=== block 1 ===
block_1/registers.png
Other sequential cells in the stronger gray, the rest of the logic in the fainter gray.
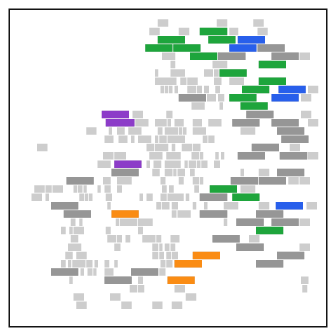

File: config.mk
export PLATFORM = sky130hd
export DESIGN_NAME = fft_stage_sequencer
export DESIGN_NICKNAME = d
export VERILOG_FILES = /design/src/rtl/fft_stage_sequencer.sv
export SDC_FILE = /design/constraint.sdc
export NUM_CORES = 1
export LEC_CHECK = 0
export CELL_PAD_IN_SITES_DETAIL_PLACEMENT = 0
export CELL_PAD_IN_SITES_GLOBAL_PLACEMENT = 1
export CORE_MARGIN = 2
export CORE_UTILIZATION = 25
export DETAILED_ROUTE_END_ITERATION = 8
export PLACE_DENSITY = 0.59
export SLEW_MARGIN = 20
export SYNTH_ARGS = -nofsm -noshare
export SYNTH_HDL_FRONTEND = slang
export SYNTH_SLANG_ARGS = --single-unit
File: constraint.sdc
create_clock -name clk -period 4.3 [get_ports clk]
set_input_delay 0.86 -clock clk [delete_from_list [all_inputs] [get_ports clk]]
set_output_delay 0.86 -clock clk [all_outputs]
set_load 0.01 [all_outputs]
File: src/rtl/fft_stage_sequencer.sv
// Stage sequencer for an in-place radix-2 DIT FFT over a ping-pong bank pair.
// Issues butterfly read/twiddle addresses and replays them as write addresses after the pipeline delay.
module fft_stage_sequencer #(
  parameter int LOG2N   = 5,
  parameter int RAM_LAT = 1,
  parameter int BF_LAT  = 3
) (
  input  logic             clk,
  input  logic             rst_n,
  input  logic             start,
  output logic             busy,
  output logic             done,
  output logic             select,
  output logic [LOG2N-1:0] addr_1,
  output logic [LOG2N-1:0] addr_2,
  output logic [LOG2N-1:0] addw_1,
  output logic [LOG2N-1:0] addw_2,
  output logic             write_enable,
  output logic [LOG2N-2:0] tw_addr,
  output logic             bf_valid,
  output logic [2:0]       stage,
  output logic [2:0]       stateDbg
);
  localparam int D  = RAM_LAT + BF_LAT;
  localparam int DW = $clog2(D + 1);
  localparam logic [LOG2N-2:0] K_LAST     = '1;  // N/2-1 is all ones
  localparam logic [2:0]       STAGE_LAST = 3'(LOG2N - 1);
  localparam logic [DW-1:0]    DRAIN_LAST = DW'(D - 1);

  typedef enum logic [2:0] {IDLE, ISSUE, DRAIN, SWAP, DONE} state_t;

  state_t state, nextState;
  logic [LOG2N-2:0] kCnt;
  logic [2:0]       stageCnt;
  logic [DW-1:0]    drainCnt;
  logic             selectR;
  logic             issuing;

  logic [LOG2N-1:0] kExt, span, pos, grp, rdA1, rdA2, twFull;

  logic [LOG2N-1:0] dlA1 [D];
  logic [LOG2N-1:0] dlA2 [D];
  logic             dlV  [D];

  always_comb begin
    nextState = state;
    case (state)
      IDLE:    if (start) nextState = ISSUE;
      ISSUE:   if (kCnt == K_LAST) nextState = DRAIN;
      DRAIN:   if (drainCnt == DRAIN_LAST) nextState = SWAP;
      SWAP:    nextState = (stageCnt == STAGE_LAST) ? DONE : ISSUE;
      DONE:    nextState = IDLE;
      default: nextState = IDLE;
    endcase
  end

  always_ff @(posedge clk or negedge rst_n) begin
    if (!rst_n) state <= IDLE;
    else        state <= nextState;
  end

  // Counters only move in their own state, so start outside IDLE has no effect.
  always_ff @(posedge clk or negedge rst_n) begin
    if (!rst_n) begin
      kCnt     <= '0;
      stageCnt <= '0;
      drainCnt <= '0;
      selectR  <= 1'b0;
    end else begin
      case (state)
        IDLE: if (start) begin
          kCnt     <= '0;
          stageCnt <= '0;
          selectR  <= 1'b0;
        end
        ISSUE: begin
          drainCnt <= '0;
          if (kCnt != K_LAST) kCnt <= kCnt + 1'b1;
        end
        DRAIN: if (drainCnt != DRAIN_LAST) drainCnt <= drainCnt + 1'b1;
        SWAP: begin
          selectR  <= ~selectR;
          kCnt     <= '0;
          stageCnt <= (stageCnt == STAGE_LAST) ? 3'd0 : stageCnt + 3'd1;
        end
        default: ;
      endcase
    end
  end

  // In-place butterfly indexing: legs are span apart inside groups of 2*span.
  always_comb begin
    kExt   = {1'b0, kCnt};
    span   = {{(LOG2N-1){1'b0}}, 1'b1} << stageCnt;
    pos    = kExt & (span - 1'b1);
    grp    = kExt >> stageCnt;
    rdA1   = ((grp << stageCnt) << 1) | pos;
    rdA2   = rdA1 + span;
    twFull = pos << (STAGE_LAST - stageCnt);
  end

  assign issuing = (state == ISSUE);
  assign addr_1  = issuing ? rdA1 : '0;
  assign addr_2  = issuing ? rdA2 : '0;
  assign tw_addr = issuing ? twFull[LOG2N-2:0] : '0;

  always_ff @(posedge clk or negedge rst_n) begin
    if (!rst_n) begin
      for (int i = 0; i < D; i++) begin
        dlA1[i] <= '0;
        dlA2[i] <= '0;
        dlV[i]  <= 1'b0;
      end
    end else begin
      dlA1[0] <= addr_1;
      dlA2[0] <= addr_2;
      dlV[0]  <= issuing;
      for (int i = 1; i < D; i++) begin
        dlA1[i] <= dlA1[i-1];
        dlA2[i] <= dlA2[i-1];
        dlV[i]  <= dlV[i-1];
      end
    end
  end

  assign addw_1       = dlA1[D-1];
  assign addw_2       = dlA2[D-1];
  assign write_enable = dlV[D-1];
  assign bf_valid     = dlV[RAM_LAT-1];
  assign busy         = (state == ISSUE) || (state == DRAIN) || (state == SWAP);
  assign done         = (state == DONE);
  assign select       = selectR;
  assign stage        = stageCnt;
  assign stateDbg     = state;
endmodule
=== block 2 ===
<file path="config.mk">
export PLATFORM = sky130hd
export DESIGN_NAME = sp_ram_arbiter
export DESIGN_NICKNAME = d
export VERILOG_FILES = /design/src/rtl/sp_ram_arbiter.sv
export SDC_FILE = /design/constraint.sdc
export NUM_CORES = 1
export LEC_CHECK = 0
export CORE_MARGIN = 4
export CORE_UTILIZATION = 25
export DETAILED_ROUTE_END_ITERATION = 10
export PLACE_DENSITY = 0.78
export SYNTH_ARGS = -nofsm -noshare
export SYNTH_HDL_FRONTEND = slang
export SYNTH_SLANG_ARGS = --single-unit
</file>
<file path="constraint.sdc">
create_clock -name clk -period 1.3 [get_ports clk]
set_input_delay 0.26 -clock clk [delete_from_list [all_inputs] [get_ports clk]]
set_output_delay 0.26 -clock clk [all_outputs]
set_load 0.01 [all_outputs]
</file>
<file path="src/rtl/sp_ram_arbiter.sv">
// Two-port valid/ready arbiter in front of one single-port RAM with a 1-cycle read.
// Define RR_ARB_EN for round-robin arbitration; otherwise port 0 has fixed priority.
module sp_ram_arbiter #(
    parameter int AW = 8,
    parameter int DW = 8
) (
    input  logic            clk,
    input  logic            rst,
    input  logic [1:0]      req_valid,
    input  logic [1:0]      req_we,
    input  logic [2*AW-1:0] req_addr,
    input  logic [2*DW-1:0] req_wdata,
    output logic [1:0]      req_ready,
    output logic [1:0]      rsp_valid,
    output logic [DW-1:0]   rsp_rdata,
    output logic [AW-1:0]   mem_addr,
    output logic            mem_we,
    output logic [DW-1:0]   mem_din,
    input  logic [DW-1:0]   mem_qout
);

    logic [1:0]    gnt;
    logic          gnt_id;
    logic          rd_pend_q, rd_pend_d;
    logic          rd_id_q, rd_id_d;
    logic [DW-1:0] rsp_rdata_q, rsp_rdata_d;

`ifdef RR_ARB_EN
    logic last_gnt_q, last_gnt_d;

    // On contention the port that was not granted last time wins.
    always_comb begin
        gnt = 2'b00;
        if (&req_valid) begin
            gnt = last_gnt_q ? 2'b01 : 2'b10;
        end else begin
            gnt = req_valid;
        end
    end

    always_comb begin
        last_gnt_d = last_gnt_q;
        if (|gnt) begin
            last_gnt_d = gnt_id;
        end
    end

    always_ff @(posedge clk or posedge rst) begin
        if (rst) begin
            last_gnt_q <= 1'b1;
        end else begin
            last_gnt_q <= last_gnt_d;
        end
    end
`else
    always_comb begin
        gnt = 2'b00;
        if (req_valid[0]) begin
            gnt = 2'b01;
        end else if (req_valid[1]) begin
            gnt = 2'b10;
        end
    end
`endif

    assign gnt_id    = gnt[1];
    assign req_ready = gnt;

    always_comb begin
        mem_addr = '0;
        mem_we   = 1'b0;
        mem_din  = '0;
        if (|gnt) begin
            mem_addr = req_addr[gnt_id*AW +: AW];
            mem_we   = req_we[gnt_id];
            mem_din  = req_wdata[gnt_id*DW +: DW];
        end
    end

    always_comb begin
        rd_pend_d   = (|gnt) && !mem_we;
        rd_id_d     = rd_pend_d ? gnt_id : rd_id_q;
        rsp_rdata_d = rd_pend_q ? mem_qout : rsp_rdata_q;
    end

    always_ff @(posedge clk or posedge rst) begin
        if (rst) begin
            rd_pend_q   <= 1'b0;
            rd_id_q     <= 1'b0;
            rsp_rdata_q <= '0;
        end else begin
            rd_pend_q   <= rd_pend_d;
            rd_id_q     <= rd_id_d;
            rsp_rdata_q <= rsp_rdata_d;
        end
    end

    // RAM output is live the cycle after the grant; otherwise replay the last value.
    always_comb begin
        rsp_valid = 2'b00;
        rsp_rdata = rsp_rdata_q;
        if (rd_pend_q) begin
            rsp_valid = rd_id_q ? 2'b10 : 2'b01;
            rsp_rdata = mem_qout;
        end
    end

endmodule

</file>
=== block 3 ===
<file path="config.mk">
export PLATFORM = sky130hd
export DESIGN_NAME = rename_seg_ctl
export DESIGN_NICKNAME = d
export VERILOG_FILES = /design/src/rtl/rename_seg_ctl.sv
export SDC_FILE = /design/constraint.sdc
export NUM_CORES = 1
export LEC_CHECK = 0
export CAP_MARGIN = 15
export CORE_AREA = 5 5 391 393
export CTS_CLUSTER_DIAMETER = 120
export DETAILED_ROUTE_END_ITERATION = 6
export DIE_AREA = 0 0 396 398
export PLACE_DENSITY = 0.3
export SYNTH_ARGS = -nofsm -noshare
export SYNTH_HDL_FRONTEND = slang
export SYNTH_SLANG_ARGS = --single-unit
</file>
<file path="constraint.sdc">
create_clock -name clk -period 8.38 [get_ports clk]
set_clock_uncertainty 0.15 [all_clocks]
set_input_delay 1.257 -clock clk [delete_from_list [all_inputs] [get_ports clk]]
set_output_delay 1.257 -clock clk [all_outputs]
set_load 0.01 [all_outputs]
</file>
<file path="src/rtl/rename_seg_ctl.sv">
// Segment-header controller for the register-translation matrix.
// Keeps one rename-map checkpoint (header) per issue-queue segment.
// Retires the oldest segment in circular order once it has drained.
// Rotates ready bits so the oldest segment feeds the low pick lines.
// On a branch flush, it reloads every header with the recovered map.
module rename_seg_ctl #(
  parameter int ISQ_DEPTH = 64,
  parameter int SEG_NUM   = 2,
  parameter int LREG_NUM  = 16,
  parameter int PREG_BITS = 6,
  parameter int INST_PORT = 4,
  parameter int CNT_BITS  = 4,
  parameter int SEG_BITS  = 1
) (
  input  logic                                        clk,
  input  logic                                        rst,
  input  logic [CNT_BITS-1:0]                         counter,
  input  logic [ISQ_DEPTH-1:0]                        inst_done,
  input  logic [SEG_NUM*LREG_NUM*(PREG_BITS+1)-1:0]   bnd_map_flat,
  input  logic                                        flush,
  input  logic [LREG_NUM*(PREG_BITS+1)-1:0]           flush_map,
  input  logic [ISQ_DEPTH-1:0]                        inst_rdy_raw,
  output logic [ISQ_DEPTH-1:0]                        inst_rdy_reo,
  output logic [SEG_NUM*LREG_NUM*(PREG_BITS+1)-1:0]   seg_src_map_flat,
  output logic [SEG_NUM*LREG_NUM*(PREG_BITS+1)-1:0]   hed_map_flat,
  output logic [SEG_BITS-1:0]                         old_seg,
  output logic                                        seg_swt,
  output logic                                        isq_ful,
  output logic [15:0]                                 swt_cnt
);

  localparam int SEG_DEPTH = ISQ_DEPTH / SEG_NUM;
  localparam int SEG_CNT   = SEG_DEPTH / INST_PORT;
  localparam int ENT_W     = PREG_BITS + 1;
  localparam int MAP_W     = LREG_NUM * ENT_W;

  // Identity map: logical register l maps to physical register l, valid.
  function automatic logic [MAP_W-1:0] ident_map();
    logic [MAP_W-1:0] m;
    m = '0;
    for (int l = 0; l < LREG_NUM; l++) begin
      m[l*ENT_W +: ENT_W] = {1'b1, PREG_BITS'(l)};
    end
    return m;
  endfunction

  logic [MAP_W-1:0]     bnd_map [SEG_NUM];
  logic [MAP_W-1:0]     hed     [SEG_NUM];
  logic [ISQ_DEPTH-1:0] rdy_rot [SEG_NUM];
  logic [SEG_NUM-1:0]   seg_done;
  logic [LREG_NUM-1:0]  vld_vec;
  logic [MAP_W-1:0]     bnd_old;
  logic [SEG_BITS-1:0]  nxt_seg;
  logic [SEG_BITS-1:0]  prv_seg;

  assign bnd_old = bnd_map[old_seg];
  // SEG_NUM is a power of two, so the segment index wraps on its own.
  assign nxt_seg = old_seg + SEG_BITS'(1);
  assign prv_seg = old_seg - SEG_BITS'(1);

  for (genvar s = 0; s < SEG_NUM; s++) begin : g_seg
    assign bnd_map[s]  = bnd_map_flat[s*MAP_W +: MAP_W];
    assign hed_map_flat[s*MAP_W +: MAP_W] = hed[s];
    // The oldest segment starts from its own checkpoint; every other segment
    // continues from the boundary map of the segment just before it.
    assign seg_src_map_flat[s*MAP_W +: MAP_W] =
      (SEG_BITS'(s) == old_seg) ? hed[s] : bnd_map[(s + SEG_NUM - 1) % SEG_NUM];
    assign seg_done[s] = &inst_done[s*SEG_DEPTH +: SEG_DEPTH];
    // Rotation that brings line s*SEG_DEPTH down to line 0.
    assign rdy_rot[s]  = (inst_rdy_raw >> (s*SEG_DEPTH)) |
                         (inst_rdy_raw << (ISQ_DEPTH - s*SEG_DEPTH));
  end

  for (genvar l = 0; l < LREG_NUM; l++) begin : g_vld
    assign vld_vec[l] = bnd_old[l*ENT_W + PREG_BITS];
  end

  assign inst_rdy_reo = rdy_rot[old_seg];

  // Retire qualifier and full detection, both derived from the oldest segment.
  always_comb begin
    // NOTE: every output of a combinational block gets a value on every path
    // before any condition, otherwise synthesis infers a latch.
    seg_swt = 1'b0;
    isq_ful = 1'b0;
    // Allocation must have left the oldest segment, all of its lines must be
    // drained and its boundary map must be fully resolved.
    if (!flush && ((int'(counter) / SEG_CNT) != int'(old_seg)) &&
        seg_done[old_seg] && (&vld_vec)) begin
      seg_swt = 1'b1;
    end
    // Full when allocation sits on the last group of the segment directly
    // behind the oldest one.
    if (int'(counter) == int'(prv_seg) * SEG_CNT + SEG_CNT - 1) begin
      isq_ful = 1'b1;
    end
  end

  // Header, oldest-segment and retire-count registers.
  always_ff @(posedge clk or posedge rst) begin
    // NOTE: sequential state is written with non-blocking assignments so every
    // register samples pre-edge values, independent of statement order.
    if (rst) begin
      old_seg <= '0;
      swt_cnt <= '0;
      // NOTE: the header array is reset on purpose: the first segment needs a
      // valid identity map right after reset, so it cannot be left as plain RAM.
      for (int s = 0; s < SEG_NUM; s++) begin
        hed[s] <= ident_map();
      end
    end else if (flush) begin
      for (int s = 0; s < SEG_NUM; s++) begin
        hed[s] <= flush_map;
      end
    end else if (seg_swt) begin
      hed[nxt_seg] <= bnd_old;
      old_seg      <= nxt_seg;
      if (swt_cnt != 16'hFFFF) begin
        swt_cnt <= swt_cnt + 16'd1;
      end
    end
  end

endmodule

</file>
=== block 4 ===
## src/rtl/raman_acq_sequencer.sv

```systemverilog
// rtl/raman_acq_sequencer.sv - laser shot and capture-window sequencer feeding the Raman accumulator
// Optional feature macro: RAMAN_ACQ_OFFSET_EN adds a per-shot offset subtraction on data.
module raman_acq_sequencer #(
    parameter int POINTS = 1500,
    parameter int DELAY  = 2,
    parameter int PERIOD = 2000,
    parameter int SHOTS  = 100000
) (
    input  logic        clk,
    input  logic        rst_n,
    input  logic        run,
    input  logic [11:0] adc_data,
`ifdef RAMAN_ACQ_OFFSET_EN
    input  logic [11:0] offset,
`endif
    output logic        laser_fire,
    output logic        enable,
    output logic [11:0] data,
    output logic        data_valid,
    output logic [10:0] cnt_point,
    output logic [16:0] cnt_measure,
    output logic        switch,
    output logic        busy,
    output logic        done
);

    localparam int PW = $clog2(PERIOD);

    // Period counter value at the last cycle of each phase; FIRE is always at 0.
    localparam logic [PW-1:0] BLANK_LAST = PW'(DELAY);
    localparam logic [PW-1:0] CAP_LAST   = PW'(DELAY + POINTS);
    localparam logic [PW-1:0] PER_LAST   = PW'(PERIOD - 1);
    localparam logic [10:0]   PT_LAST    = 11'(POINTS - 1);
    localparam logic [16:0]   SHOT_LAST  = 17'(SHOTS - 1);

    generate
        if (PERIOD < POINTS + DELAY + 2) begin : g_period_check
            $error("raman_acq_sequencer: PERIOD must be at least POINTS + DELAY + 2");
        end
    endgenerate

    typedef enum logic [2:0] {
        S_IDLE,
        S_FIRE,
        S_BLANK,
        S_CAPTURE,
        S_WAIT,
        S_DONE
    } state_t;

    state_t        state;
    state_t        state_next;
    logic [PW-1:0] pcnt;
    logic          shot_end;

    assign shot_end = (state == S_WAIT) && (pcnt == PER_LAST);

    // State register; reset discards any in-flight shot.
    always_ff @(posedge clk or negedge rst_n) begin
        if (!rst_n) begin
            state <= S_IDLE;
        end else begin
            state <= state_next;
        end
    end

    // Next-state selection and state-decoded outputs.
    always_comb begin
        state_next = state;
        laser_fire = 1'b0;
        enable     = 1'b0;
        data_valid = 1'b0;
        busy       = 1'b0;
        done       = 1'b0;
        case (state)
            S_IDLE: begin
                if (run) state_next = S_FIRE;
            end
            S_FIRE: begin
                laser_fire = 1'b1;
                enable     = 1'b1;
                busy       = 1'b1;
                state_next = (DELAY == 0) ? S_CAPTURE : S_BLANK;
            end
            S_BLANK: begin
                busy = 1'b1;
                if (pcnt == BLANK_LAST) state_next = S_CAPTURE;
            end
            S_CAPTURE: begin
                busy       = 1'b1;
                data_valid = 1'b1;
                if (pcnt == CAP_LAST) state_next = S_WAIT;
            end
            S_WAIT: begin
                busy = 1'b1;
                if (shot_end) begin
                    if (!run) begin
                        state_next = S_IDLE;
                    end else if (cnt_measure != SHOT_LAST || !switch) begin
                        state_next = S_FIRE;
                    end else begin
                        state_next = S_DONE;
                    end
                end
            end
            S_DONE: begin
                done = 1'b1;
                if (!run) state_next = S_IDLE;
            end
            default: state_next = S_IDLE;
        endcase
    end

    // Period counter: zero in FIRE, stops at PERIOD-1 so it never wraps.
    always_ff @(posedge clk or negedge rst_n) begin
        if (!rst_n) begin
            pcnt <= '0;
        end else if (state_next == S_FIRE) begin
            pcnt <= '0;
        end else if (busy && pcnt != PER_LAST) begin
            pcnt <= pcnt + 1'b1;
        end
    end

    // Shot counter and channel select; both only move at a shot boundary or on start.
    always_ff @(posedge clk or negedge rst_n) begin
        if (!rst_n) begin
            cnt_measure <= '0;
            switch      <= 1'b0;
        end else if (state == S_IDLE && run) begin
            cnt_measure <= '0;
            switch      <= 1'b0;
        end else if (shot_end) begin
            if (run && cnt_measure == SHOT_LAST && !switch) begin
                switch      <= 1'b1;
                cnt_measure <= '0;
            end else begin
                cnt_measure <= cnt_measure + 1'b1;
            end
        end
    end

    // Point index: restarts on window entry, saturates at POINTS-1 and holds outside it.
    always_ff @(posedge clk or negedge rst_n) begin
        if (!rst_n) begin
            cnt_point <= '0;
        end else if (state_next == S_CAPTURE && state != S_CAPTURE) begin
            cnt_point <= '0;
        end else if (state == S_CAPTURE && cnt_point != PT_LAST) begin
            cnt_point <= cnt_point + 1'b1;
        end
    end

`ifdef RAMAN_ACQ_OFFSET_EN
    logic [11:0] offset_q;
    logic [11:0] offset_eff;

    // In FIRE the live offset is used so a zero-delay capture already sees it.
    assign offset_eff = (state == S_FIRE) ? offset : offset_q;

    // Offset is latched once per shot in FIRE.
    always_ff @(posedge clk or negedge rst_n) begin
        if (!rst_n) begin
            offset_q <= '0;
        end else if (state == S_FIRE) begin
            offset_q <= offset;
        end
    end

    // Sample register with saturating offset subtraction.
    always_ff @(posedge clk or negedge rst_n) begin
        if (!rst_n) begin
            data <= '0;
        end else begin
            data <= (adc_data >= offset_eff) ? (adc_data - offset_eff) : '0;
        end
    end
`else
    // Sample register: one-cycle delayed copy of the ADC.
    always_ff @(posedge clk or negedge rst_n) begin
        if (!rst_n) begin
            data <= '0;
        end else begin
            data <= adc_data;
        end
    end
`endif

endmodule

```

## config.mk

```make
export PLATFORM = sky130hd
export DESIGN_NAME = raman_acq_sequencer
export DESIGN_NICKNAME = d
export VERILOG_FILES = /design/src/rtl/raman_acq_sequencer.sv
export SDC_FILE = /design/constraint.sdc
export NUM_CORES = 1
export LEC_CHECK = 0
export ABC_AREA = 0
export CAP_MARGIN = 20
export CORE_MARGIN = 1
export CORE_UTILIZATION = 45
export CTS_CLUSTER_SIZE = 30
export DETAILED_ROUTE_END_ITERATION = 10
export HOLD_SLACK_MARGIN = 0.08
export MAX_ROUTING_LAYER = met4
export PLACE_DENSITY = 0.72
export SLEW_MARGIN = 20
export SYNTH_ARGS = -nofsm -noshare
export SYNTH_HDL_FRONTEND = slang
export SYNTH_SLANG_ARGS = --single-unit
export TNS_END_PERCENT = 50
```

## constraint.sdc

```tcl
create_clock -name clk -period 2.9 [get_ports clk]
set_clock_uncertainty 0.15 [all_clocks]
set_input_delay 0.58 -clock clk [delete_from_list [all_inputs] [get_ports clk]]
set_output_delay 0.58 -clock clk [all_outputs]
set_load 0.02 [all_outputs]
```

=== block 5 ===
===== src/rtl/float_to_ieee_pkg.sv =====
// Shared widths, internal float layout and state/case encodings for the
// internal-float to IEEE-754 output converter.
package float_to_ieee_pkg;

    localparam int Nm      = 23;
    localparam int Ne      = 8;
    localparam int BIAS    = 2**(Ne-1) - 1;
    localparam int EXP_MAX = 2**Ne - 1;

    // Internal operand: signed biased exponent, explicit hidden bit at mant[Nm]
    typedef struct packed {
        logic          s;
        logic [Ne:0]   exp;
        logic [Nm:0]   mant;
    } float_t;

    typedef enum logic [1:0] {
        IDLE,
        NORM,
        OUT
    } state_t;

    typedef enum logic [2:0] {
        FMT_ZERO,
        FMT_FLUSH,
        FMT_INF,
        FMT_DENORM,
        FMT_NORMAL
    } fmt_sel_t;

endpackage


===== src/rtl/float_to_ieee_fmt.sv =====
// Final IEEE pack: builds the output word and status flags from the
// normalised sign/exponent/fraction and the classification chosen by the FSM.
module float_ieee_fmt #(
    parameter int Nm = 23,
    parameter int Ne = 8
) (
    input  logic             s_i,
    input  logic [Ne-1:0]    exp_i,
    input  logic [Nm-1:0]    frac_i,
    input  logic [2:0]       sel_i,
    output logic [Ne+Nm:0]   word_o,
    output logic             zero_o,
    output logic             ovf_o,
    output logic             unf_o
);
    import float_to_ieee_pkg::*;

    fmt_sel_t sel;
    assign sel = fmt_sel_t'(sel_i);

    always_comb begin
        word_o = '0;
        zero_o = 1'b0;
        ovf_o  = 1'b0;
        unf_o  = 1'b0;
        case (sel)
            FMT_ZERO: begin
                word_o = {s_i, {Ne{1'b0}}, {Nm{1'b0}}};
                zero_o = 1'b1;
            end
            FMT_FLUSH: begin
                word_o = {s_i, {Ne{1'b0}}, {Nm{1'b0}}};
                zero_o = 1'b1;
                unf_o  = 1'b1;
            end
            FMT_INF: begin
                word_o = {s_i, {Ne{1'b1}}, {Nm{1'b0}}};
                ovf_o  = 1'b1;
            end
            FMT_DENORM: begin
                word_o = {s_i, {Ne{1'b0}}, frac_i};
                unf_o  = 1'b1;
            end
            default: begin
                word_o = {s_i, exp_i, frac_i};
            end
        endcase
    end

endmodule


===== src/rtl/float_to_ieee.sv =====
// Internal float -> IEEE-754 converter: accepts one operand, normalises it
// with one left shift per cycle, then presents the packed word until taken.
module float_to_ieee #(
    parameter int Nm = 23,
    parameter int Ne = 8
) (
    input  logic               clk,
    input  logic               reset_n,
    input  logic               in_valid,
    output logic               in_ready,
    input  logic [Nm+Ne+2:0]   in_data,
    output logic               out_valid,
    input  logic               out_ready,
    output logic [Ne+Nm:0]     out_data,
    output logic               out_zero,
    output logic               out_ovf,
    output logic               out_unf
);
    import float_to_ieee_pkg::*;

    localparam logic [Ne:0] EXP_ONE = {{Ne{1'b0}}, 1'b1};

    state_t           state_q;
    logic             s_q;
    logic [Ne:0]      exp_q;
    logic [Nm:0]      mant_q;
    logic [Ne+Nm:0]   out_data_q;
    logic             out_zero_q, out_ovf_q, out_unf_q;

    logic             mant_zero, exp_le0, exp_ovf, exp_one, hidden;
    logic             do_shift;
    fmt_sel_t         sel_d;
    logic [Ne+Nm:0]   word_d;
    logic             zero_d, ovf_d, unf_d;

    assign mant_zero = (mant_q == '0);
    assign exp_le0   = exp_q[Ne] | (exp_q == '0);
    // Signed exponent >= 2^Ne-1 only happens with sign clear and low bits all ones
    assign exp_ovf   = ~exp_q[Ne] & (&exp_q[Ne-1:0]);
    assign exp_one   = (exp_q == EXP_ONE);
    assign hidden    = mant_q[Nm];

    always_comb begin
        do_shift = 1'b0;
        sel_d    = FMT_NORMAL;
        if (mant_zero)
            sel_d = FMT_ZERO;
        else if (exp_le0)
            sel_d = FMT_FLUSH;
        else if (exp_ovf)
            sel_d = FMT_INF;
        else if (!hidden) begin
            if (exp_one)
                sel_d = FMT_DENORM;
            else
                do_shift = 1'b1;
        end
    end

    float_ieee_fmt #(.Nm(Nm), .Ne(Ne)) u_fmt (
        .s_i    (s_q),
        .exp_i  (exp_q[Ne-1:0]),
        .frac_i (mant_q[Nm-1:0]),
        .sel_i  (sel_d),
        .word_o (word_d),
        .zero_o (zero_d),
        .ovf_o  (ovf_d),
        .unf_o  (unf_d)
    );

    always_ff @(posedge clk or negedge reset_n) begin
        if (!reset_n) begin
            state_q    <= IDLE;
            s_q        <= 1'b0;
            exp_q      <= '0;
            mant_q     <= '0;
            out_data_q <= '0;
            out_zero_q <= 1'b0;
            out_ovf_q  <= 1'b0;
            out_unf_q  <= 1'b0;
        end else begin
            case (state_q)
                IDLE: begin
                    if (in_valid) begin
                        s_q     <= in_data[Nm+Ne+2];
                        exp_q   <= in_data[Nm+Ne+1:Nm+1];
                        mant_q  <= in_data[Nm:0];
                        state_q <= NORM;
                    end
                end
                NORM: begin
                    if (do_shift) begin
                        mant_q <= {mant_q[Nm-1:0], 1'b0};
                        exp_q  <= exp_q - EXP_ONE;
                    end else begin
                        out_data_q <= word_d;
                        out_zero_q <= zero_d;
                        out_ovf_q  <= ovf_d;
                        out_unf_q  <= unf_d;
                        state_q    <= OUT;
                    end
                end
                OUT: begin
                    if (out_ready)
                        state_q <= IDLE;
                end
                default: state_q <= IDLE;
            endcase
        end
    end

    assign in_ready  = (state_q == IDLE);
    assign out_valid = (state_q == OUT);
    assign out_data  = out_data_q;
    assign out_zero  = out_zero_q;
    assign out_ovf   = out_ovf_q;
    assign out_unf   = out_unf_q;

endmodule


===== config.mk =====
export PLATFORM = sky130hd
export DESIGN_NAME = float_to_ieee
export DESIGN_NICKNAME = d
export VERILOG_FILES = /design/src/rtl/float_to_ieee_pkg.sv /design/src/rtl/float_to_ieee_fmt.sv /design/src/rtl/float_to_ieee.sv
export SDC_FILE = /design/constraint.sdc
export NUM_CORES = 1
export LEC_CHECK = 0
export ABC_CLOCK_PERIOD_IN_PS = 3900
export CAP_MARGIN = 20
export CORE_ASPECT_RATIO = 0.75
export CORE_MARGIN = 10
export CORE_UTILIZATION = 56
export CTS_BUF_LIST = sky130_fd_sc_hd__clkbuf_8
export CTS_CLUSTER_DIAMETER = 120
export CTS_CLUSTER_SIZE = 12
export DETAILED_ROUTE_END_ITERATION = 10
export HOLD_SLACK_MARGIN = 0.1
export PLACE_DENSITY = 0.95
export SLEW_MARGIN = 5
export SYNTH_ARGS = -nofsm -noshare
export SYNTH_HDL_FRONTEND = slang
export SYNTH_SLANG_ARGS = --single-unit

===== constraint.sdc =====
create_clock -name clk -period 3.9 [get_ports clk]
set_input_delay 1.17 -clock clk [delete_from_list [all_inputs] [get_ports clk]]
set_output_delay 1.17 -clock clk [all_outputs]
set_load 0.01 [all_outputs]

block_2/zoom.png
Window x 4 to 24, y 4 to 24 um. Cells in gray, sequential cells in the stronger gray; small squares are vias.
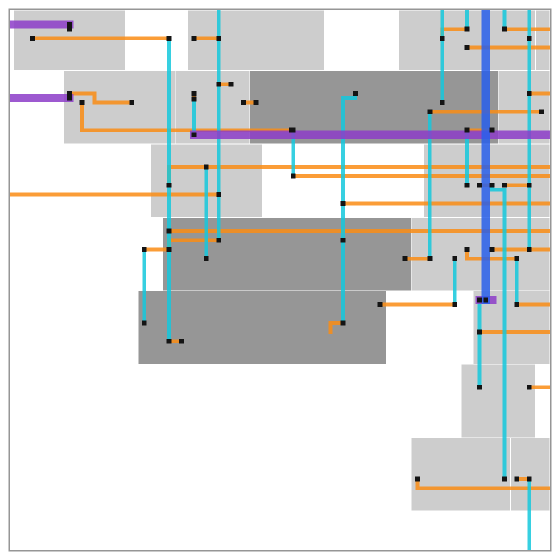
layer	color
met4	blue
met3	purple
met1	orange
met2	cyan
sequential cells in the window	3
cells with their middle in the window	14
netlist names of flops here include	`rsp_rdata_q` (3)
most frequent	buf_6 (3), dfrtp_1 (3)

==> run summary, block 2 <==
run metrics: cts hold-fix bufs 0, Sequential Area between 200 and 300 um^2, worst min-delay path class input port to asynchronous set/reset pin, clock share of power 0.234, sequential share of cell area 0.1748, Worst-path clk slew 60 ps, status complete, but fails checks, grt peak-use layer met2, FP Rows 17, cell type with the largest total area dfrtp_1, Die H 56.96 um, Comb area share 0.2334, clk latency late pin ~270 ps, Die Area 3244 um^2, Post-synth EDFFs 0, Design Area, Final around 1400 um^2, failing checks negative setup slack, area grow syn2layout 138.8%, post-route setup slack -207.8 ps, #FFs+latches synth 10, met2 Track Usage GR 0.3230, RR Endpoint rsp_rdata_q[7], P_int slightly below 0.0009 W, PwrDens 827.6 nW/um^2, Worst slew margin 0.7448, core area 2255 um^2, instance count on the critical path 3, most used logic cell in the final layout clkdlybuf4s50_1, maximum vdd drop 0.7812 mV, number of global-route vias before repair between 700 and 800, Synth area leaders dfrtp_1 (42%), a22o_1 (25%), mux2_2 (15%), buf_6 (3.8%), buf_8 (2.5%), Tap Count 28, Worst Max-Slew Pin Slew 382.4 ps, Final TNS setup -1749 ps, Final setup viols 10, final net count 179, unrepaired setup endpoints after global routing yes, post-synthesis net count 95, post-CTS sizing 154
[block 2: cell families (layout without fill, tap and decap cells)]
group                  after synthesis  after routing  synth area share
muxes                                8              8            0.1503
AOI/OAI and AO/OA                   19             19            0.2756
buffers and inverters                8             91            0.1044
and+or+nand+nor                      4              4           0.05219
DFF                                 10             10            0.4175
[block 2: sequential cells by signal, indices dropped and copies added, names as in the netlist]
signal       count
rd_id_q          1
rsp_rdata_q      8
rd_pend_q        1
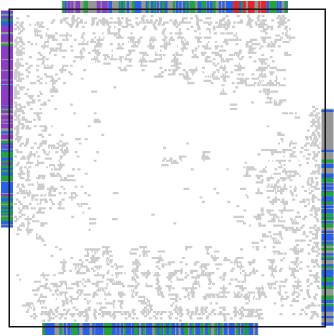
block_3/pins.png
Pins as bars across the die edge, other pins in gray.
port	color	pins	direction	edge
`swt_cnt`	red	16	output	top
`flush_map`	green	112	input	35 bottom, 27 top, 25 left, 25 right
`inst_rdy_raw`	purple	64	input	54 left, 10 top
`hed_map_flat`	blue	224	output	77 bottom, 53 top, 48 right, 46 left
all pins by edge	308 top, 294 bottom, 200 left, 200 right

==> run summary, block 3 <==
run metrics: Placed Cells 4356, reg2reg setup slack 3540 ps, sequential share of power 0.328, Basic Gates by Area 0.1634, area grow syn2layout 90.61%, dpl hpwl ~100000 um, #FFs+latches synth 241, HP Start swt_cnt[6], # fillers 16470, Pwr Total 0.004285 W, Post-Synth AOI/OAI Area 0.1567, met1 Resource Use GR 0.1750, CP Class input port to output pin, grt peak-use layer met2, Vias 16520, Worst slew margin 0.1984, Clock Path Buffers 3, WL final 125300 um, Worst Setup End Kind output pin, largest net degree at the start of global routing 161, final net count 2926, Worst R2R Path Depth 8, Main synth FF type dfrtp_1, core area around 150000 um^2, Total GRT Usage 0.1504, Synth area leaders dfrtp_1 (24%), mux2_2 (22%), dfstp_2 (17%), o21ai_0 (6.5%), a21oi_1 (6.4%), Post-CTS Setup Bufs 0, most frequent cell after synthesis mux2_2, met2 routed WL 66130 um, initial antenna violation count 19, crit path to seg_swt, worst min-delay path class flip-flop to flip-flop, cts hold-fix bufs 0, post-CTS sizing 0, fp_density 0.1000, status completed, clk latency late pin approximately 580 ps, Main logic family multiplexers, Synth mux share 0.2175, Worst-path clk slew about 50 ps, worst hold endpoint swt_cnt[6], CP cell instances clkdlybuf4s50_1, nand4_1, nor4_1, nand4_1, a2111oi_4, buf_4, clkdlybuf4s50_1, Die Area 157600 um^2
## block 3: cell families after synthesis
group | Yosys count
flip-flops | 241
AND-OR/OR-AND | 429
adder cells (fa/ha/maj) | 1
AND/OR/NAND/NOR | 398
buffers and inverters | 159
multiplexers | 288
XOR/XNOR | 13
## block 3: state kept, by name, indices dropped and copies added, names as in the netlist
| signal | count |
|---|---|
| hed_map_flat | 224 |
| old_seg | 1 |
| swt_cnt | 16 |
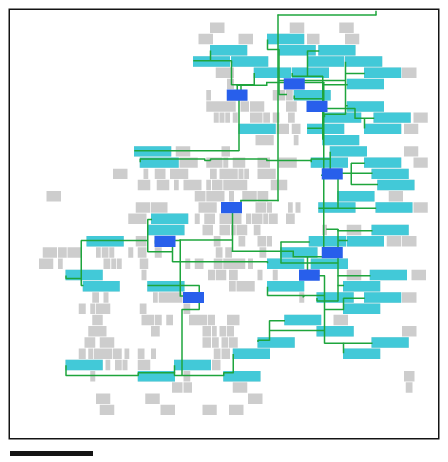
block_1/clock_map.png
Bar = 20 um.
[clock wires] green | length: 848 um
[flip-flops] cyan | count: 58
[cells driving clock nets] blue | count: 9
routed clock nets	10

About block_1/registers.png:
signal	color	sequential cells
`kCnt`	orange	4
`stage`	purple	3
`dlA2`	green	15
`addw_2`	blue	5

==> run summary, block 1 <==
run metrics: final net count 271, Psw 0.0002183 W, Worst Max-Slew Pin Slew 718.4 ps, Vias approximately 1700, top layer in use met4, CP peak stage delay 570 ps, cells after synthesis 214, fraction of registers with async set/reset 1.000, Crit path max-delay family adder cells, Worst slew margin 0.5211, Final setup viols 0, logic area 873.3 um^2, # fillers 999, Total GRT Usage 0.1004, DRC 0, # clock sinks 58, worst hold slack 345.9 ps, GRT met3 Usage 0.03021, WL final 4989 um, Clock-cell share 0.04834, #FFs+latches synth just under 60, PortBufs 37, cell type with the largest total area dfrtp_1, Non-CTS inverters 17, Clock Path Buffers 2, FP Rows 36, clock skew 7.671 ps, Leading cell kind sequential cells, Worst Path Max Fanout 6, area grow syn2layout 26.35%, CTS tree done, clk latency late pin 330 ps, Tap Count around 130, RR Endpoint dlA2[19], wire per inst 12.79 um, I/O pins 38, drt pass-1 iters 4, instance count on the critical path 11, LEAKAGE 1.501 nW, tool warning count 31, Yosys Instances 214, Final TNS setup 0 ps, Util after Layout 0.3234, unrepaired setup endpoints after global routing no, status completed, Num CTS Buffers 9, Final min period about 4100 ps, grt peak-use layer met2, routed length on met3 between 200 and 250 um
==> block 1: per-stage QoR <==
step | setup slack (ps) | instances
final | 189.2 | 390
after global routing | 17.29 | 390
after CTS | 8.867 | 390
after detailed placement | 181.0 | 375
after global placement | 232.3 | 375
after floorplan | 576.8 | 214
==> block 1: power groups by stage <==
stage          sequential [W]  clock, W  combinational (W)
6_report             0.000546  0.000408          0.0000152
5_1_grt              0.000545  0.000448          0.0000183
4_1_cts              0.000546  0.000425          0.0000158
3_5_place_dp         0.000556         0          0.0000156
3_3_place_gp         0.000556         0          0.0000156
2_1_floorplan        0.000556         0         0.00000190
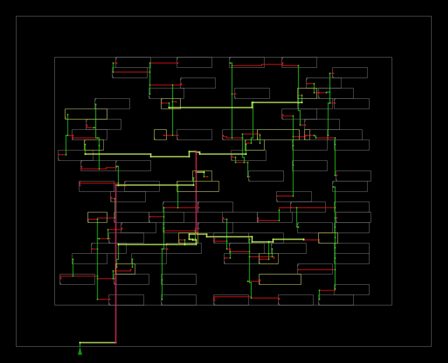
block_5/final_clocks.png
clock skew: 7.974 ps
clk latency late pin: 360 ps
seq_cells: 71
Num CTS Buffers: 9
clkbuf count: 10

block_5/registers.png
Other sequential cells in the stronger gray, the rest of the logic in the fainter gray.
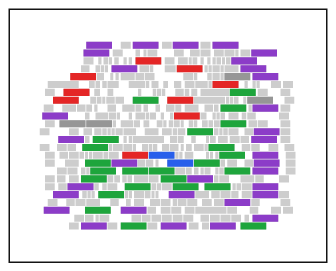
signal	color	sequential cells
`exp_q`	red	9
`mant_q`	green	24
`state_q`	blue	2
`out_data`	purple	32
not colored	4

==> run summary, block 5 <==
run metrics: status completed, Die H 86.97 um, CP peak stage delay 630 ps, Final Cycle Share 0.7305, Final min period 2849 ps, clock share of power 0.209, post-CTS sizing 0, Synth area leaders dfrtp_1 (53%), mux2i_1 (6.9%), a22o_1 (6.3%), nand2_1 (5.6%), o21ai_0 (4.0%), top post-synthesis cells by count dfrtp_1 (71), nand2_1 (50), o21ai_0 (27), a22o_1 (24), mux2i_1 (23), instance count on the critical path 6, reported max-cap violation count 0, most frequent cell after synthesis dfrtp_1, grt peak-use layer met2, initial antenna violation count 0, Die Area around 9500 um^2, top layer in use met4, cell type with the largest total area dfrtp_1, area grow syn2layout 30.46%, Yosys cell types 46, GRT met3 Usage 0.06879, Worst Max-Slew Pin Slew 953.8 ps, Root Buffer clkbuf_8, Worst R2R Path Depth 7, FP Rows 24, Mapped Avg Cell Area 10.63 um^2, Buf/Inv on CP 2, Clock Path Buffers 2, PwrDens 858.6 nW/um^2, sequential share of power 0.374, Worst-path clk slew roughly 80 ps, Clock-cell share 0.06187, gpl congestion 0.8859, HP Start s_q, Comb power frac 0.418, Seq/Total Area, Yosys 0.5306, Placed Cells 456, Worst slew margin 0.3642, Crit path max-delay family AND-OR/OR-AND gates, Routed Antenna Nets 0, crit path to exp_q[1], CP startpoint in_valid, largest net degree at the start of global routing 32, DP Area 4098 um^2, Synth Warn # 0, Mapped Area 3348 um^2, max FFs per register 32, most frequent cells in the layout clkdlybuf4s50_1 (73), dfrtp_1 (71), nand2_1 (50), o21ai_0 (27), a22o_1 (24), final net count ~430, Non-clk bufs roughly 81, Main synth FF type dfrtp_1, cells after synthesis roughly 320, layout cells sized above 1 0.08376, Util after Layout 0.7537, Psw 0.001424 W, Net Sw Frac 0.3796, cell count of the worst hold path 2, DRC 0, tool warning count 29, Worst Path Max Fanout 29, M1 WL between 4000 and 5000 um, logic area 1409 um^2, CP cell instances clkdlybuf4s50_1, and2_1, a41oi_4, buf_4, a211oi_1, a21oi_2
block 5: kinds of logic (layout without fill, tap and decap cells):
group	count (synthesis)	in the layout	synth area share
flip-flops	71	71	0.5306
multiplexers	23	23	0.06876
AND-OR/OR-AND	94	94	0.1996
AND/OR/NAND/NOR	98	98	0.1368
adder cells (fa/ha/maj)	4	4	0.01495
buffers and inverters	25	104	0.04932
block 5: worst register-to-register path: stages (launching register included):
cell,delay (ps)
dfrtp_1,450
nor4_1,440
nand4_1,180
or2_1,390
a41oi_4,620
buf_4,390
a211oi_1,100
a21oi_2,140
block_4/registers.png
Other sequential cells in the stronger gray, the rest of the logic in the fainter gray.
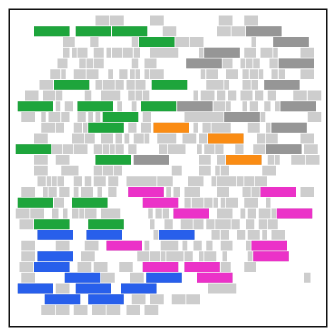
signal	color	sequential cells
`cnt_measure`	green	17
`data`	blue	12
`state`	orange	3
`pcnt`	magenta	11

==> run summary, block 4 <==
run metrics: # clock sinks ~55, critical path launch point type flip-flop, Synth mux share 0.003638, Worst slew margin 0.5769, clock-net power 0.000461 W, fp_density 0.4647, Non-clk bufs 67, Mapped Avg Cell Area 10.08 um^2, Critical Path RT 2170 ps, layout cells sized above 1 0.08876, YS chip area 2751 um^2, seq_cells 55, routed length on met3 250 um, reg2reg setup slack around 540 ps, drt initial violations 182, M1 WL 2895 um, antenna cells 0, Crit path max-delay family buffers and inverters, WL final 6128 um, Design Area, Final around 3600 um^2, Comb area share 0.3618, clk latency late pin ~320 ps, cts hold-fix bufs 0, Worst-path clk slew 110 ps, unrepaired setup endpoints after global routing no, Sequential Area between 1000 and 1500 um^2, gpl congestion about 0.89, Final Cycle Share 0.9520, Vias 2288, final hold violation count 0, tool warning count 27, Largest type area fraction 0.5002, Buf/Inv on CP 2, worst min-delay path class input port to asynchronous set/reset pin, CP arrival 2030 ps, Top power group sequential cells, DRC 0, reported max-cap violation count 0, slowest CP cell clkdlybuf4s50_1, initial antenna violation count 0, maximum achievable frequency 0.3622 GHz, Non-CTS inverters 9, met2 Track Usage GR 0.3444, wire per inst around 15 um, total grt overflow 0, drt pass-1 iters 4, logic area 1289 um^2, status completed, first-pass GRT wire length 10610 um, met2 routed WL 2929 um, Num CTS Buffers 5, count of multi-input gates 199, pre-CTS setup slack ~270 ps, Mapped Area 2751 um^2, Final setup viols 0, maximum vdd drop approximately 0.37 mV, most used logic cell in the final layout clkdlybuf4s50_1, met1 Resource Use GR 0.2887, Post-Synth AOI/OAI Area 0.1141, DP Area 3466 um^2, Pwr Total 0.002215 W
-- block 4: cells by family after synthesis --
kind of cell / after synthesis
flip-flops: 55
adder cells (fa/ha/maj): 4
AND-OR/OR-AND: 44
buffers and inverters: 19
AND/OR/NAND/NOR: 132
multiplexers: 1
XOR/XNOR: 18
-- block 4: worst paths after layout --
path                                   endpoint  depth (start not counted)
worst max register to register          pcnt[1]                          7
max in group asynchronous               pcnt[4]                          2
worst min register to register  cnt_measure[16]                          1
worst min-delay path                    pcnt[6]                          1
min in group clk                cnt_measure[16]                          1
worst max-delay path                       busy                          4

==> gallery <==
Wiring by layer.
Plate I
Bar = 20 um.
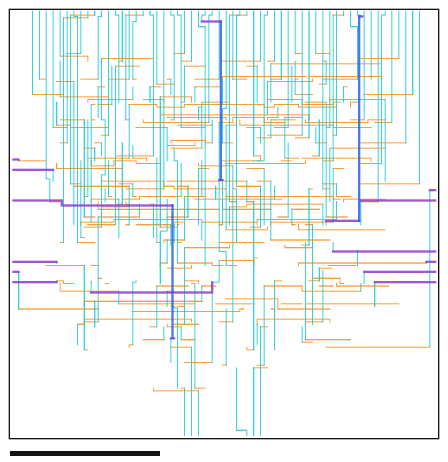
Plate II
Bar = 20 um.
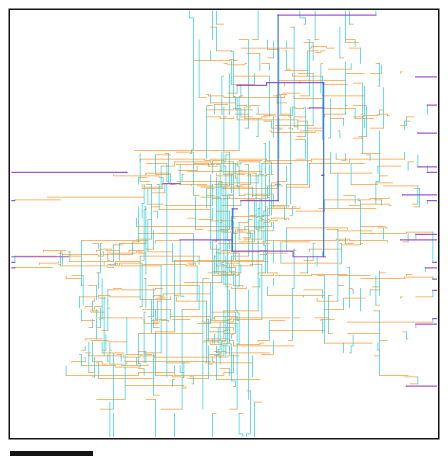
Plate III
Bar = 20 um.
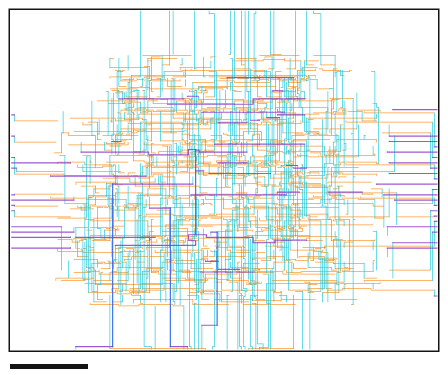
Plate IV
Bar = 100 um.
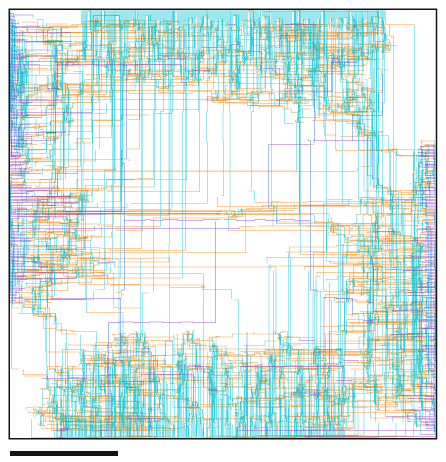
Plate V
Bar = 20 um.
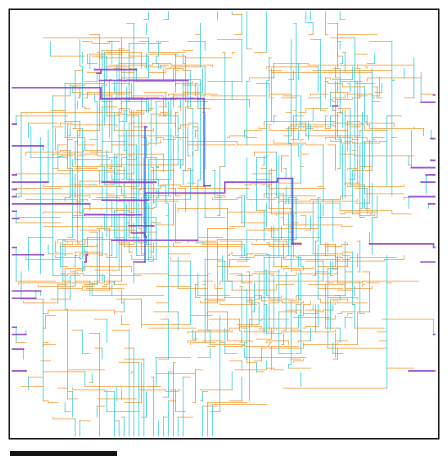
Plate I: block 2
Plate II: block 1
Plate V: block 4
Plate IV: block 3
Plate III: block 5
Of these, smallest die: Plate I
Of these, most wire: Plate IV


=== block 6 ===
block_6/metal_stack.png
Bar = 20 um.
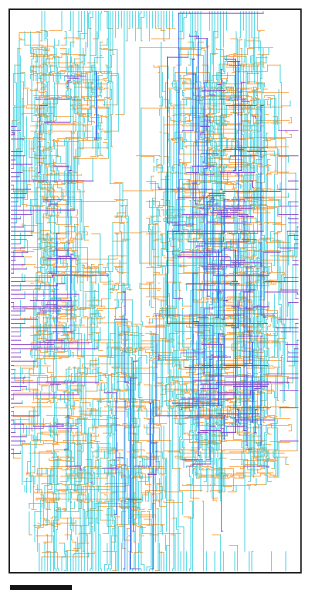

===== src/rtl/zeroriscy_lsu_nb.sv =====
// zeroriscy_lsu_nb: non-blocking load/store unit between EX and the data bus.
// Keeps up to MAX_OUTST bus beats in flight and splits misaligned word and
// half-word accesses into two aligned beats. Results return to EX in request
// order, one lsu_rvalid_o per access.
//
// Optional feature: define ZERORISCY_LSU_BUS_ERR_EN to report bus errors
// (lsu_err_o) together with the original byte address (lsu_err_addr_o).
// Without it, data_err_i is ignored and both error outputs are tied to 0.
//
// Ports:
//   clk, rst                  clock, synchronous active-high reset
//   lsu_req_i / lsu_gnt_o     EX request / access fully issued
//   lsu_we_i, lsu_type_i,
//   lsu_sign_ext_i,
//   lsu_addr_i, lsu_wdata_i   access attributes, held until lsu_gnt_o
//   lsu_rvalid_o, lsu_rdata_o completed access and its extended load data
//   lsu_err_o, lsu_err_addr_o bus error and faulting original address
//   busy_o                    beats outstanding or a bus request pending
//   data_req_o / data_gnt_i   bus request / grant
//   data_addr_o, data_we_o,
//   data_be_o, data_wdata_o   bus beat attributes (word-aligned)
//   data_rvalid_i, data_err_i,
//   data_rdata_i              in-order bus response
module zeroriscy_lsu_nb #(
    parameter int unsigned ADDR_W    = 32,
    parameter int unsigned MAX_OUTST = 2
) (
    input  logic              clk,
    input  logic              rst,
    input  logic              lsu_req_i,
    output logic              lsu_gnt_o,
    input  logic              lsu_we_i,
    input  logic [1:0]        lsu_type_i,
    input  logic              lsu_sign_ext_i,
    input  logic [ADDR_W-1:0] lsu_addr_i,
    input  logic [31:0]       lsu_wdata_i,
    output logic              lsu_rvalid_o,
    output logic [31:0]       lsu_rdata_o,
    output logic              lsu_err_o,
    output logic [ADDR_W-1:0] lsu_err_addr_o,
    output logic              busy_o,
    output logic              data_req_o,
    input  logic              data_gnt_i,
    input  logic              data_rvalid_i,
    input  logic              data_err_i,
    output logic [ADDR_W-1:0] data_addr_o,
    output logic              data_we_o,
    output logic [3:0]        data_be_o,
    output logic [31:0]       data_wdata_o,
    input  logic [31:0]       data_rdata_i
);

    localparam int unsigned PTR_W = (MAX_OUTST > 1) ? $clog2(MAX_OUTST) : 1;
    localparam int unsigned CNT_W = $clog2(MAX_OUTST + 1);

    typedef enum logic {
        ST_ISSUE,
        ST_SECOND
    } state_e;

    typedef enum logic [1:0] {
        PART_SINGLE = 2'd0,
        PART_FIRST  = 2'd1,
        PART_SECOND = 2'd2
    } part_e;

    // Per-beat bookkeeping needed to rebuild the EX result on response.
    typedef struct packed {
        logic              we;
        logic [1:0]        typ;
        logic [1:0]        off;
        logic              sign_ext;
        part_e             part;
`ifdef ZERORISCY_LSU_BUS_ERR_EN
        logic [ADDR_W-1:0] addr;
`endif
    } meta_t;

    state_e            state_q;
    state_e            state_d;
    logic [CNT_W-1:0]  cnt_q;
    logic [PTR_W-1:0]  wr_ptr_q;
    logic [PTR_W-1:0]  rd_ptr_q;
    meta_t             meta_q [MAX_OUTST];
    meta_t             push_meta;
    meta_t             head;
    logic [31:0]       stage_data_q;

    logic              can_issue;
    logic              misaligned;
    logic              second_beat;
    part_e             beat_part;
    logic              push;
    logic              pop;

    logic [1:0]        off;
    logic [3:0]        be_base;
    logic [7:0]        be_wide;
    logic [ADDR_W-1:0] addr_aligned;
    logic [4:0]        lane_sh;

    logic [31:0]       single_sh;
    logic [31:0]       split_sh;
    logic [31:0]       raw_data;
    logic [31:0]       ext_data;
    logic [4:0]        resp_sh;

    // Request-side decode
    assign off          = lsu_addr_i[1:0];
    assign lane_sh      = {off, 3'b000};
    assign addr_aligned = {lsu_addr_i[ADDR_W-1:2], 2'b00};
    assign can_issue    = (cnt_q < CNT_W'(MAX_OUTST));

    always_comb begin
        misaligned = 1'b0;
        unique case (lsu_type_i)
            2'b00:   misaligned = (off != 2'b00);
            2'b01:   misaligned = (off == 2'b11);
            default: misaligned = 1'b0;
        endcase
    end

    // FSM state register
    always_ff @(posedge clk) begin
        if (rst) begin
            state_q <= ST_ISSUE;
        end else begin
            state_q <= state_d;
        end
    end

    // FSM next state
    always_comb begin
        state_d = state_q;
        unique case (state_q)
            ST_ISSUE: begin
                if (lsu_req_i && can_issue && data_gnt_i && misaligned) begin
                    state_d = ST_SECOND;
                end
            end
            ST_SECOND: begin
                if (can_issue && data_gnt_i) begin
                    state_d = ST_ISSUE;
                end
            end
            default: state_d = ST_ISSUE;
        endcase
    end

    // FSM outputs: bus request, EX grant and which part of the access is issued
    always_comb begin
        data_req_o  = 1'b0;
        lsu_gnt_o   = 1'b0;
        second_beat = 1'b0;
        beat_part   = PART_SINGLE;
        unique case (state_q)
            ST_ISSUE: begin
                data_req_o = lsu_req_i && can_issue;
                lsu_gnt_o  = data_req_o && data_gnt_i && !misaligned;
                beat_part  = misaligned ? PART_FIRST : PART_SINGLE;
            end
            ST_SECOND: begin
                data_req_o  = can_issue;
                lsu_gnt_o   = can_issue && data_gnt_i;
                second_beat = 1'b1;
                beat_part   = PART_SECOND;
            end
            default: begin
                data_req_o = 1'b0;
            end
        endcase
    end

    // Bus beat attributes; the second beat takes the lanes that spill past
    // the first word, so both come from one 8-lane shifted mask.
    always_comb begin
        be_base = 4'b0001;
        unique case (lsu_type_i)
            2'b00:   be_base = 4'b1111;
            2'b01:   be_base = 4'b0011;
            default: be_base = 4'b0001;
        endcase
        be_wide = {4'b0000, be_base} << off;

        data_addr_o  = '0;
        data_we_o    = 1'b0;
        data_be_o    = 4'b0000;
        data_wdata_o = '0;
        if (data_req_o) begin
            data_addr_o  = second_beat ? (addr_aligned + ADDR_W'(4)) : addr_aligned;
            data_we_o    = lsu_we_i;
            data_be_o    = second_beat ? be_wide[7:4] : be_wide[3:0];
            // Rotate left so every byte lands in its lane on either beat.
            data_wdata_o = (lsu_wdata_i << lane_sh) |
                           (lsu_wdata_i >> (6'd32 - {1'b0, lane_sh}));
        end
    end

    // Metadata FIFO: one entry per granted beat, popped per bus response
    assign push = data_req_o && data_gnt_i;
    assign pop  = data_rvalid_i && (cnt_q != '0);

    always_comb begin
        push_meta          = '0;
        push_meta.we       = lsu_we_i;
        push_meta.typ      = lsu_type_i;
        push_meta.off      = off;
        push_meta.sign_ext = lsu_sign_ext_i;
        push_meta.part     = beat_part;
`ifdef ZERORISCY_LSU_BUS_ERR_EN
        push_meta.addr     = lsu_addr_i;
`endif
    end

    function automatic logic [PTR_W-1:0] ptr_inc(input logic [PTR_W-1:0] p);
        return (p == PTR_W'(MAX_OUTST - 1)) ? '0 : (p + PTR_W'(1));
    endfunction

    // FIFO pointers and occupancy
    always_ff @(posedge clk) begin
        if (rst) begin
            cnt_q    <= '0;
            wr_ptr_q <= '0;
            rd_ptr_q <= '0;
        end else begin
            if (push) begin
                wr_ptr_q <= ptr_inc(wr_ptr_q);
            end
            if (pop) begin
                rd_ptr_q <= ptr_inc(rd_ptr_q);
            end
            unique case ({push, pop})
                2'b10:   cnt_q <= cnt_q + CNT_W'(1);
                2'b01:   cnt_q <= cnt_q - CNT_W'(1);
                default: cnt_q <= cnt_q;
            endcase
        end
    end

    // FIFO storage; entries are only read while valid, so no reset needed
    always_ff @(posedge clk) begin
        if (push) begin
            meta_q[wr_ptr_q] <= push_meta;
        end
    end

    assign head = meta_q[rd_ptr_q];

    // Staging register for the first half of a split access
    always_ff @(posedge clk) begin
        if (rst) begin
            stage_data_q <= '0;
        end else if (pop && (head.part == PART_FIRST)) begin
            stage_data_q <= data_rdata_i;
        end
    end

    // Response extraction: shift the addressed bytes down, then extend
    assign resp_sh   = {head.off, 3'b000};
    assign single_sh = data_rdata_i >> resp_sh;
    assign split_sh  = 32'({data_rdata_i, stage_data_q} >> resp_sh);
    assign raw_data  = (head.part == PART_SECOND) ? split_sh : single_sh;

    always_comb begin
        ext_data = raw_data;
        unique case (head.typ)
            2'b00:   ext_data = raw_data;
            2'b01:   ext_data = {{16{head.sign_ext & raw_data[15]}}, raw_data[15:0]};
            default: ext_data = {{24{head.sign_ext & raw_data[7]}}, raw_data[7:0]};
        endcase
    end

    assign lsu_rvalid_o = pop && (head.part != PART_FIRST);
    assign lsu_rdata_o  = (lsu_rvalid_o && !head.we) ? ext_data : 32'h0;
    assign busy_o       = (cnt_q != '0) || data_req_o;

`ifdef ZERORISCY_LSU_BUS_ERR_EN
    logic stage_err_q;

    // Error bit of the first beat travels with the staged data
    always_ff @(posedge clk) begin
        if (rst) begin
            stage_err_q <= 1'b0;
        end else if (pop && (head.part == PART_FIRST)) begin
            stage_err_q <= data_err_i;
        end
    end

    assign lsu_err_o      = lsu_rvalid_o &&
                            (data_err_i || ((head.part == PART_SECOND) && stage_err_q));
    assign lsu_err_addr_o = lsu_err_o ? head.addr : '0;
`else
    logic unused_data_err;

    assign unused_data_err = data_err_i;
    assign lsu_err_o       = 1'b0;
    assign lsu_err_addr_o  = '0;
`endif

endmodule


===== config.mk =====
export PLATFORM = sky130hd
export DESIGN_NAME = zeroriscy_lsu_nb
export DESIGN_NICKNAME = d
export VERILOG_FILES = /design/src/rtl/zeroriscy_lsu_nb.sv
export SDC_FILE = /design/constraint.sdc
export NUM_CORES = 1
export LEC_CHECK = 0
export ABC_AREA = 1
export CORE_ASPECT_RATIO = 2
export CORE_MARGIN = 3
export CORE_UTILIZATION = 41
export CTS_CLUSTER_SIZE = 14
export DETAILED_ROUTE_END_ITERATION = 7
export PLACE_DENSITY = 0.79
export SYNTH_ARGS = -nofsm -noshare
export SYNTH_HDL_FRONTEND = slang
export SYNTH_SLANG_ARGS = --single-unit

===== constraint.sdc =====
create_clock -name clk -period 2.9 [get_ports clk]
set_clock_uncertainty 0.2 [all_clocks]
set_input_delay 0.58 -clock clk [delete_from_list [all_inputs] [get_ports clk]]
set_output_delay 0.58 -clock clk [all_outputs]
set_load 0.03 [all_outputs]

=== block 7 ===
==> config.mk <==
export PLATFORM = sky130hd
export DESIGN_NAME = psg_output_mixer_flat
export DESIGN_NICKNAME = d
export VERILOG_FILES = /design/src/rtl/psg_pkg.sv /design/src/rtl/psg_output_mixer_if.sv /design/src/rtl/psg_output_mixer_term.sv /design/src/rtl/psg_output_mixer.sv /design/src/flat_wrapper.sv
export SDC_FILE = /design/constraint.sdc
export NUM_CORES = 1
export LEC_CHECK = 0
export CAP_MARGIN = 20
export CORE_MARGIN = 2
export CORE_UTILIZATION = 46
export CTS_CLUSTER_SIZE = 14
export DETAILED_ROUTE_END_ITERATION = 7
export PLACE_DENSITY = 0.69
export SYNTH_ARGS = -nofsm -noshare
export SYNTH_HDL_FRONTEND = slang
export SYNTH_SLANG_ARGS = --single-unit
==> constraint.sdc <==
create_clock -name clk_i -period 11.9 [get_ports clk_i]
set_clock_uncertainty 0.2 [all_clocks]
set_input_delay 2.38 -clock clk_i [delete_from_list [all_inputs] [get_ports clk_i]]
set_output_delay 2.38 -clock clk_i [all_outputs]
set_load 0.005 [all_outputs]
==> src/rtl/psg_pkg.sv <==
// Shared definitions for the PSG output mixer.
//   mix_state_e : mix FSM states (idle, accumulate, output)
//   VOL_W       : width of a per-channel volume code
//   VOL_SHIFT   : right shift applied after the volume multiply (vol=15 -> x15/16)
//   acc_width() : accumulator width that can hold NCH full-scale terms without wrapping
package psg_pkg;

  typedef enum logic [1:0] {
    StIdle,
    StAcc,
    StOut
  } mix_state_e;

  localparam int unsigned VOL_W     = 4;
  localparam int unsigned VOL_SHIFT = 4;

  // Each term is at most IW+1 bits; NCH of them need clog2(NCH) extra bits.
  function automatic int unsigned acc_width(input int unsigned iw, input int unsigned nch);
    return iw + 1 + $clog2(nch);
  endfunction

endpackage

==> src/rtl/psg_output_mixer_if.sv <==
// Bus bundle between the voice filter stage, the output mixer and the DAC side.
//   cnt      : clock-divider count, a mix pass starts when it is zero
//   ufi/fi   : packed unfiltered/filtered channel samples, channel k at [k*IW +: IW]
//   vol      : packed 4-bit volumes, channel k at [k*4 +: 4]
//   ch_en    : per-channel enable
//   o        : mixed, saturated output; o_valid pulses when it updates
//   busy     : a mix pass is in progress
//   ovf      : sticky saturation / dropped-strobe flag
//   peak, peak_clr : only when PSG_MIX_PEAK_EN is defined
// Modports: master drives the inputs and consumes the results, slave is the mixer.
interface psg_output_mixer_if #(
  parameter int unsigned NCH   = 4,
  parameter int unsigned IW    = 22,
  parameter int unsigned OW    = 22,
  parameter int unsigned DIV_W = 8
);

  logic [DIV_W-1:0]  cnt;
  logic [NCH*IW-1:0] ufi;
  logic [NCH*IW-1:0] fi;
  logic [NCH*4-1:0]  vol;
  logic [NCH-1:0]    ch_en;
  logic [OW-1:0]     o;
  logic              o_valid;
  logic              busy;
  logic              ovf;
`ifdef PSG_MIX_PEAK_EN
  logic              peak_clr;
  logic [OW-1:0]     peak;
`endif

`ifdef PSG_MIX_PEAK_EN
  modport master (
    output cnt, ufi, fi, vol, ch_en, peak_clr,
    input  o, o_valid, busy, ovf, peak
  );
  modport slave (
    input  cnt, ufi, fi, vol, ch_en, peak_clr,
    output o, o_valid, busy, ovf, peak
  );
`else
  modport master (
    output cnt, ufi, fi, vol, ch_en,
    input  o, o_valid, busy, ovf
  );
  modport slave (
    input  cnt, ufi, fi, vol, ch_en,
    output o, o_valid, busy, ovf
  );
`endif

endinterface

==> src/rtl/psg_output_mixer_term.sv <==
// Single-channel mix term: ((ufi + fi) * vol) >> VOL_SHIFT, forced to zero when disabled.
//   ufi_i, fi_i : unsigned IW-bit channel samples
//   vol_i       : 4-bit volume
//   en_i        : channel enable
//   term_o      : IW+1-bit scaled term
module psg_mix_term
  import psg_pkg::*;
#(
  parameter int unsigned IW = 22
) (
  input  logic [IW-1:0]    ufi_i,
  input  logic [IW-1:0]    fi_i,
  input  logic [VOL_W-1:0] vol_i,
  input  logic             en_i,
  output logic [IW:0]      term_o
);

  localparam int unsigned PW = IW + 1 + VOL_W;

  logic [IW:0]   sum;
  logic [PW-1:0] prod;

  always_comb begin
    sum    = {1'b0, ufi_i} + {1'b0, fi_i};
    prod   = PW'(sum) * PW'(vol_i);
    term_o = en_i ? (IW + 1)'(prod >> VOL_SHIFT) : '0;
  end

endmodule

==> src/rtl/psg_output_mixer.sv <==
// PSG output mixer: on a divider strobe (cnt == 0) in idle, snapshots all channel inputs and
// accumulates one channel term per cycle, then saturates the sum to OW bits.
//   clk_i, rst_ni : clock, asynchronous active-low reset
//   bus (slave)   : cnt, ufi, fi, vol, ch_en in; o, o_valid, busy, ovf out
// Optional: define PSG_MIX_PEAK_EN to add the peak-hold output (peak) and its clear (peak_clr).
module psg_output_mixer
  import psg_pkg::*;
#(
  parameter int unsigned NCH   = 4,
  parameter int unsigned IW    = 22,
  parameter int unsigned OW    = 22,
  parameter int unsigned DIV_W = 8
) (
  input  logic                clk_i,
  input  logic                rst_ni,
  psg_output_mixer_if.slave   bus
);

  localparam int unsigned AW    = acc_width(IW, NCH);
  localparam int unsigned IDX_W = (NCH > 1) ? $clog2(NCH) : 1;
  localparam int unsigned CW    = (AW > OW) ? AW : OW;
  localparam logic [CW-1:0] OMAX = CW'({OW{1'b1}});

  mix_state_e state_q, state_d;
  logic [IDX_W-1:0] ch_idx_q, ch_idx_d;
  logic [AW-1:0]    acc_q, acc_d;
  logic [OW-1:0]    o_q, o_d;
  logic             ovf_q, ovf_d;

  logic [IW-1:0]    ufi_q [NCH];
  logic [IW-1:0]    fi_q  [NCH];
  logic [VOL_W-1:0] vol_q [NCH];
  logic [NCH-1:0]   en_q;

  logic          strobe;
  logic          snap;
  logic [IW:0]   term;
  logic [AW-1:0] acc_sum;
  logic [CW-1:0] sum_ext;
  logic          sat_hit;
  logic [OW-1:0] o_sat;

  assign strobe = (bus.cnt == DIV_W'(0));
  assign snap   = (state_q == StIdle) && strobe;

  // Snapshot: the pass only ever reads these, so input changes mid-pass are invisible.
  always_ff @(posedge clk_i or negedge rst_ni) begin
    if (!rst_ni) begin
      for (int k = 0; k < NCH; k++) begin
        ufi_q[k] <= '0;
        fi_q[k]  <= '0;
        vol_q[k] <= '0;
      end
      en_q <= '0;
    end else if (snap) begin
      for (int k = 0; k < NCH; k++) begin
        ufi_q[k] <= bus.ufi[k*IW +: IW];
        fi_q[k]  <= bus.fi[k*IW +: IW];
        vol_q[k] <= bus.vol[k*VOL_W +: VOL_W];
      end
      en_q <= bus.ch_en;
    end
  end

  psg_mix_term #(
    .IW (IW)
  ) u_term (
    .ufi_i  (ufi_q[ch_idx_q]),
    .fi_i   (fi_q[ch_idx_q]),
    .vol_i  (vol_q[ch_idx_q]),
    .en_i   (en_q[ch_idx_q]),
    .term_o (term)
  );

  // Saturate the running sum including the current term, so o is ready on entry to StOut.
  always_comb begin
    acc_sum = acc_q + AW'(term);
    sum_ext = CW'(acc_sum);
    sat_hit = (sum_ext > OMAX);
    o_sat   = sat_hit ? OW'(OMAX) : OW'(sum_ext);
  end

  always_comb begin
    state_d  = state_q;
    ch_idx_d = ch_idx_q;
    acc_d    = acc_q;
    o_d      = o_q;
    ovf_d    = ovf_q;
    unique case (state_q)
      StIdle: begin
        if (strobe) begin
          state_d  = StAcc;
          ch_idx_d = '0;
          acc_d    = '0;
        end
      end
      StAcc: begin
        if (strobe) ovf_d = 1'b1;  // dropped strobe
        acc_d = acc_sum;
        if (ch_idx_q == IDX_W'(NCH - 1)) begin
          state_d = StOut;
          o_d     = o_sat;
          if (sat_hit) ovf_d = 1'b1;
        end else begin
          ch_idx_d = ch_idx_q + IDX_W'(1);
        end
      end
      StOut: begin
        if (strobe) ovf_d = 1'b1;  // dropped strobe
        state_d = StIdle;
      end
      default: state_d = StIdle;
    endcase
  end

  always_ff @(posedge clk_i or negedge rst_ni) begin
    if (!rst_ni) begin
      state_q  <= StIdle;
      ch_idx_q <= '0;
      acc_q    <= '0;
      o_q      <= '0;
      ovf_q    <= 1'b0;
    end else begin
      state_q  <= state_d;
      ch_idx_q <= ch_idx_d;
      acc_q    <= acc_d;
      o_q      <= o_d;
      ovf_q    <= ovf_d;
    end
  end

  assign bus.o       = o_q;
  assign bus.o_valid = (state_q == StOut);
  assign bus.busy    = (state_q != StIdle);
  assign bus.ovf     = ovf_q;

`ifdef PSG_MIX_PEAK_EN
  logic [OW-1:0] peak_q;

  // Clear wins over an update landing in the same cycle.
  always_ff @(posedge clk_i or negedge rst_ni) begin
    if (!rst_ni) begin
      peak_q <= '0;
    end else if (bus.peak_clr) begin
      peak_q <= '0;
    end else if (bus.o_valid && (o_q > peak_q)) begin
      peak_q <= o_q;
    end
  end

  assign bus.peak = peak_q;
`endif

endmodule

==> src/flat_wrapper.sv <==
// flat-port wrapper written by rule: the top's interface ports become plain ports
module psg_output_mixer_flat import psg_pkg::*;
#(
  parameter int unsigned NCH   = 4,
  parameter int unsigned IW    = 22,
  parameter int unsigned OW    = 22,
  parameter int unsigned DIV_W = 8
)
  (clk_i, rst_ni, bus_cnt, bus_ufi, bus_fi, bus_vol, bus_ch_en, bus_o, bus_o_valid, bus_busy, bus_ovf);
  psg_output_mixer_if #(.NCH(NCH), .IW(IW), .OW(OW), .DIV_W(DIV_W)) bus_i ();
  input  logic clk_i;
  input  logic rst_ni;
  input wire logic [$bits(bus_i.cnt)-1:0] bus_cnt;
  input wire logic [$bits(bus_i.ufi)-1:0] bus_ufi;
  input wire logic [$bits(bus_i.fi)-1:0] bus_fi;
  input wire logic [$bits(bus_i.vol)-1:0] bus_vol;
  input wire logic [$bits(bus_i.ch_en)-1:0] bus_ch_en;
  output wire logic [$bits(bus_i.o)-1:0] bus_o;
  output wire logic [$bits(bus_i.o_valid)-1:0] bus_o_valid;
  output wire logic [$bits(bus_i.busy)-1:0] bus_busy;
  output wire logic [$bits(bus_i.ovf)-1:0] bus_ovf;
  assign bus_i.cnt = bus_cnt;
  assign bus_i.ufi = bus_ufi;
  assign bus_i.fi = bus_fi;
  assign bus_i.vol = bus_vol;
  assign bus_i.ch_en = bus_ch_en;
  assign bus_o = bus_i.o;
  assign bus_o_valid = bus_i.o_valid;
  assign bus_busy = bus_i.busy;
  assign bus_ovf = bus_i.ovf;
  psg_output_mixer #(.NCH(NCH), .IW(IW), .OW(OW), .DIV_W(DIV_W)) u_core (.clk_i(clk_i), .rst_ni(rst_ni), .bus(bus_i));
endmodule
block_6/clock_map.png
Bar = 20 um.
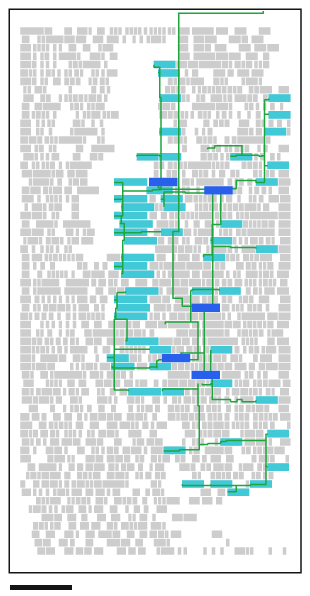
[flip-flops] cyan | count: 54
[cells driving clock nets] blue | count: 5
[clock wires] green | length: 803 um
routed clock nets	6

About block_6/metal_stack.png:
layer	color	wire length
met1	orange	8160 um
met4	blue	1830 um
met2	cyan	14600 um
met3	purple	1930 um

==> run summary, block 6 <==
run metrics: Total GRT Usage 0.2770, Non-clk bufs 359, Vias 8929, max FFs per register 32, Comb area share 0.4737, failing checks negative setup slack, worst min-delay path class flip-flop to flip-flop, r2r startpoint state_q, critical path launch point type flip-flop, number of global-route vias before repair 8344, Leading cell kind multi-input combinational cells, Mapped Avg Cell Area 5.471 um^2, tool warning count 30, antenna cells 1, status complete, but fails checks, grt peak-use layer met2, slowest CP cell dfxtp_4, Sequential Area around 1200 um^2, CP arrival between 2000 and 2500 ps, I/O pins ~240, Critical Path RT 2120 ps, Worst Setup End Kind output pin, Tap Count 195, final cell count without fillers 1656, Routed Antenna Nets 0, met2 routed WL 14580 um, cells after synthesis 1164, CP cell instances inv_8, nand2_4, nand2_4, nand2_8, buf_8, nand2_2, nand3_2, nand3_2, nand2_2, nand2_2, nand2_2, nand2_4, clkbuf_16, nor2_4, buf_6, cell type with the largest total area nand2_1, post-route setup slack -99.89 ps, top post-synthesis cells by count nand2_1 (354), nand3_1 (131), inv_1 (126), nor2_1 (100), a21oi_1 (97), fp_density 0.4230, Top reg by flops stage_data_q, Post-synth EDFFs 16, most frequent cells in the layout nand2_1 (331), buf_4 (190), inv_1 (112), nand3_1 (111), a21oi_1 (85), GRT met3 Usage 0.03878, core area 15060 um^2, clkbuf count 5, Die W 94.13 um, Final setup viols 24, DRC 0, Root Buffer clkbuf_16, final net count 1569, Final Cycle Share 1.034, Non-CTS inverters 132, Main synth FF type dfxtp_1, most used logic cell in the final layout nand2_1, largest net degree at the start of global routing 50, Design Area, Final 10530 um^2, FP Rows 63
==> block 6: cell families (layout without fill, tap and decap cells) <==
logic type | count (synthesis) | count (layout) | share of synthesized area
AOI/OAI and AO/OA | 226 | 226 | 0.1914
xor gates and xnor gates | 10 | 10 | 0.01375
adders and majority gates | 4 | 4 | 0.007859
buffers and inverters | 237 | 499 | 0.1741
DFF | 54 | 54 | 0.1949
other | 1 | 36 | 0.0005888
and+or+nand+nor | 632 | 632 | 0.4175
==> block 6: power by group <==
group / switching, W / internal [W]
registers: 0.0000407 / 0.000848
clock network: 0.000306 / 0.000326
logic: 0.00210 / 0.00133
block_7/clock_map.png
Bar = 50 um.
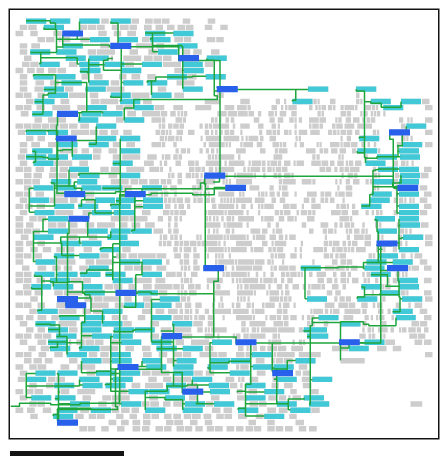
[clock wires] green | length: 3150 um
[flip-flops] cyan | count: 248
[cells driving clock nets] blue | count: 26
flops lie	spread over the die
routed clock nets	27

==> run summary, block 7 <==
run metrics: Total GRT Usage 0.2060, fraction of registers with async set/reset 1.000, gpl congestion 0.8403, Die H about 190 um, LEAKAGE 8.981 nW, first-pass GRT wire length roughly 60000 um, Die Area 35540 um^2, P_seq 0.000932 W, Crit path max-delay family AND-OR/OR-AND gates, HP Start u_core.acc_q[3], Yosys cell types 70, Final TNS setup 0 ps, maximum vdd drop 0.08480 mV, clk latency late pin 550 ps, Buf/Inv on CP 3, Worst R2R Path Depth 31, CP startpoint u_core.ch_idx_q[0], Seq/Total Area, Yosys 0.3963, largest net degree at the start of global routing 181, reg2reg setup slack approximately 2300 ps, drt pass-1 iters 5, via density per instance approximately 5.4, CTS tree done, CP Class flip-flop to flip-flop, critical path launch point type flip-flop, crit-path most repeated cell o21ai_0, most frequent cells in the layout dfrtp_1 (246), clkdlybuf4s50_1 (229), mux2_2 (202), nor2_1 (139), inv_1 (85), Final setup viols 0, unrepaired setup endpoints after global routing no, Util after Layout 0.5741, antenna cells 0, Vias 11370, Post-synth EDFFs 0, Worst Path Max Fanout approximately 40, initial antenna violation count 2, Critical Path RT roughly 12000 ps, Basic Gates by Area 0.1035, Post-CTS Setup Bufs 0, Adders+Majority by Area 0.1173, Mapped Avg Cell Area 11.06 um^2, final hold violation count 0, FP Rows 67, instance count on the critical path 31, WL final 36130 um, cts hold-fix bufs 0, clock share of power 0.382, pre-CTS setup slack about 2200 ps, final cell count without fillers ~2100, crit path to u_core.bus.ovf, status completed, Worst Max-Slew Pin Slew 1014 ps, Yosys Instances approximately 1400, P_comb 0.000342 W, number of global-route vias before repair 11800, layout cells sized above 1 0.1985
block 7: routing by layer:
metal | share of wire | GRT usage | vias up
met5 | 0.00091 | 0 | -
met4 | 0.016 | 0.03996 | 4
met3 | 0.058 | 0.03986 | 48
met2 | 0.45 | 0.3302 | 288
met1 | 0.47 | 0.2940 | 5560
li1 | - | - | 5472
block 7: cell type report:
class,instances,area [um^2]
Sequential cell,248,6211
Timing Repair Buffer,243,2437
Multi-Input combinational cell,1022,8901
Inverter,85,319.1
Clock inverter,6,75.07
Tap cell,448,560.5
Clock buffer,38,745.7
Fill cell,2863,14280

==> notes/layouts.md <==
Pictures saved along the way, in no particular order.

Clock nets.
image #1
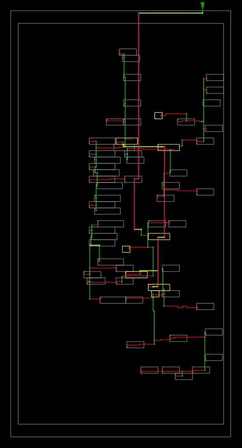
image #2
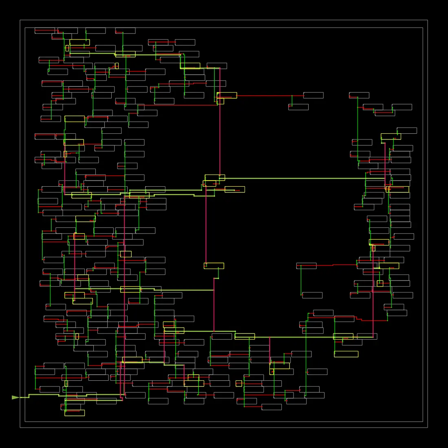
block 6 -> image #1
block 7 -> image #2
Of these, most sequential cells: image #2
Of these, most clock buffers: image #2


=== block 8 ===
block_8/clock_map.png
Bar = 50 um.
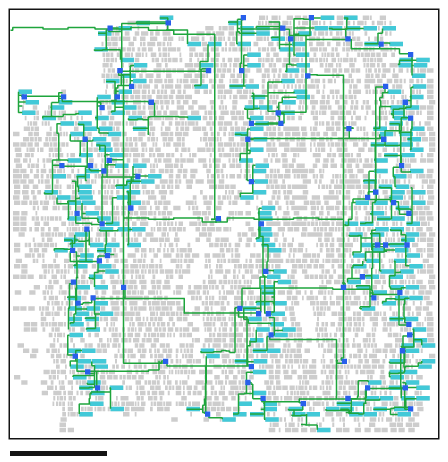

[src/rtl/iter_multiplier.sv]
// Iterative shift-add multiplier: signed/unsigned, short (W) or long (2W) result, optional accumulate, N/Z flags.
// Latency: start-to-done is k+1 edges, k = WIDTH/RBITS RUN cycles (data dependent when MULT_EARLY_TERM_EN is defined).
// Backpressure: none downstream; start is only accepted while ready=1, and start while busy is ignored.
//
// Ports:
//   clk, rst             clock, synchronous active-high reset
//   start, abort         launch (taken only in IDLE) / cancel in-flight operation (no done)
//   sgn, lng, accum      two's complement operands / 2W-bit result / add acc0 to product
//   in0, in1, acc0       multiplier (scanned), multiplicand, accumulator (low W bits only in short mode)
//   ready, busy, done    idle / RUN or FIXUP / one-cycle result-valid pulse
//   result, result_n/z   product (held until next done), sign and zero flags of the tested width
// Build option: define MULT_EARLY_TERM_EN to leave RUN as soon as the remaining multiplier bits are zero.
module iter_multiplier #(
   parameter int WIDTH = 32,
   parameter int RBITS = 2
) (
   input  logic                 clk,
   input  logic                 rst,
   input  logic                 start,
   input  logic                 abort,
   input  logic                 sgn,
   input  logic                 lng,
   input  logic                 accum,
   input  logic [WIDTH-1:0]     in0,
   input  logic [WIDTH-1:0]     in1,
   input  logic [2*WIDTH-1:0]   acc0,
   output logic                 ready,
   output logic                 busy,
   output logic                 done,
   output logic [2*WIDTH-1:0]   result,
   output logic                 result_n,
   output logic                 result_z
);

   localparam int STEPS = WIDTH / RBITS;
   localparam int CW    = $clog2(STEPS + 1);

   typedef enum logic [1:0] {S_IDLE, S_RUN, S_FIXUP} state_t;

   state_t               state;
   logic [WIDTH-1:0]     bitfield;
   logic [2*WIDTH-1:0]   mcand;
   logic [2*WIDTH-1:0]   partial;
   logic [2*WIDTH-1:0]   acc_q;
   logic                 neg_q;
   logic                 lng_q;
   logic                 accum_q;
   logic [CW-1:0]        cnt;

   // Operand magnitudes. The most-negative value negates to itself, which
   // read as unsigned is exactly its magnitude 2^(W-1).
   logic [WIDTH-1:0]     mag0;
   logic [WIDTH-1:0]     mag1;
   logic                 neg_in;

   always_comb begin
      mag0   = (sgn && in0[WIDTH-1]) ? -in0 : in0;
      mag1   = (sgn && in1[WIDTH-1]) ? -in1 : in1;
      neg_in = sgn & (in0[WIDTH-1] ^ in1[WIDTH-1]);
   end

   // One RUN step: retire RBITS multiplier bits.
   logic [2*WIDTH-1:0]   step_sum;
   logic [2*WIDTH-1:0]   partial_nxt;
   logic [WIDTH-1:0]     bitfield_nxt;
   logic [2*WIDTH-1:0]   mcand_nxt;
   logic [CW-1:0]        cnt_nxt;
   logic                 run_last;

   always_comb begin
      step_sum = '0;
      for (int i = 0; i < RBITS; i++) begin
         if (bitfield[i]) begin
            step_sum = step_sum + (mcand << i);
         end
      end
      partial_nxt  = partial + step_sum;
      bitfield_nxt = bitfield >> RBITS;
      mcand_nxt    = mcand << RBITS;
      cnt_nxt      = cnt + CW'(1);
`ifdef MULT_EARLY_TERM_EN
      run_last     = (bitfield_nxt == '0) || (cnt_nxt == CW'(STEPS));
`else
      run_last     = (cnt_nxt == CW'(STEPS));
`endif
   end

   // FIXUP: apply sign, accumulate, truncate to the selected width.
   logic [2*WIDTH-1:0]   signed_p;
   logic [2*WIDTH-1:0]   acc_add;
   logic [2*WIDTH-1:0]   sum_p;
   logic [2*WIDTH-1:0]   fix_res;
   logic                 fix_n;
   logic                 fix_z;

   always_comb begin
      signed_p = neg_q ? -partial : partial;
      acc_add  = lng_q ? acc_q : {{WIDTH{1'b0}}, acc_q[WIDTH-1:0]};
      sum_p    = accum_q ? (signed_p + acc_add) : signed_p;
      fix_res  = lng_q ? sum_p : {{WIDTH{1'b0}}, sum_p[WIDTH-1:0]};
      fix_n    = lng_q ? fix_res[2*WIDTH-1] : fix_res[WIDTH-1];
      fix_z    = lng_q ? (fix_res == '0) : (fix_res[WIDTH-1:0] == '0);
   end

   always_ff @(posedge clk) begin
      if (rst) begin
         state    <= S_IDLE;
         done     <= 1'b0;
         result   <= '0;
         result_n <= 1'b0;
         result_z <= 1'b1;
         bitfield <= '0;
         mcand    <= '0;
         partial  <= '0;
         acc_q    <= '0;
         neg_q    <= 1'b0;
         lng_q    <= 1'b0;
         accum_q  <= 1'b0;
         cnt      <= '0;
      end else begin
         done <= 1'b0;
         case (state)
            S_IDLE: begin
               // abort in the same cycle drops the start
               if (start && !abort) begin
                  bitfield <= mag0;
                  mcand    <= {{WIDTH{1'b0}}, mag1};
                  partial  <= '0;
                  acc_q    <= acc0;
                  neg_q    <= neg_in;
                  lng_q    <= lng;
                  accum_q  <= accum;
                  cnt      <= '0;
                  state    <= S_RUN;
               end
            end
            S_RUN: begin
               if (abort) begin
                  state <= S_IDLE;
               end else begin
                  partial  <= partial_nxt;
                  bitfield <= bitfield_nxt;
                  mcand    <= mcand_nxt;
                  cnt      <= cnt_nxt;
                  if (run_last) begin
                     state <= S_FIXUP;
                  end
               end
            end
            S_FIXUP: begin
               state <= S_IDLE;
               if (!abort) begin
                  result   <= fix_res;
                  result_n <= fix_n;
                  result_z <= fix_z;
                  done     <= 1'b1;
               end
            end
            default: state <= S_IDLE;
         endcase
      end
   end

   assign busy  = (state != S_IDLE);
   assign ready = ~busy;

endmodule

[config.mk]
export PLATFORM = sky130hd
export DESIGN_NAME = iter_multiplier
export DESIGN_NICKNAME = d
export VERILOG_FILES = /design/src/rtl/iter_multiplier.sv
export SDC_FILE = /design/constraint.sdc
export NUM_CORES = 1
export LEC_CHECK = 0
export CORE_MARGIN = 1
export CORE_UTILIZATION = 55
export CTS_BUF_LIST = sky130_fd_sc_hd__clkbuf_4
export DETAILED_ROUTE_END_ITERATION = 10
export PLACE_DENSITY = 0.8
export RECOVER_POWER = 50
export SLEW_MARGIN = 20
export SYNTH_ARGS = -nofsm -noshare
export SYNTH_HDL_FRONTEND = slang
export SYNTH_SLANG_ARGS = --single-unit
[constraint.sdc]
create_clock -name clk -period 13.1 [get_ports clk]
set_input_delay 2.62 -clock clk [delete_from_list [all_inputs] [get_ports clk]]
set_output_delay 2.62 -clock clk [all_outputs]
set_load 0.02 [all_outputs]
=== block 9 ===
**src/rtl/free_list.sv**
```systemverilog
// free_list: circular FIFO of free physical register indices for rename, with a retire-time head copy for mispredict restore.
// Ports:
//   clk            rising-edge clock
//   reset          asynchronous, active-high; clears all state immediately
//   alloc_req      rename asks for one destination preg this cycle
//   alloc_gnt      request granted; alloc_pr is consumed at the next edge
//   alloc_pr       preg at the head (combinational)
//   free_enable    retiring instruction returns free_pr (its old dest); preg 0 is ignored
//   retire_enable  a retiring instruction that allocated a dest advances the retired head
//   restore_enable mispredict: roll head back to the retired head, reclaiming speculative pregs
//   empty          no stored free pregs
//   free_count     number of stored free pregs
//   overflow       sticky: a push arrived while the list was full
// Optional feature: define FREE_LIST_BYPASS_EN to grant a returning preg straight through an empty list.
`ifndef PHYS_REG_SZ
`define PHYS_REG_SZ 64
`endif
`ifndef PHYS_REG_IDX_SZ
`define PHYS_REG_IDX_SZ 6
`endif
module free_list #(
    parameter int NUM_PREGS = `PHYS_REG_SZ,
    parameter int DEPTH = NUM_PREGS - 1,
    parameter int PRW = `PHYS_REG_IDX_SZ + 1,
    parameter int CW = `PHYS_REG_IDX_SZ + 2
) (
    input  logic           clk,
    input  logic           reset,
    input  logic           alloc_req,
    output logic           alloc_gnt,
    output logic [PRW-1:0] alloc_pr,
    input  logic           free_enable,
    input  logic [PRW-1:0] free_pr,
    input  logic           retire_enable,
    input  logic           restore_enable,
    output logic           empty,
    output logic [CW-1:0]  free_count,
    output logic           overflow
);
    localparam int IW = (DEPTH > 1) ? $clog2(DEPTH) : 1;
    localparam logic [IW-1:0] LAST = IW'(DEPTH - 1);
    localparam logic [CW-1:0] FULL = CW'(DEPTH);
    logic [PRW-1:0] entries [DEPTH];
    logic [IW-1:0] head, tail, rhead, rhead_next;
    logic [CW-1:0] count, spec_cnt, count_next, spec_next;
    logic push_req, full, grant, byp, push, take;
    function automatic logic [IW-1:0] inc(input logic [IW-1:0] p);
        return (p == LAST) ? '0 : p + IW'(1);
    endfunction
    assign push_req = free_enable && free_pr != '0;
    assign full = count == FULL;
    assign empty = count == '0;
    assign grant = alloc_req && !empty && !restore_enable;
`ifdef FREE_LIST_BYPASS_EN
    // An empty list hands the returning preg straight to rename; it never touches the ring.
    assign byp = empty && push_req && alloc_req && !restore_enable;
`else
    assign byp = 1'b0;
`endif
    assign push = push_req && !full && !byp;
    assign take = grant || byp;
    assign alloc_gnt = take;
    assign alloc_pr = byp ? free_pr : entries[head];
    assign free_count = count;
    assign rhead_next = retire_enable ? inc(rhead) : rhead;
    assign count_next = count + CW'(push) - CW'(grant);
    assign spec_next = spec_cnt + CW'(take) - CW'(retire_enable);
    always_ff @(posedge clk or posedge reset) begin
        if (reset) begin
            for (int i = 0; i < DEPTH; i++) entries[i] <= PRW'(i + 1);
            head <= '0;
            tail <= '0;
            rhead <= '0;
            count <= FULL;
            spec_cnt <= '0;
            overflow <= 1'b0;
        end else begin
            if (push) begin
                entries[tail] <= free_pr;
                tail <= inc(tail);
            end
            if (push_req && full) overflow <= 1'b1;
            rhead <= rhead_next;
            // Restore: everything between the retired head and the head returns to the free pool.
            head <= restore_enable ? rhead_next : (grant ? inc(head) : head);
            count <= restore_enable ? count_next + spec_next : count_next;
            spec_cnt <= restore_enable ? '0 : spec_next;
        end
    end
endmodule

```
**config.mk**
```make
export PLATFORM = sky130hd
export DESIGN_NAME = free_list
export DESIGN_NICKNAME = d
export VERILOG_FILES = /design/src/rtl/free_list.sv
export SDC_FILE = /design/constraint.sdc
export NUM_CORES = 1
export LEC_CHECK = 0
export CAP_MARGIN = 20
export CORE_MARGIN = 10
export CORE_UTILIZATION = 60
export CTS_BUF_LIST = sky130_fd_sc_hd__clkbuf_8
export CTS_CLUSTER_DIAMETER = 40
export DETAILED_ROUTE_END_ITERATION = 8
export GPL_TIMING_DRIVEN = 0
export PLACE_DENSITY = 0.79
export SKIP_CTS_REPAIR_TIMING = 1
export SKIP_LAST_GASP = 1
export SYNTH_ARGS = -nofsm -noshare
export SYNTH_HDL_FRONTEND = slang
export SYNTH_SLANG_ARGS = --single-unit
```
**constraint.sdc**
```tcl
create_clock -name clk -period 21.3 [get_ports clk]
set_clock_uncertainty 0.2 [all_clocks]
set_input_delay 3.195 -clock clk [delete_from_list [all_inputs] [get_ports clk]]
set_output_delay 3.195 -clock clk [all_outputs]
set_load 0.05 [all_outputs]
```
=== block 10 ===
File: config.mk
export PLATFORM = sky130hd
export DESIGN_NAME = ball_ctrl
export DESIGN_NICKNAME = d
export VERILOG_FILES = /design/src/rtl/ball_ctrl.sv
export SDC_FILE = /design/constraint.sdc
export NUM_CORES = 1
export LEC_CHECK = 0
export ABC_CLOCK_PERIOD_IN_PS = 5180
export CAP_MARGIN = 40
export CORE_ASPECT_RATIO = 0.75
export CORE_MARGIN = 2
export CORE_UTILIZATION = 30
export DETAILED_ROUTE_END_ITERATION = 12
export GPL_TIMING_DRIVEN = 0
export PLACE_DENSITY = 0.59
export RECOVER_POWER = 25
export SLEW_MARGIN = 20
export SYNTH_ARGS = -nofsm -noshare
export SYNTH_HDL_FRONTEND = slang
export SYNTH_SLANG_ARGS = --single-unit
File: constraint.sdc
create_clock -name clk -period 5.18 [get_ports clk]
set_input_delay 1.036 -clock clk [delete_from_list [all_inputs] [get_ports clk]]
set_output_delay 1.036 -clock clk [all_outputs]
set_load 0.1 [all_outputs]
File: src/rtl/ball_ctrl.sv
// Pong ball motion controller: once per frame applies paddle/wall bounces,
// advances the ball with saturation, detects goals and sequences the serve.
module ball_ctrl #(
   parameter int unsigned S_WIDTH      = 640,
   parameter int unsigned S_HEIGHT     = 480,
   parameter int unsigned SPEED        = 2,
   parameter int unsigned SERVE_FRAMES = 60
) (
   input  logic       clk,
   input  logic       rst_n,
   input  logic       frame,
   input  logic       serve,
   input  logic       coll_v,
   input  logic       coll_h,
   input  logic       coll_p1,
   input  logic       coll_p2,
   output logic [9:0] bx,
   output logic [8:0] by,
   output logic       dir_x,
   output logic       dir_y,
   output logic       in_play,
   output logic       score_p1,
   output logic       score_p2
);

   localparam int unsigned X_W   = 10;
   localparam int unsigned Y_W   = 9;
   localparam int unsigned X_EW  = X_W + 1;
   localparam int unsigned Y_EW  = Y_W + 1;
   localparam int unsigned CNT_W = 8;

   localparam logic [X_W-1:0]   X_MID      = X_W'(S_WIDTH / 2);
   localparam logic [Y_W-1:0]   Y_MID      = Y_W'(S_HEIGHT / 2);
   localparam logic [X_W-1:0]   X_MAX      = X_W'(S_WIDTH - 1);
   localparam logic [Y_W-1:0]   Y_MAX      = Y_W'(S_HEIGHT - 1);
   localparam logic [X_EW-1:0]  X_MAX_EXT  = X_EW'(S_WIDTH - 1);
   localparam logic [Y_EW-1:0]  Y_MAX_EXT  = Y_EW'(S_HEIGHT - 1);
   localparam logic [X_W-1:0]   X_STEP     = X_W'(SPEED);
   localparam logic [Y_W-1:0]   Y_STEP     = Y_W'(SPEED);
   localparam logic [X_EW-1:0]  X_STEP_EXT = X_EW'(SPEED);
   localparam logic [Y_EW-1:0]  Y_STEP_EXT = Y_EW'(SPEED);
   localparam logic [CNT_W-1:0] CNT_INIT   = CNT_W'(SERVE_FRAMES);
   localparam logic [CNT_W-1:0] CNT_LAST   = CNT_W'(1);

   typedef enum logic [1:0] {
      ST_IDLE,
      ST_SERVE,
      ST_PLAY,
      ST_SCORED
   } state_e;

   state_e           state_q, state_d;
   logic [X_W-1:0]   bx_q, bx_d;
   logic [Y_W-1:0]   by_q, by_d;
   logic             dir_x_q, dir_x_d;
   logic             dir_y_q, dir_y_d;
   logic             in_play_q, in_play_d;
   logic             score_p1_q, score_p1_d;
   logic             score_p2_q, score_p2_d;
   logic [CNT_W-1:0] cnt_q, cnt_d;
   logic [X_EW-1:0]  x_sum;
   logic [Y_EW-1:0]  y_sum;
   logic             goal;

   // Next-state and next-value logic; everything holds unless frame is high.
   always_comb begin
      state_d    = state_q;
      bx_d       = bx_q;
      by_d       = by_q;
      dir_x_d    = dir_x_q;
      dir_y_d    = dir_y_q;
      in_play_d  = in_play_q;
      cnt_d      = cnt_q;
      score_p1_d = 1'b0;
      score_p2_d = 1'b0;
      x_sum      = '0;
      y_sum      = '0;
      goal       = 1'b0;

      if (frame) begin
         unique case (state_q)
            ST_IDLE: begin
               bx_d = X_MID;
               by_d = Y_MID;
               if (serve) begin
                  cnt_d   = CNT_INIT;
                  state_d = ST_SERVE;
               end
            end

            ST_SERVE: begin
               bx_d = X_MID;
               by_d = Y_MID;
               if (cnt_q == CNT_LAST) state_d = ST_PLAY;
               else                   cnt_d   = cnt_q - CNT_LAST;
            end

            ST_PLAY: begin
               // Paddles force a direction; both at once leaves it alone.
               if (coll_p1 && !coll_p2)      dir_x_d = 1'b1;
               else if (coll_p2 && !coll_p1) dir_x_d = 1'b0;

               // Wall bounce points the ball back toward the screen middle.
               if (coll_v) dir_y_d = (by_q < Y_MID);

               goal = coll_h && !coll_p1 && !coll_p2;
               if (goal) begin
                  if (bx_q < X_MID) begin
                     score_p2_d = 1'b1;
                     dir_x_d    = 1'b0;
                  end else begin
                     score_p1_d = 1'b1;
                     dir_x_d    = 1'b1;
                  end
                  bx_d    = X_MID;
                  by_d    = Y_MID;
                  state_d = ST_SCORED;
               end else begin
                  x_sum = {1'b0, bx_q} + X_STEP_EXT;
                  y_sum = {1'b0, by_q} + Y_STEP_EXT;
                  if (dir_x_d) bx_d = (x_sum > X_MAX_EXT) ? X_MAX : x_sum[X_W-1:0];
                  else         bx_d = (bx_q < X_STEP) ? '0 : bx_q - X_STEP;
                  if (dir_y_d) by_d = (y_sum > Y_MAX_EXT) ? Y_MAX : y_sum[Y_W-1:0];
                  else         by_d = (by_q < Y_STEP) ? '0 : by_q - Y_STEP;
               end
            end

            ST_SCORED: begin
               bx_d    = X_MID;
               by_d    = Y_MID;
               cnt_d   = CNT_INIT;
               state_d = ST_SERVE;
            end

            default: state_d = ST_IDLE;
         endcase

         in_play_d = (state_d == ST_PLAY);
      end
   end

   always_ff @(posedge clk or negedge rst_n) begin
      if (!rst_n) begin
         state_q    <= ST_IDLE;
         bx_q       <= X_MID;
         by_q       <= Y_MID;
         dir_x_q    <= 1'b1;
         dir_y_q    <= 1'b1;
         in_play_q  <= 1'b0;
         score_p1_q <= 1'b0;
         score_p2_q <= 1'b0;
         cnt_q      <= '0;
      end else begin
         state_q    <= state_d;
         bx_q       <= bx_d;
         by_q       <= by_d;
         dir_x_q    <= dir_x_d;
         dir_y_q    <= dir_y_d;
         in_play_q  <= in_play_d;
         score_p1_q <= score_p1_d;
         score_p2_q <= score_p2_d;
         cnt_q      <= cnt_d;
      end
   end

   assign bx       = bx_q;
   assign by       = by_q;
   assign dir_x    = dir_x_q;
   assign dir_y    = dir_y_q;
   assign in_play  = in_play_q;
   assign score_p1 = score_p1_q;
   assign score_p2 = score_p2_q;

endmodule
=== block 11 ===
--- src/rtl/piano_pkg.sv ---
// piano_pkg: shared FSM state, song count and clock-rate defaults for the
// front-panel controller.
package piano_pkg;
    typedef enum logic [1:0] {IDLE, PLAY, SWITCH} state_t;
    localparam int CLK_HZ              = 100_000_000;
    localparam int DEBOUNCE_CYCLES_DEF = 2_000_000;
    localparam int GAP_CYCLES_DEF      = 10_000_000;
    localparam int NUM_SONGS_DEF       = 2;
    function automatic logic [1:0] song_step(input logic [1:0] s, input logic [1:0] last,
                                             input logic up);
        return up ? ((s == last) ? 2'd0 : s + 2'd1) : ((s == 2'd0) ? last : s - 2'd1);
    endfunction
endpackage

--- src/rtl/btn_debounce.sv ---
// btn_debounce: 2-FF synchronizer, stability counter and one-cycle press pulse
// for a raw push-button.
module btn_debounce
    import piano_pkg::*;
#(
    parameter int DEBOUNCE_CYCLES = DEBOUNCE_CYCLES_DEF
) (
    input  logic clk,
    input  logic rst_n,
    input  logic btn_raw,
    output logic level,
    output logic press
);
    localparam int CW = $clog2(DEBOUNCE_CYCLES);
    localparam logic [CW-1:0] CNT_MAX = CW'(DEBOUNCE_CYCLES - 1);
    logic sync1_q, sync2_q, level_q, level_d, press_q, press_d, flip;
    logic [CW-1:0] cnt_q, cnt_d;
    always_comb begin
        flip    = (sync2_q != level_q) && (cnt_q == CNT_MAX);
        level_d = flip ? sync2_q : level_q;
        press_d = flip && sync2_q;
        cnt_d   = (sync2_q == level_q || flip) ? '0 : cnt_q + 1'b1;
    end
    always_ff @(posedge clk or negedge rst_n) begin
        if (!rst_n) begin
            sync1_q <= 1'b0;
            sync2_q <= 1'b0;
            level_q <= 1'b0;
            press_q <= 1'b0;
            cnt_q   <= '0;
        end else begin
            sync1_q <= btn_raw;
            sync2_q <= sync1_q;
            level_q <= level_d;
            press_q <= press_d;
            cnt_q   <= cnt_d;
        end
    end
    assign level = level_q;
    assign press = press_q;
endmodule

--- src/rtl/song_ctrl.sv ---
// song_ctrl: debounced play/next/prev buttons driving a play/stop/switch FSM
// that selects the song and holds the player in reset while stopped or switching.
module song_ctrl
    import piano_pkg::*;
#(
    parameter int DEBOUNCE_CYCLES = DEBOUNCE_CYCLES_DEF,
    parameter int GAP_CYCLES      = GAP_CYCLES_DEF,
    parameter int NUM_SONGS       = NUM_SONGS_DEF
) (
    input  logic       clk,
    input  logic       rst_n,
    input  logic       btn_play,
    input  logic       btn_next,
    input  logic       btn_prev,
    output logic [1:0] song_num,
    output logic       player_rst_n,
    output logic       playing
);
    localparam int GW = (GAP_CYCLES > 1) ? $clog2(GAP_CYCLES) : 1;
    localparam logic [GW-1:0] GAP_MAX = GW'(GAP_CYCLES - 1);
    localparam logic [1:0] LAST = 2'(NUM_SONGS - 1);
    logic play_p, next_p, prev_p, step, nxt, prv;
    logic [1:0] song_q, song_d;
    logic [GW-1:0] gap_q, gap_d;
    logic run_q, run_d;
    state_t state_q, state_d;
    btn_debounce #(.DEBOUNCE_CYCLES(DEBOUNCE_CYCLES)) u_play (
        .clk(clk), .rst_n(rst_n), .btn_raw(btn_play), .level(), .press(play_p));
    btn_debounce #(.DEBOUNCE_CYCLES(DEBOUNCE_CYCLES)) u_next (
        .clk(clk), .rst_n(rst_n), .btn_raw(btn_next), .level(), .press(next_p));
    btn_debounce #(.DEBOUNCE_CYCLES(DEBOUNCE_CYCLES)) u_prev (
        .clk(clk), .rst_n(rst_n), .btn_raw(btn_prev), .level(), .press(prev_p));
    // play outranks next, next outranks prev; losers are dropped
    always_comb begin
        nxt     = next_p && !play_p;
        prv     = prev_p && !play_p && !next_p;
        step    = nxt || prv;
        state_d = state_q;
        song_d  = song_q;
        gap_d   = gap_q;
        case (state_q)
            IDLE: begin
                if (play_p) state_d = PLAY;
                else if (step) song_d = song_step(song_q, LAST, nxt);
            end
            PLAY: begin
                if (play_p) state_d = IDLE;
                else if (step) begin
                    song_d  = song_step(song_q, LAST, nxt);
                    gap_d   = GAP_MAX;
                    state_d = SWITCH;
                end
            end
            default: begin
                if (play_p) state_d = IDLE;
                else if (step) begin
                    song_d = song_step(song_q, LAST, nxt);
                    gap_d  = GAP_MAX;
                end else if (gap_q == '0) state_d = PLAY;
                else gap_d = gap_q - 1'b1;
            end
        endcase
        run_d = (state_d == PLAY);
    end
    always_ff @(posedge clk or negedge rst_n) begin
        if (!rst_n) begin
            state_q <= IDLE;
            song_q  <= 2'd0;
            gap_q   <= '0;
            run_q   <= 1'b0;
        end else begin
            state_q <= state_d;
            song_q  <= song_d;
            gap_q   <= gap_d;
            run_q   <= run_d;
        end
    end
    assign song_num     = song_q;
    assign player_rst_n = run_q;
    assign playing      = run_q;
endmodule

--- config.mk ---
export PLATFORM = sky130hd
export DESIGN_NAME = song_ctrl
export DESIGN_NICKNAME = d
export VERILOG_FILES = /design/src/rtl/piano_pkg.sv /design/src/rtl/btn_debounce.sv /design/src/rtl/song_ctrl.sv
export SDC_FILE = /design/constraint.sdc
export NUM_CORES = 1
export LEC_CHECK = 0
export CORE_UTILIZATION = 60
export CTS_BUF_LIST = sky130_fd_sc_hd__clkbuf_4 sky130_fd_sc_hd__clkbuf_8
export CTS_CLUSTER_SIZE = 14
export DETAILED_ROUTE_END_ITERATION = 8
export PLACE_DENSITY_LB_ADDON = 0.2
export SLEW_MARGIN = 10
export SYNTH_ARGS = -nofsm -noshare
export SYNTH_HDL_FRONTEND = slang
export SYNTH_HIERARCHICAL = 1
export SYNTH_SLANG_ARGS = --single-unit
--- constraint.sdc ---
create_clock -name clk -period 6.9 [get_ports clk]
set_input_delay 1.38 -clock clk [delete_from_list [all_inputs] [get_ports clk]]
set_output_delay 1.38 -clock clk [all_outputs]
set_load 0.02 [all_outputs]
block_8/final_clocks.png
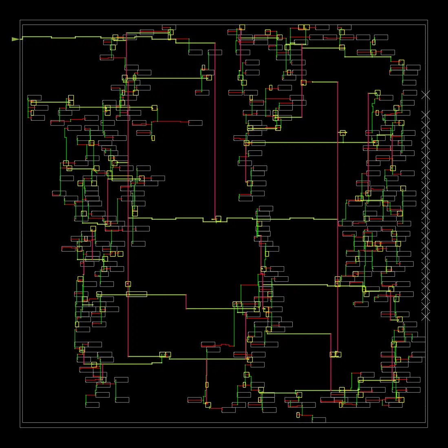
clkbuf count: 112
clk latency late pin: 850 ps

About block_8/clock_map.png:
[flip-flops] cyan | count: 301
[cells driving clock nets] blue | count: 82
[clock wires] green | length: 4800 um
routed clock nets	83
flops lie	spread over the die

==> run summary, block 8 <==
run metrics: Crit path max-delay family buffers and inverters, status complete, but fails checks, total grt overflow 0, Worst Path Max Fanout 101, via density per instance ~6.0, sequential share of cell area 0.2055, Worst R2R Path Depth 8, Final Slew Violations 313, Comb area share 0.6490, largest net degree at the start of global routing 116, Basic Gates by Area 0.2242, Worst Max-Slew Pin Slew 4468 ps, clock skew 68.32 ps, Die Area 48480 um^2, worst min-delay path class flip-flop to flip-flop, final hold violation count 0, pre-CTS setup slack 4480 ps, failing checks design-rule violations, max-capacitance violations, max-slew violations, r2r startpoint state[1], most used logic cell in the final layout nand2_1, Yosys cell types 87, YS chip area approximately 26000 um^2, post-CTS sizing 0, Final min period 10150 ps, Pwr Total 0.002084 W, DRC 22, Die W 220.2 um, layout cells sized above 1 0.06369, reported max-cap violation count 4, core area 46750 um^2, final net count 3937, Final setup viols 0, CP startpoint abort, top post-synthesis cells by count nand2_1 (410), a21oi_1 (386), nor2_1 (350), dfxtp_1 (301), clkbuf_1 (197), #FFs+latches synth 301, unrepaired setup endpoints after global routing no, number of H-tree levels 3
block 8: routing by layer:
layer | global-route usage | up-vias
li1 | - | 13010
met1 | 0.4253 | 11910
met2 | 0.4486 | 856
met3 | 0.04275 | 112
met4 | 0.1002 | 0
met5 | 0 | -
block 8: where the power goes:
part	leakage [nW]	switching [W]	internal (W)
clock	0.605	0.000419	0.000435
combinational	9.62	0.000156	0.000108
sequential	2.44	0.0000282	0.000938
total	12.7	0.000603	0.00148
block 8: flip-flops by register name, summed over array words and instances (netlist names), 2 cells and up:
signal	cells
result	64
mcand	64
acc_q	64
bitfield	32
state	2
cnt	5
partial	64
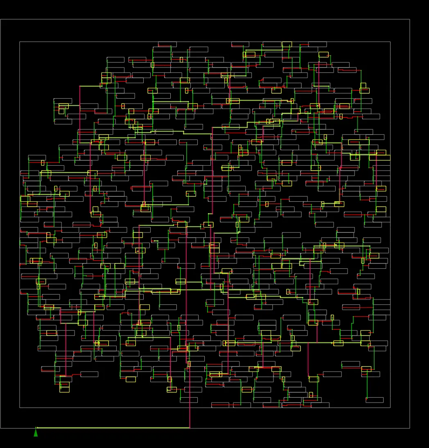
block_9/final_clocks.png
seq_cells: 476
# clock sinks: 476
Num CTS Buffers: 82
clock-net power: 0.000831 W

block_9/registers.png
Other sequential cells in the stronger gray, the rest of the logic in the fainter gray.
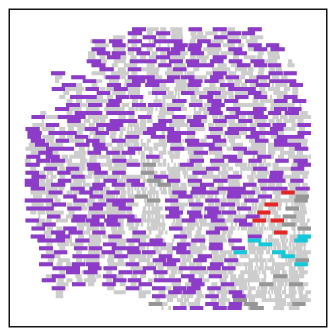
signal	color	sequential cells
`spec_cnt`	cyan	8
`head`	red	6
`entries`	purple	441

==> run summary, block 9 <==
run metrics: drt pass-1 iters 7, Net Sw Frac 0.3545, unrepaired setup endpoints after global routing no, area grow syn2layout 11.57%, Top reg by flops entries, Mapped Avg Cell Area about 15 um^2, CP arrival 5590 ps, top layer in use met4, gpl congestion ~0.84, CP peak stage delay 770 ps, Root Buffer clkbuf_8, Critical Path RT 17910 ps, fp_density 0.6097, Final setup viols 0, Die Area 46600 um^2, Seq/Total Area, Yosys 0.5282, Vias ~14000, drt initial violations 1158, HP Start overflow, Post-synth EDFFs 0, pre-CTS setup slack 12310 ps, met2 routed WL 27650 um, DP Area around 24000 um^2, instance count on the critical path 5, post-route setup slack roughly 12000 ps, Basic Gates by Area 0.03984, status completed, slowest CP cell clkdlybuf4s50_1, most frequent cell after synthesis mux2_2, total grt overflow 0, maximum vdd drop roughly 0.12 mV, Routed Antenna Nets 0, Worst R2R Path Depth 20, cell type with the largest total area dfrtp_1, Worst Setup End Kind output pin, largest net degree at the start of global routing ~140, Final TNS setup 0 ps, final cell count without fillers approximately 2200, clk latency late pin 640 ps, crit-path most repeated cell clkdlybuf4s50_1, grt peak-use layer met2, Largest type area fraction 0.3022, Final min period 8986 ps, initial antenna violation count 0, fraction of registers with async set/reset 1.000, PortBufs 22, CP startpoint restore_enable, Mapped Area 23020 um^2, worst hold endpoint overflow, Synth Warn # 0, number of H-tree levels 3, Top power group combinational cells, FP Rows 71, WL final 56680 um, final hold violation count 0, Synth mux share 0.3501, max FFs per register 441, top post-synthesis cells by count mux2_2 (439), dfrtp_1 (278), dfstp_2 (198), mux4_2 (126), clkbuf_1 (69), Yosys Instances 1543, Worst Max-Slew Pin Slew 926.2 ps
-- block 9: layout make-up --
| cell class | instances | area, um^2 | area share |
|---|---|---|---|
| flip-flops and latches | 476 | 12160 | 0.4735 |
| multi-input cells | 923 | 10270 | 0.3999 |
| clock buffers | 104 | 1431 | 0.05574 |
| well taps | 511 | 639.4 | 0.02490 |
| plain buffers | 110 | 462.9 | 0.01803 |
| repair buffers | 26 | 330.3 | 0.01286 |
| clock inverters | 47 | 249.0 | 0.009695 |
| inverters | 34 | 135.1 | 0.005262 |
| diodes | 2 | 5.005 | 0.0001949 |
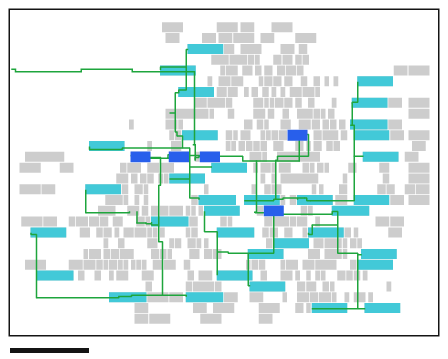
block_10/clock_map.png
Bar = 20 um.
[flip-flops] cyan | count: 34
[clock wires] green | length: 571 um
[cells driving clock nets] blue | count: 5
flops lie	spread over the die

block_10/registers.png
Other sequential cells in the stronger gray, the rest of the logic in the fainter gray.
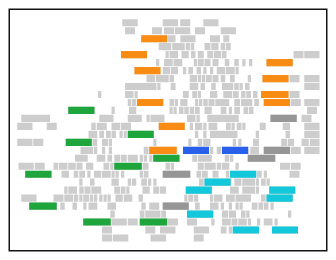
signal	color	sequential cells
`by`	green	9
`cnt_q`	cyan	8
`bx`	orange	10
`state_q`	blue	2
not colored	5

==> run summary, block 10 <==
run metrics: status completed, Routed Antenna Nets 0, slowest CP cell nor3b_1, Num CTS Buffers 5, gpl congestion 0.8884, Main logic family simple AND/OR/NAND/NOR gates, first-pass GRT wire length 11350 um, clock share of power 0.404, Die H 81.88 um, Mapped Avg Cell Area between 8 and 9 um^2, Die W 107.8 um, largest net degree at the start of global routing 22, clock skew 6.086 ps, Largest type area fraction 0.2682, Tap Count 105, M1 WL 3341 um, top post-synthesis cells by count nand2_1 (36), o21ai_0 (29), dfrtp_1 (26), nor2_1 (26), a21oi_1 (19), reported max-cap violation count 0, post-route setup slack 1959 ps, # clock sinks 34, wire per inst 14.32 um, Critical Path RT 5390 ps, Non-CTS inverters 16, CP arrival 3430 ps, Post-Synth AOI/OAI Area 0.2548, area grow syn2layout 39.14%, maximum achievable frequency between 0.3 and 0.4 GHz
[block 10: registers in the layout, indices dropped and copies added, names as in the netlist, 2 cells and up]
signal,count
bx,10
by,9
cnt_q,8
state_q,2
[block 10: worst min-delay path, stage by stage, from the launching register on]
cell and delay [ps]:
dfstp_2 390, nand2_1 50, o21ai_0 60
[block 10: path summary, 6_finish.rpt]
kind | from | end
max in group asynchronous | rst_n | bx[9]
worst max register to register | bx[1] | bx[3]
worst max-delay path | coll_p1 | bx[3]
worst min-delay path | dir_y | dir_y
worst min register to register | dir_y | dir_y
min in group asynchronous | rst_n | cnt_q[3]
block_11/pins.png
Pins as bars across the die edge, other pins in gray.
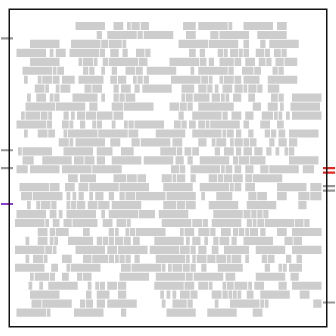
port	color	pins	direction	edge
`song_num`	red	2	output	right
`btn_prev`	purple	1	input	left
all pins by edge	5 right, 4 left

==> run summary, block 11 <==
run metrics: status completed, Synth Warn # 6, gpl congestion 0.8116, # clock sinks 104, most used logic cell in the final layout dfrtp_1, Routed Antenna Nets 0, M1 WL about 4600 um, Pwr Total 0.001039 W, Largest type area fraction 0.4910, GRT met3 Usage 0.04107, worst min-delay path class flip-flop to flip-flop, most frequent cells in the layout dfrtp_1 (104), nor2_1 (62), o21ai_0 (32), nand2_1 (28), final hold violation count 0, cell count of the worst hold path 0, FP Rows 33, Leading cell kind sequential cells, fraction of registers with async set/reset 1.000, YS chip area 5300 um^2, PortBufs 8, Sequential Area 2603 um^2, worst hold endpoint u_play/sync2_q, P_int between 0.0008 and 0.0009 W, top layer in use met4, routed length on met3 288 um, LEAKAGE 2.481 nW, Root Buffer clkbuf_8, Mapped Avg Cell Area 10.10 um^2, pre-CTS setup slack 3889 ps, Worst slew margin 0.4551, Final min period slightly above 3000 ps, Post-CTS Setup Bufs 0, largest net degree at the start of global routing between 60 and 70, drt initial violations around 170, Top reg by flops gap_q, Vias about 3900, critical path launch point type flip-flop, I/O pins 9, Top power group sequential cells, Post-synth EDFFs 0, slowest CP cell o211ai_1, Mapped Area 5300 um^2, met2 Track Usage GR 0.3895, final cell count without fillers 640, dpl hpwl between 6000 and 7000 um, seq_cells ~100, CP startpoint gap_q[0], unrepaired setup endpoints after global routing no, CP cell instances inv_1, ha_1, or3b_2, or4b_1, o211ai_1, nor4_1, a211o_1, Final TNS setup 0 ps, Seq/Total Area, Yosys 0.4910, logic area 2551 um^2, DP Area roughly 5400 um^2, number of global-route vias before repair 3701, clkbuf count 10, Synth area leaders dfrtp_1 (49%), nor2_1 (4.4%), xnor2_1 (4.1%), o21ai_0 (3.0%), xor2_1 (2.6%), Clock-cell share 0.03579, antenna cells 0, clock skew 11.88 ps, Worst R2R Path Depth 7, clock share of power 0.375, Main synth FF type dfrtp_1, reported max-cap violation count 0, Final Cycle Share 0.4427, WL final around 10000 um
## block 11: logic make-up (layout without fill, tap and decap cells)
family | count (synthesis) | count (layout) | share of synthesized area
XOR/XNOR | 41 | 41 | 0.06775
adder cells (fa/ha/maj) | 4 | 4 | 0.009443
flip-flops | 104 | 104 | 0.4910
AND-OR/OR-AND | 105 | 105 | 0.1235
buffers and inverters | 28 | 38 | 0.02762
AND/OR/NAND/NOR | 240 | 240 | 0.2743
multiplexers | 3 | 3 | 0.006373

=== block 12 ===
==> src/rtl/speck_pkg.sv <==
// speck_pkg: shared widths, mask timing, FSM encoding and the xorshift64 step for the share generator
package speck_pkg;
  localparam int SPECK_PT_W = 128;
  localparam int SPECK_KEY_W = 128;
  localparam int SPECK_SHARE_W = 256;
  localparam int SPECK_NSHARE = 3;
  localparam int MASK_CYCLES = 8;
  localparam logic [63:0] SPECK_SEED = 64'hACE1_2468_1357_BDF9;
  typedef enum logic [1:0] {IDLE = 2'd0, MASK = 2'd1, RUN = 2'd2} state_t;
  function automatic logic [63:0] xorshift64(input logic [63:0] v);
    logic [63:0] x;
    x = v;
    x = x ^ (x << 13);
    x = x ^ (x >> 7);
    x = x ^ (x << 17);
    return x;
  endfunction
endpackage

==> src/rtl/speck_xorshift64.sv <==
// speck_xorshift64: xorshift64 PRNG that never holds a zero state; rnd is the value the next step stores
module speck_xorshift64
  import speck_pkg::*;
#(
  parameter logic [63:0] SEED = SPECK_SEED
) (
  input  logic        clk,
  input  logic        reset_n,
  input  logic        step,
  input  logic        load,
  input  logic [63:0] load_val,
  output logic [63:0] rnd
);
  logic [63:0] x;
  logic [63:0] st;
  assign st = xorshift64(x);
  assign rnd = |st ? st : SEED;
  // State register: reseed (zero falls back to SEED) takes priority over stepping
  always_ff @(posedge clk or negedge reset_n) begin
    if (!reset_n) x <= SEED;
    else if (load) x <= |load_val ? load_val : SEED;
    else if (step) x <= rnd;
  end
endmodule

==> src/rtl/speck_share_gen.sv <==
// speck_share_gen: splits {pt,key} into three Boolean shares and drives the SPECK core handshake (option: SPECK_SHARE_RESEED_EN)
module speck_share_gen
  import speck_pkg::*;
#(
  parameter logic [63:0] SEED = SPECK_SEED,
  parameter int SHARE_W = SPECK_SHARE_W
) (
  input  logic                          clk,
  input  logic                          reset_n,
  input  logic                          in_valid,
  output logic                          in_ready,
  input  logic [SPECK_PT_W-1:0]         pt,
  input  logic [SPECK_KEY_W-1:0]        key,
  output logic [SPECK_NSHARE*SHARE_W-1:0] d_out,
  output logic                          core_start,
  input  logic                          core_done,
`ifdef SPECK_SHARE_RESEED_EN
  input  logic                          seed_valid,
  input  logic [63:0]                   seed,
`endif
  output logic                          busy
);
  state_t state, nxt;
  logic [2:0] cnt;
  logic [SHARE_W-1:0] x_reg;
  logic [2*SHARE_W-1:0] r, r_nxt;
  logic [63:0] rnd;
  logic [63:0] seed_in;
  logic seed_ld;
  logic accept;
`ifdef SPECK_SHARE_RESEED_EN
  assign seed_ld = state == IDLE && seed_valid;
  assign seed_in = seed;
`else
  assign seed_ld = 1'b0;
  assign seed_in = '0;
`endif
  assign in_ready = reset_n && state == IDLE && !seed_ld;
  assign accept = in_valid && in_ready;
  assign core_start = state == RUN;
  assign busy = state != IDLE;
  speck_xorshift64 #(.SEED(SEED)) u_prng (
    .clk(clk),
    .reset_n(reset_n),
    .step(state == MASK),
    .load(seed_ld),
    .load_val(seed_in),
    .rnd(rnd)
  );
  // Mask image with this cycle's random word merged into its 64-bit slot
  always_comb begin
    r_nxt = r;
    r_nxt[{cnt, 6'd0} +: 64] = rnd;
  end
  // Next state: accept in IDLE, fixed-length MASK, wait for core_done in RUN
  always_comb begin
    nxt = state;
    if (accept) nxt = MASK;
    else if (state == MASK && cnt == 3'(MASK_CYCLES - 1)) nxt = RUN;
    else if (state == RUN && core_done) nxt = IDLE;
  end
  // FSM state register
  always_ff @(posedge clk or negedge reset_n) begin
    if (!reset_n) state <= IDLE;
    else state <= nxt;
  end
  // Capture input, accumulate mask words, publish shares on the last MASK cycle
  always_ff @(posedge clk or negedge reset_n) begin
    if (!reset_n) begin
      cnt <= '0;
      x_reg <= '0;
      r <= '0;
      d_out <= '0;
    end else begin
      if (accept) begin
        x_reg <= {pt, key};
        cnt <= '0;
      end
      if (state == MASK) begin
        r <= r_nxt;
        cnt <= cnt + 3'd1;
        if (cnt == 3'(MASK_CYCLES - 1))
          d_out <= {r_nxt[2*SHARE_W-1:SHARE_W], r_nxt[SHARE_W-1:0], x_reg ^ r_nxt[SHARE_W-1:0] ^ r_nxt[2*SHARE_W-1:SHARE_W]};
      end
    end
  end
endmodule
==> config.mk <==
export PLATFORM = sky130hd
export DESIGN_NAME = speck_share_gen
export DESIGN_NICKNAME = d
export VERILOG_FILES = /design/src/rtl/speck_pkg.sv /design/src/rtl/speck_xorshift64.sv /design/src/rtl/speck_share_gen.sv
export SDC_FILE = /design/constraint.sdc
export NUM_CORES = 2
export LEC_CHECK = 0
export ABC_AREA = 1
export CAP_MARGIN = 20
export CORE_AREA = 2 2 404 406
export CTS_BUF_LIST = sky130_fd_sc_hd__clkbuf_4 sky130_fd_sc_hd__clkbuf_8
export DETAILED_ROUTE_END_ITERATION = 6
export DIE_AREA = 0 0 406 408
export PLACE_DENSITY = 0.73
export SKIP_CTS_REPAIR_TIMING = 1
export SYNTH_ARGS = -nofsm -noshare
export SYNTH_HDL_FRONTEND = slang
export SYNTH_HIERARCHICAL = 1
export SYNTH_SLANG_ARGS = --single-unit
==> constraint.sdc <==
create_clock -name clk -period 3.9 [get_ports clk]
set_clock_uncertainty 0.1 [all_clocks]
set_input_delay 1.17 -clock clk [delete_from_list [all_inputs] [get_ports clk]]
set_output_delay 1.17 -clock clk [all_outputs]
set_load 0.05 [all_outputs]
block_12/registers.png
Other sequential cells in the stronger gray, the rest of the logic in the fainter gray.
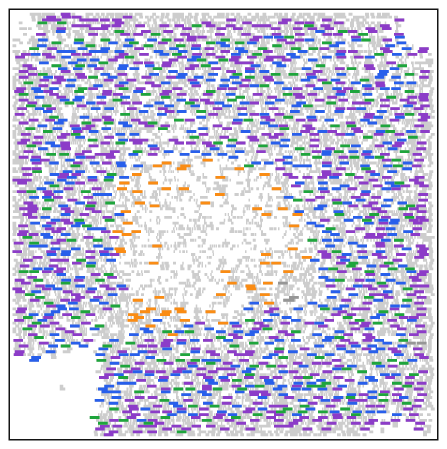
signal	color	sequential cells
`d_out`	purple	768
`x_reg`	green	256
`r`	blue	512
`u_prng/x`	orange	64

block_12/clock_map.png
Bar = 100 um.
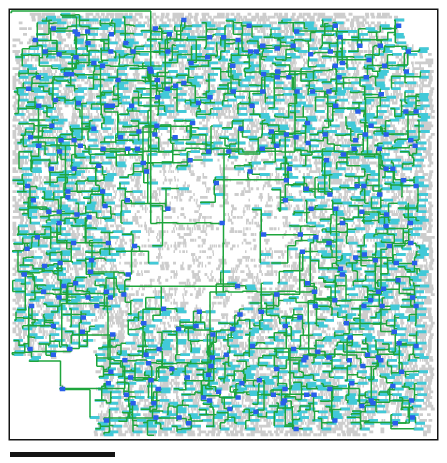
[flip-flops] cyan | count: 1605
[clock wires] green | length: 23.3 mm
[cells driving clock nets] blue | count: 294
flops lie	spread over the die

==> run summary <==
run metrics: status complete, but fails checks, failing checks design-rule violations, Final setup viols 0, DRC 2, maximum achievable frequency around 0.26 GHz, final hold violation count 0, met1 Resource Use GR 0.4970, Design Area, Final 98090 um^2, met2 Track Usage GR 0.5644, Synth Warn # 6, Critical Path RT between 4000 and 5000 ps, Die Area 165600 um^2, Worst Path Max Fanout 31, pre-CTS setup slack -241.6 ps, Mapped Avg Cell Area 7.503 um^2, Post-Synth AOI/OAI Area 0.1111, reported max-cap violation count 0, gpl congestion 0.9993, dpl hpwl 232000 um
==> final cells by class <==
type / instances / area [um^2]
clock inverters: 25 / 161.4
clock buffers: 452 / 5633
well taps: 2175 / 2721
repair buffers: 1335 / 13620
diodes: 30 / 75.07
multi-input cells: 7448 / 32340
fillers: 14370 / 63570
flip-flops and latches: 1605 / 40210
inverters: 884 / 3337
==> power by group <==
part	switching (W)	internal [W]	leakage (nW)
clock	0.00722	0.00917	3.10
combinational	0.00353	0.00132	23.4
sequential	0.000156	0.0168	21.1


==> screenshots <==
Wiring by layer.
shot_01.png
Bar = 50 um.
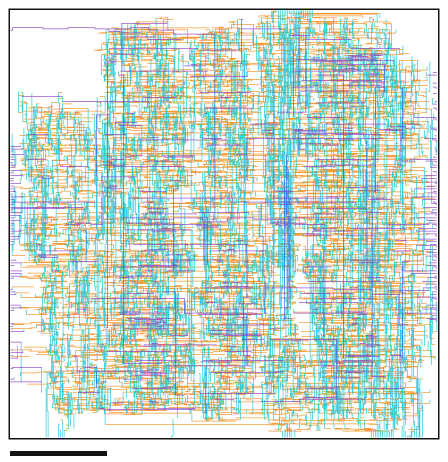
shot_02.png
Bar = 20 um.
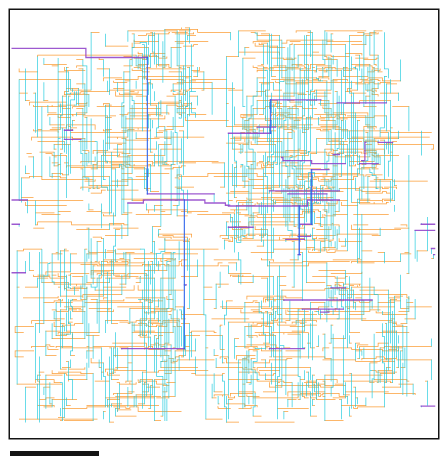
shot_03.png
Bar = 20 um.
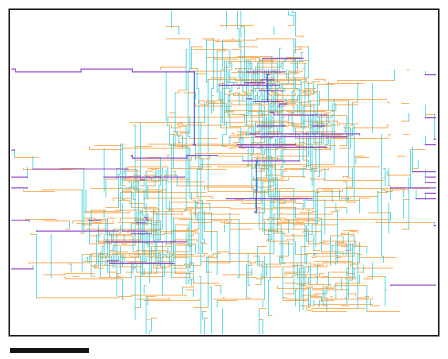
shot_04.png
Bar = 50 um.
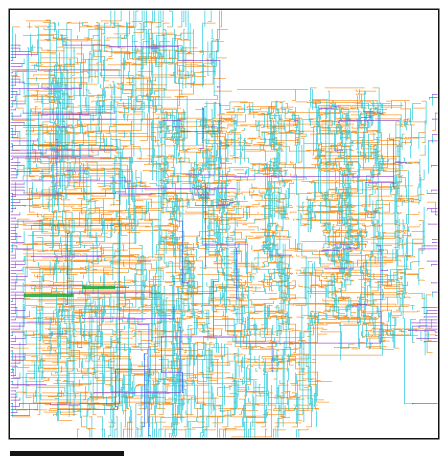
shot_05.png
Bar = 100 um.
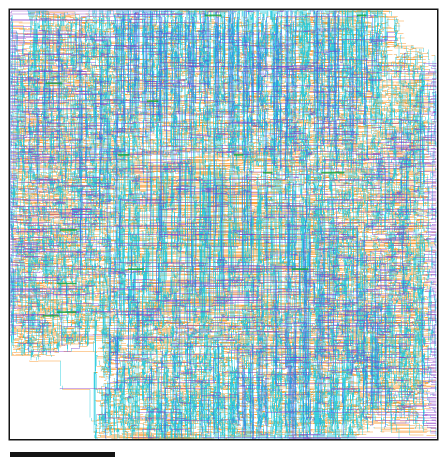
shot_06.png
Bar = 50 um.
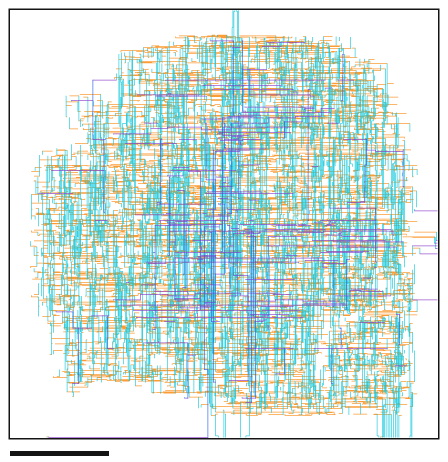
shot_03.png: block 10
shot_01.png: block 8
shot_02.png: block 11
shot_04.png: block 7
shot_05.png: block 12
shot_06.png: block 9
The one with the most wire is shot_05.png.
The one with the least wire is shot_03.png.

Key to shot_02.png:
layer	color	wire length
met2	cyan	4820 um
met3	purple	288 um
met1	orange	4610 um
met4	blue	94.5 um


==> screenshots <==
Clock nets.
(a)
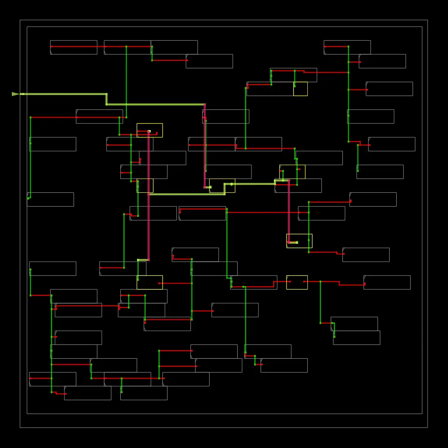
(b)
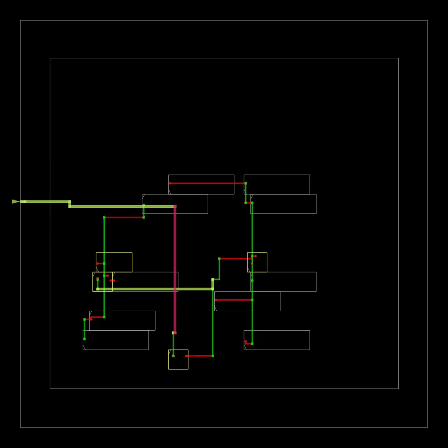
(c)
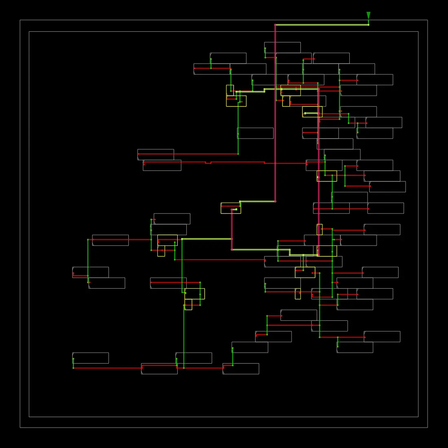
(d)
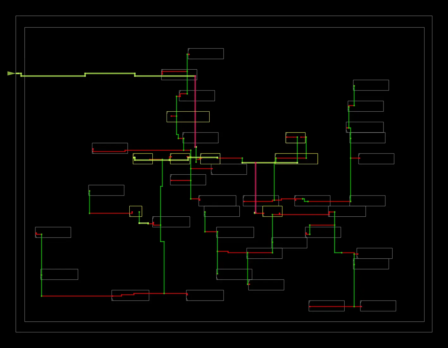
(e)
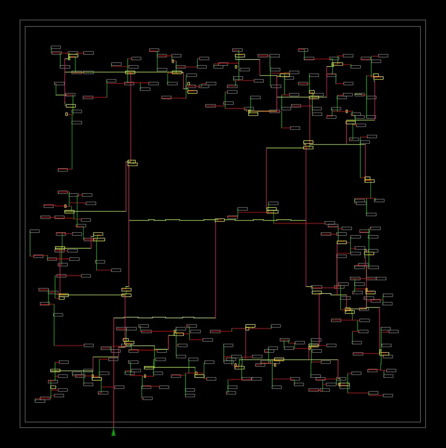
(f)
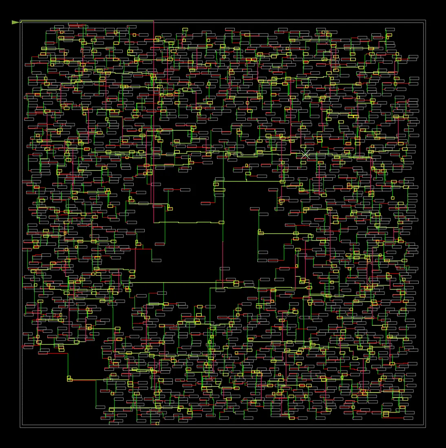
(e) is block 3.
(c) is block 1.
(d) is block 10.
(a) is block 4.
(f) is block 12.
(b) is block 2.
The one with the fewest sequential cells is (b).

Power and IR drop assume default switching activity.
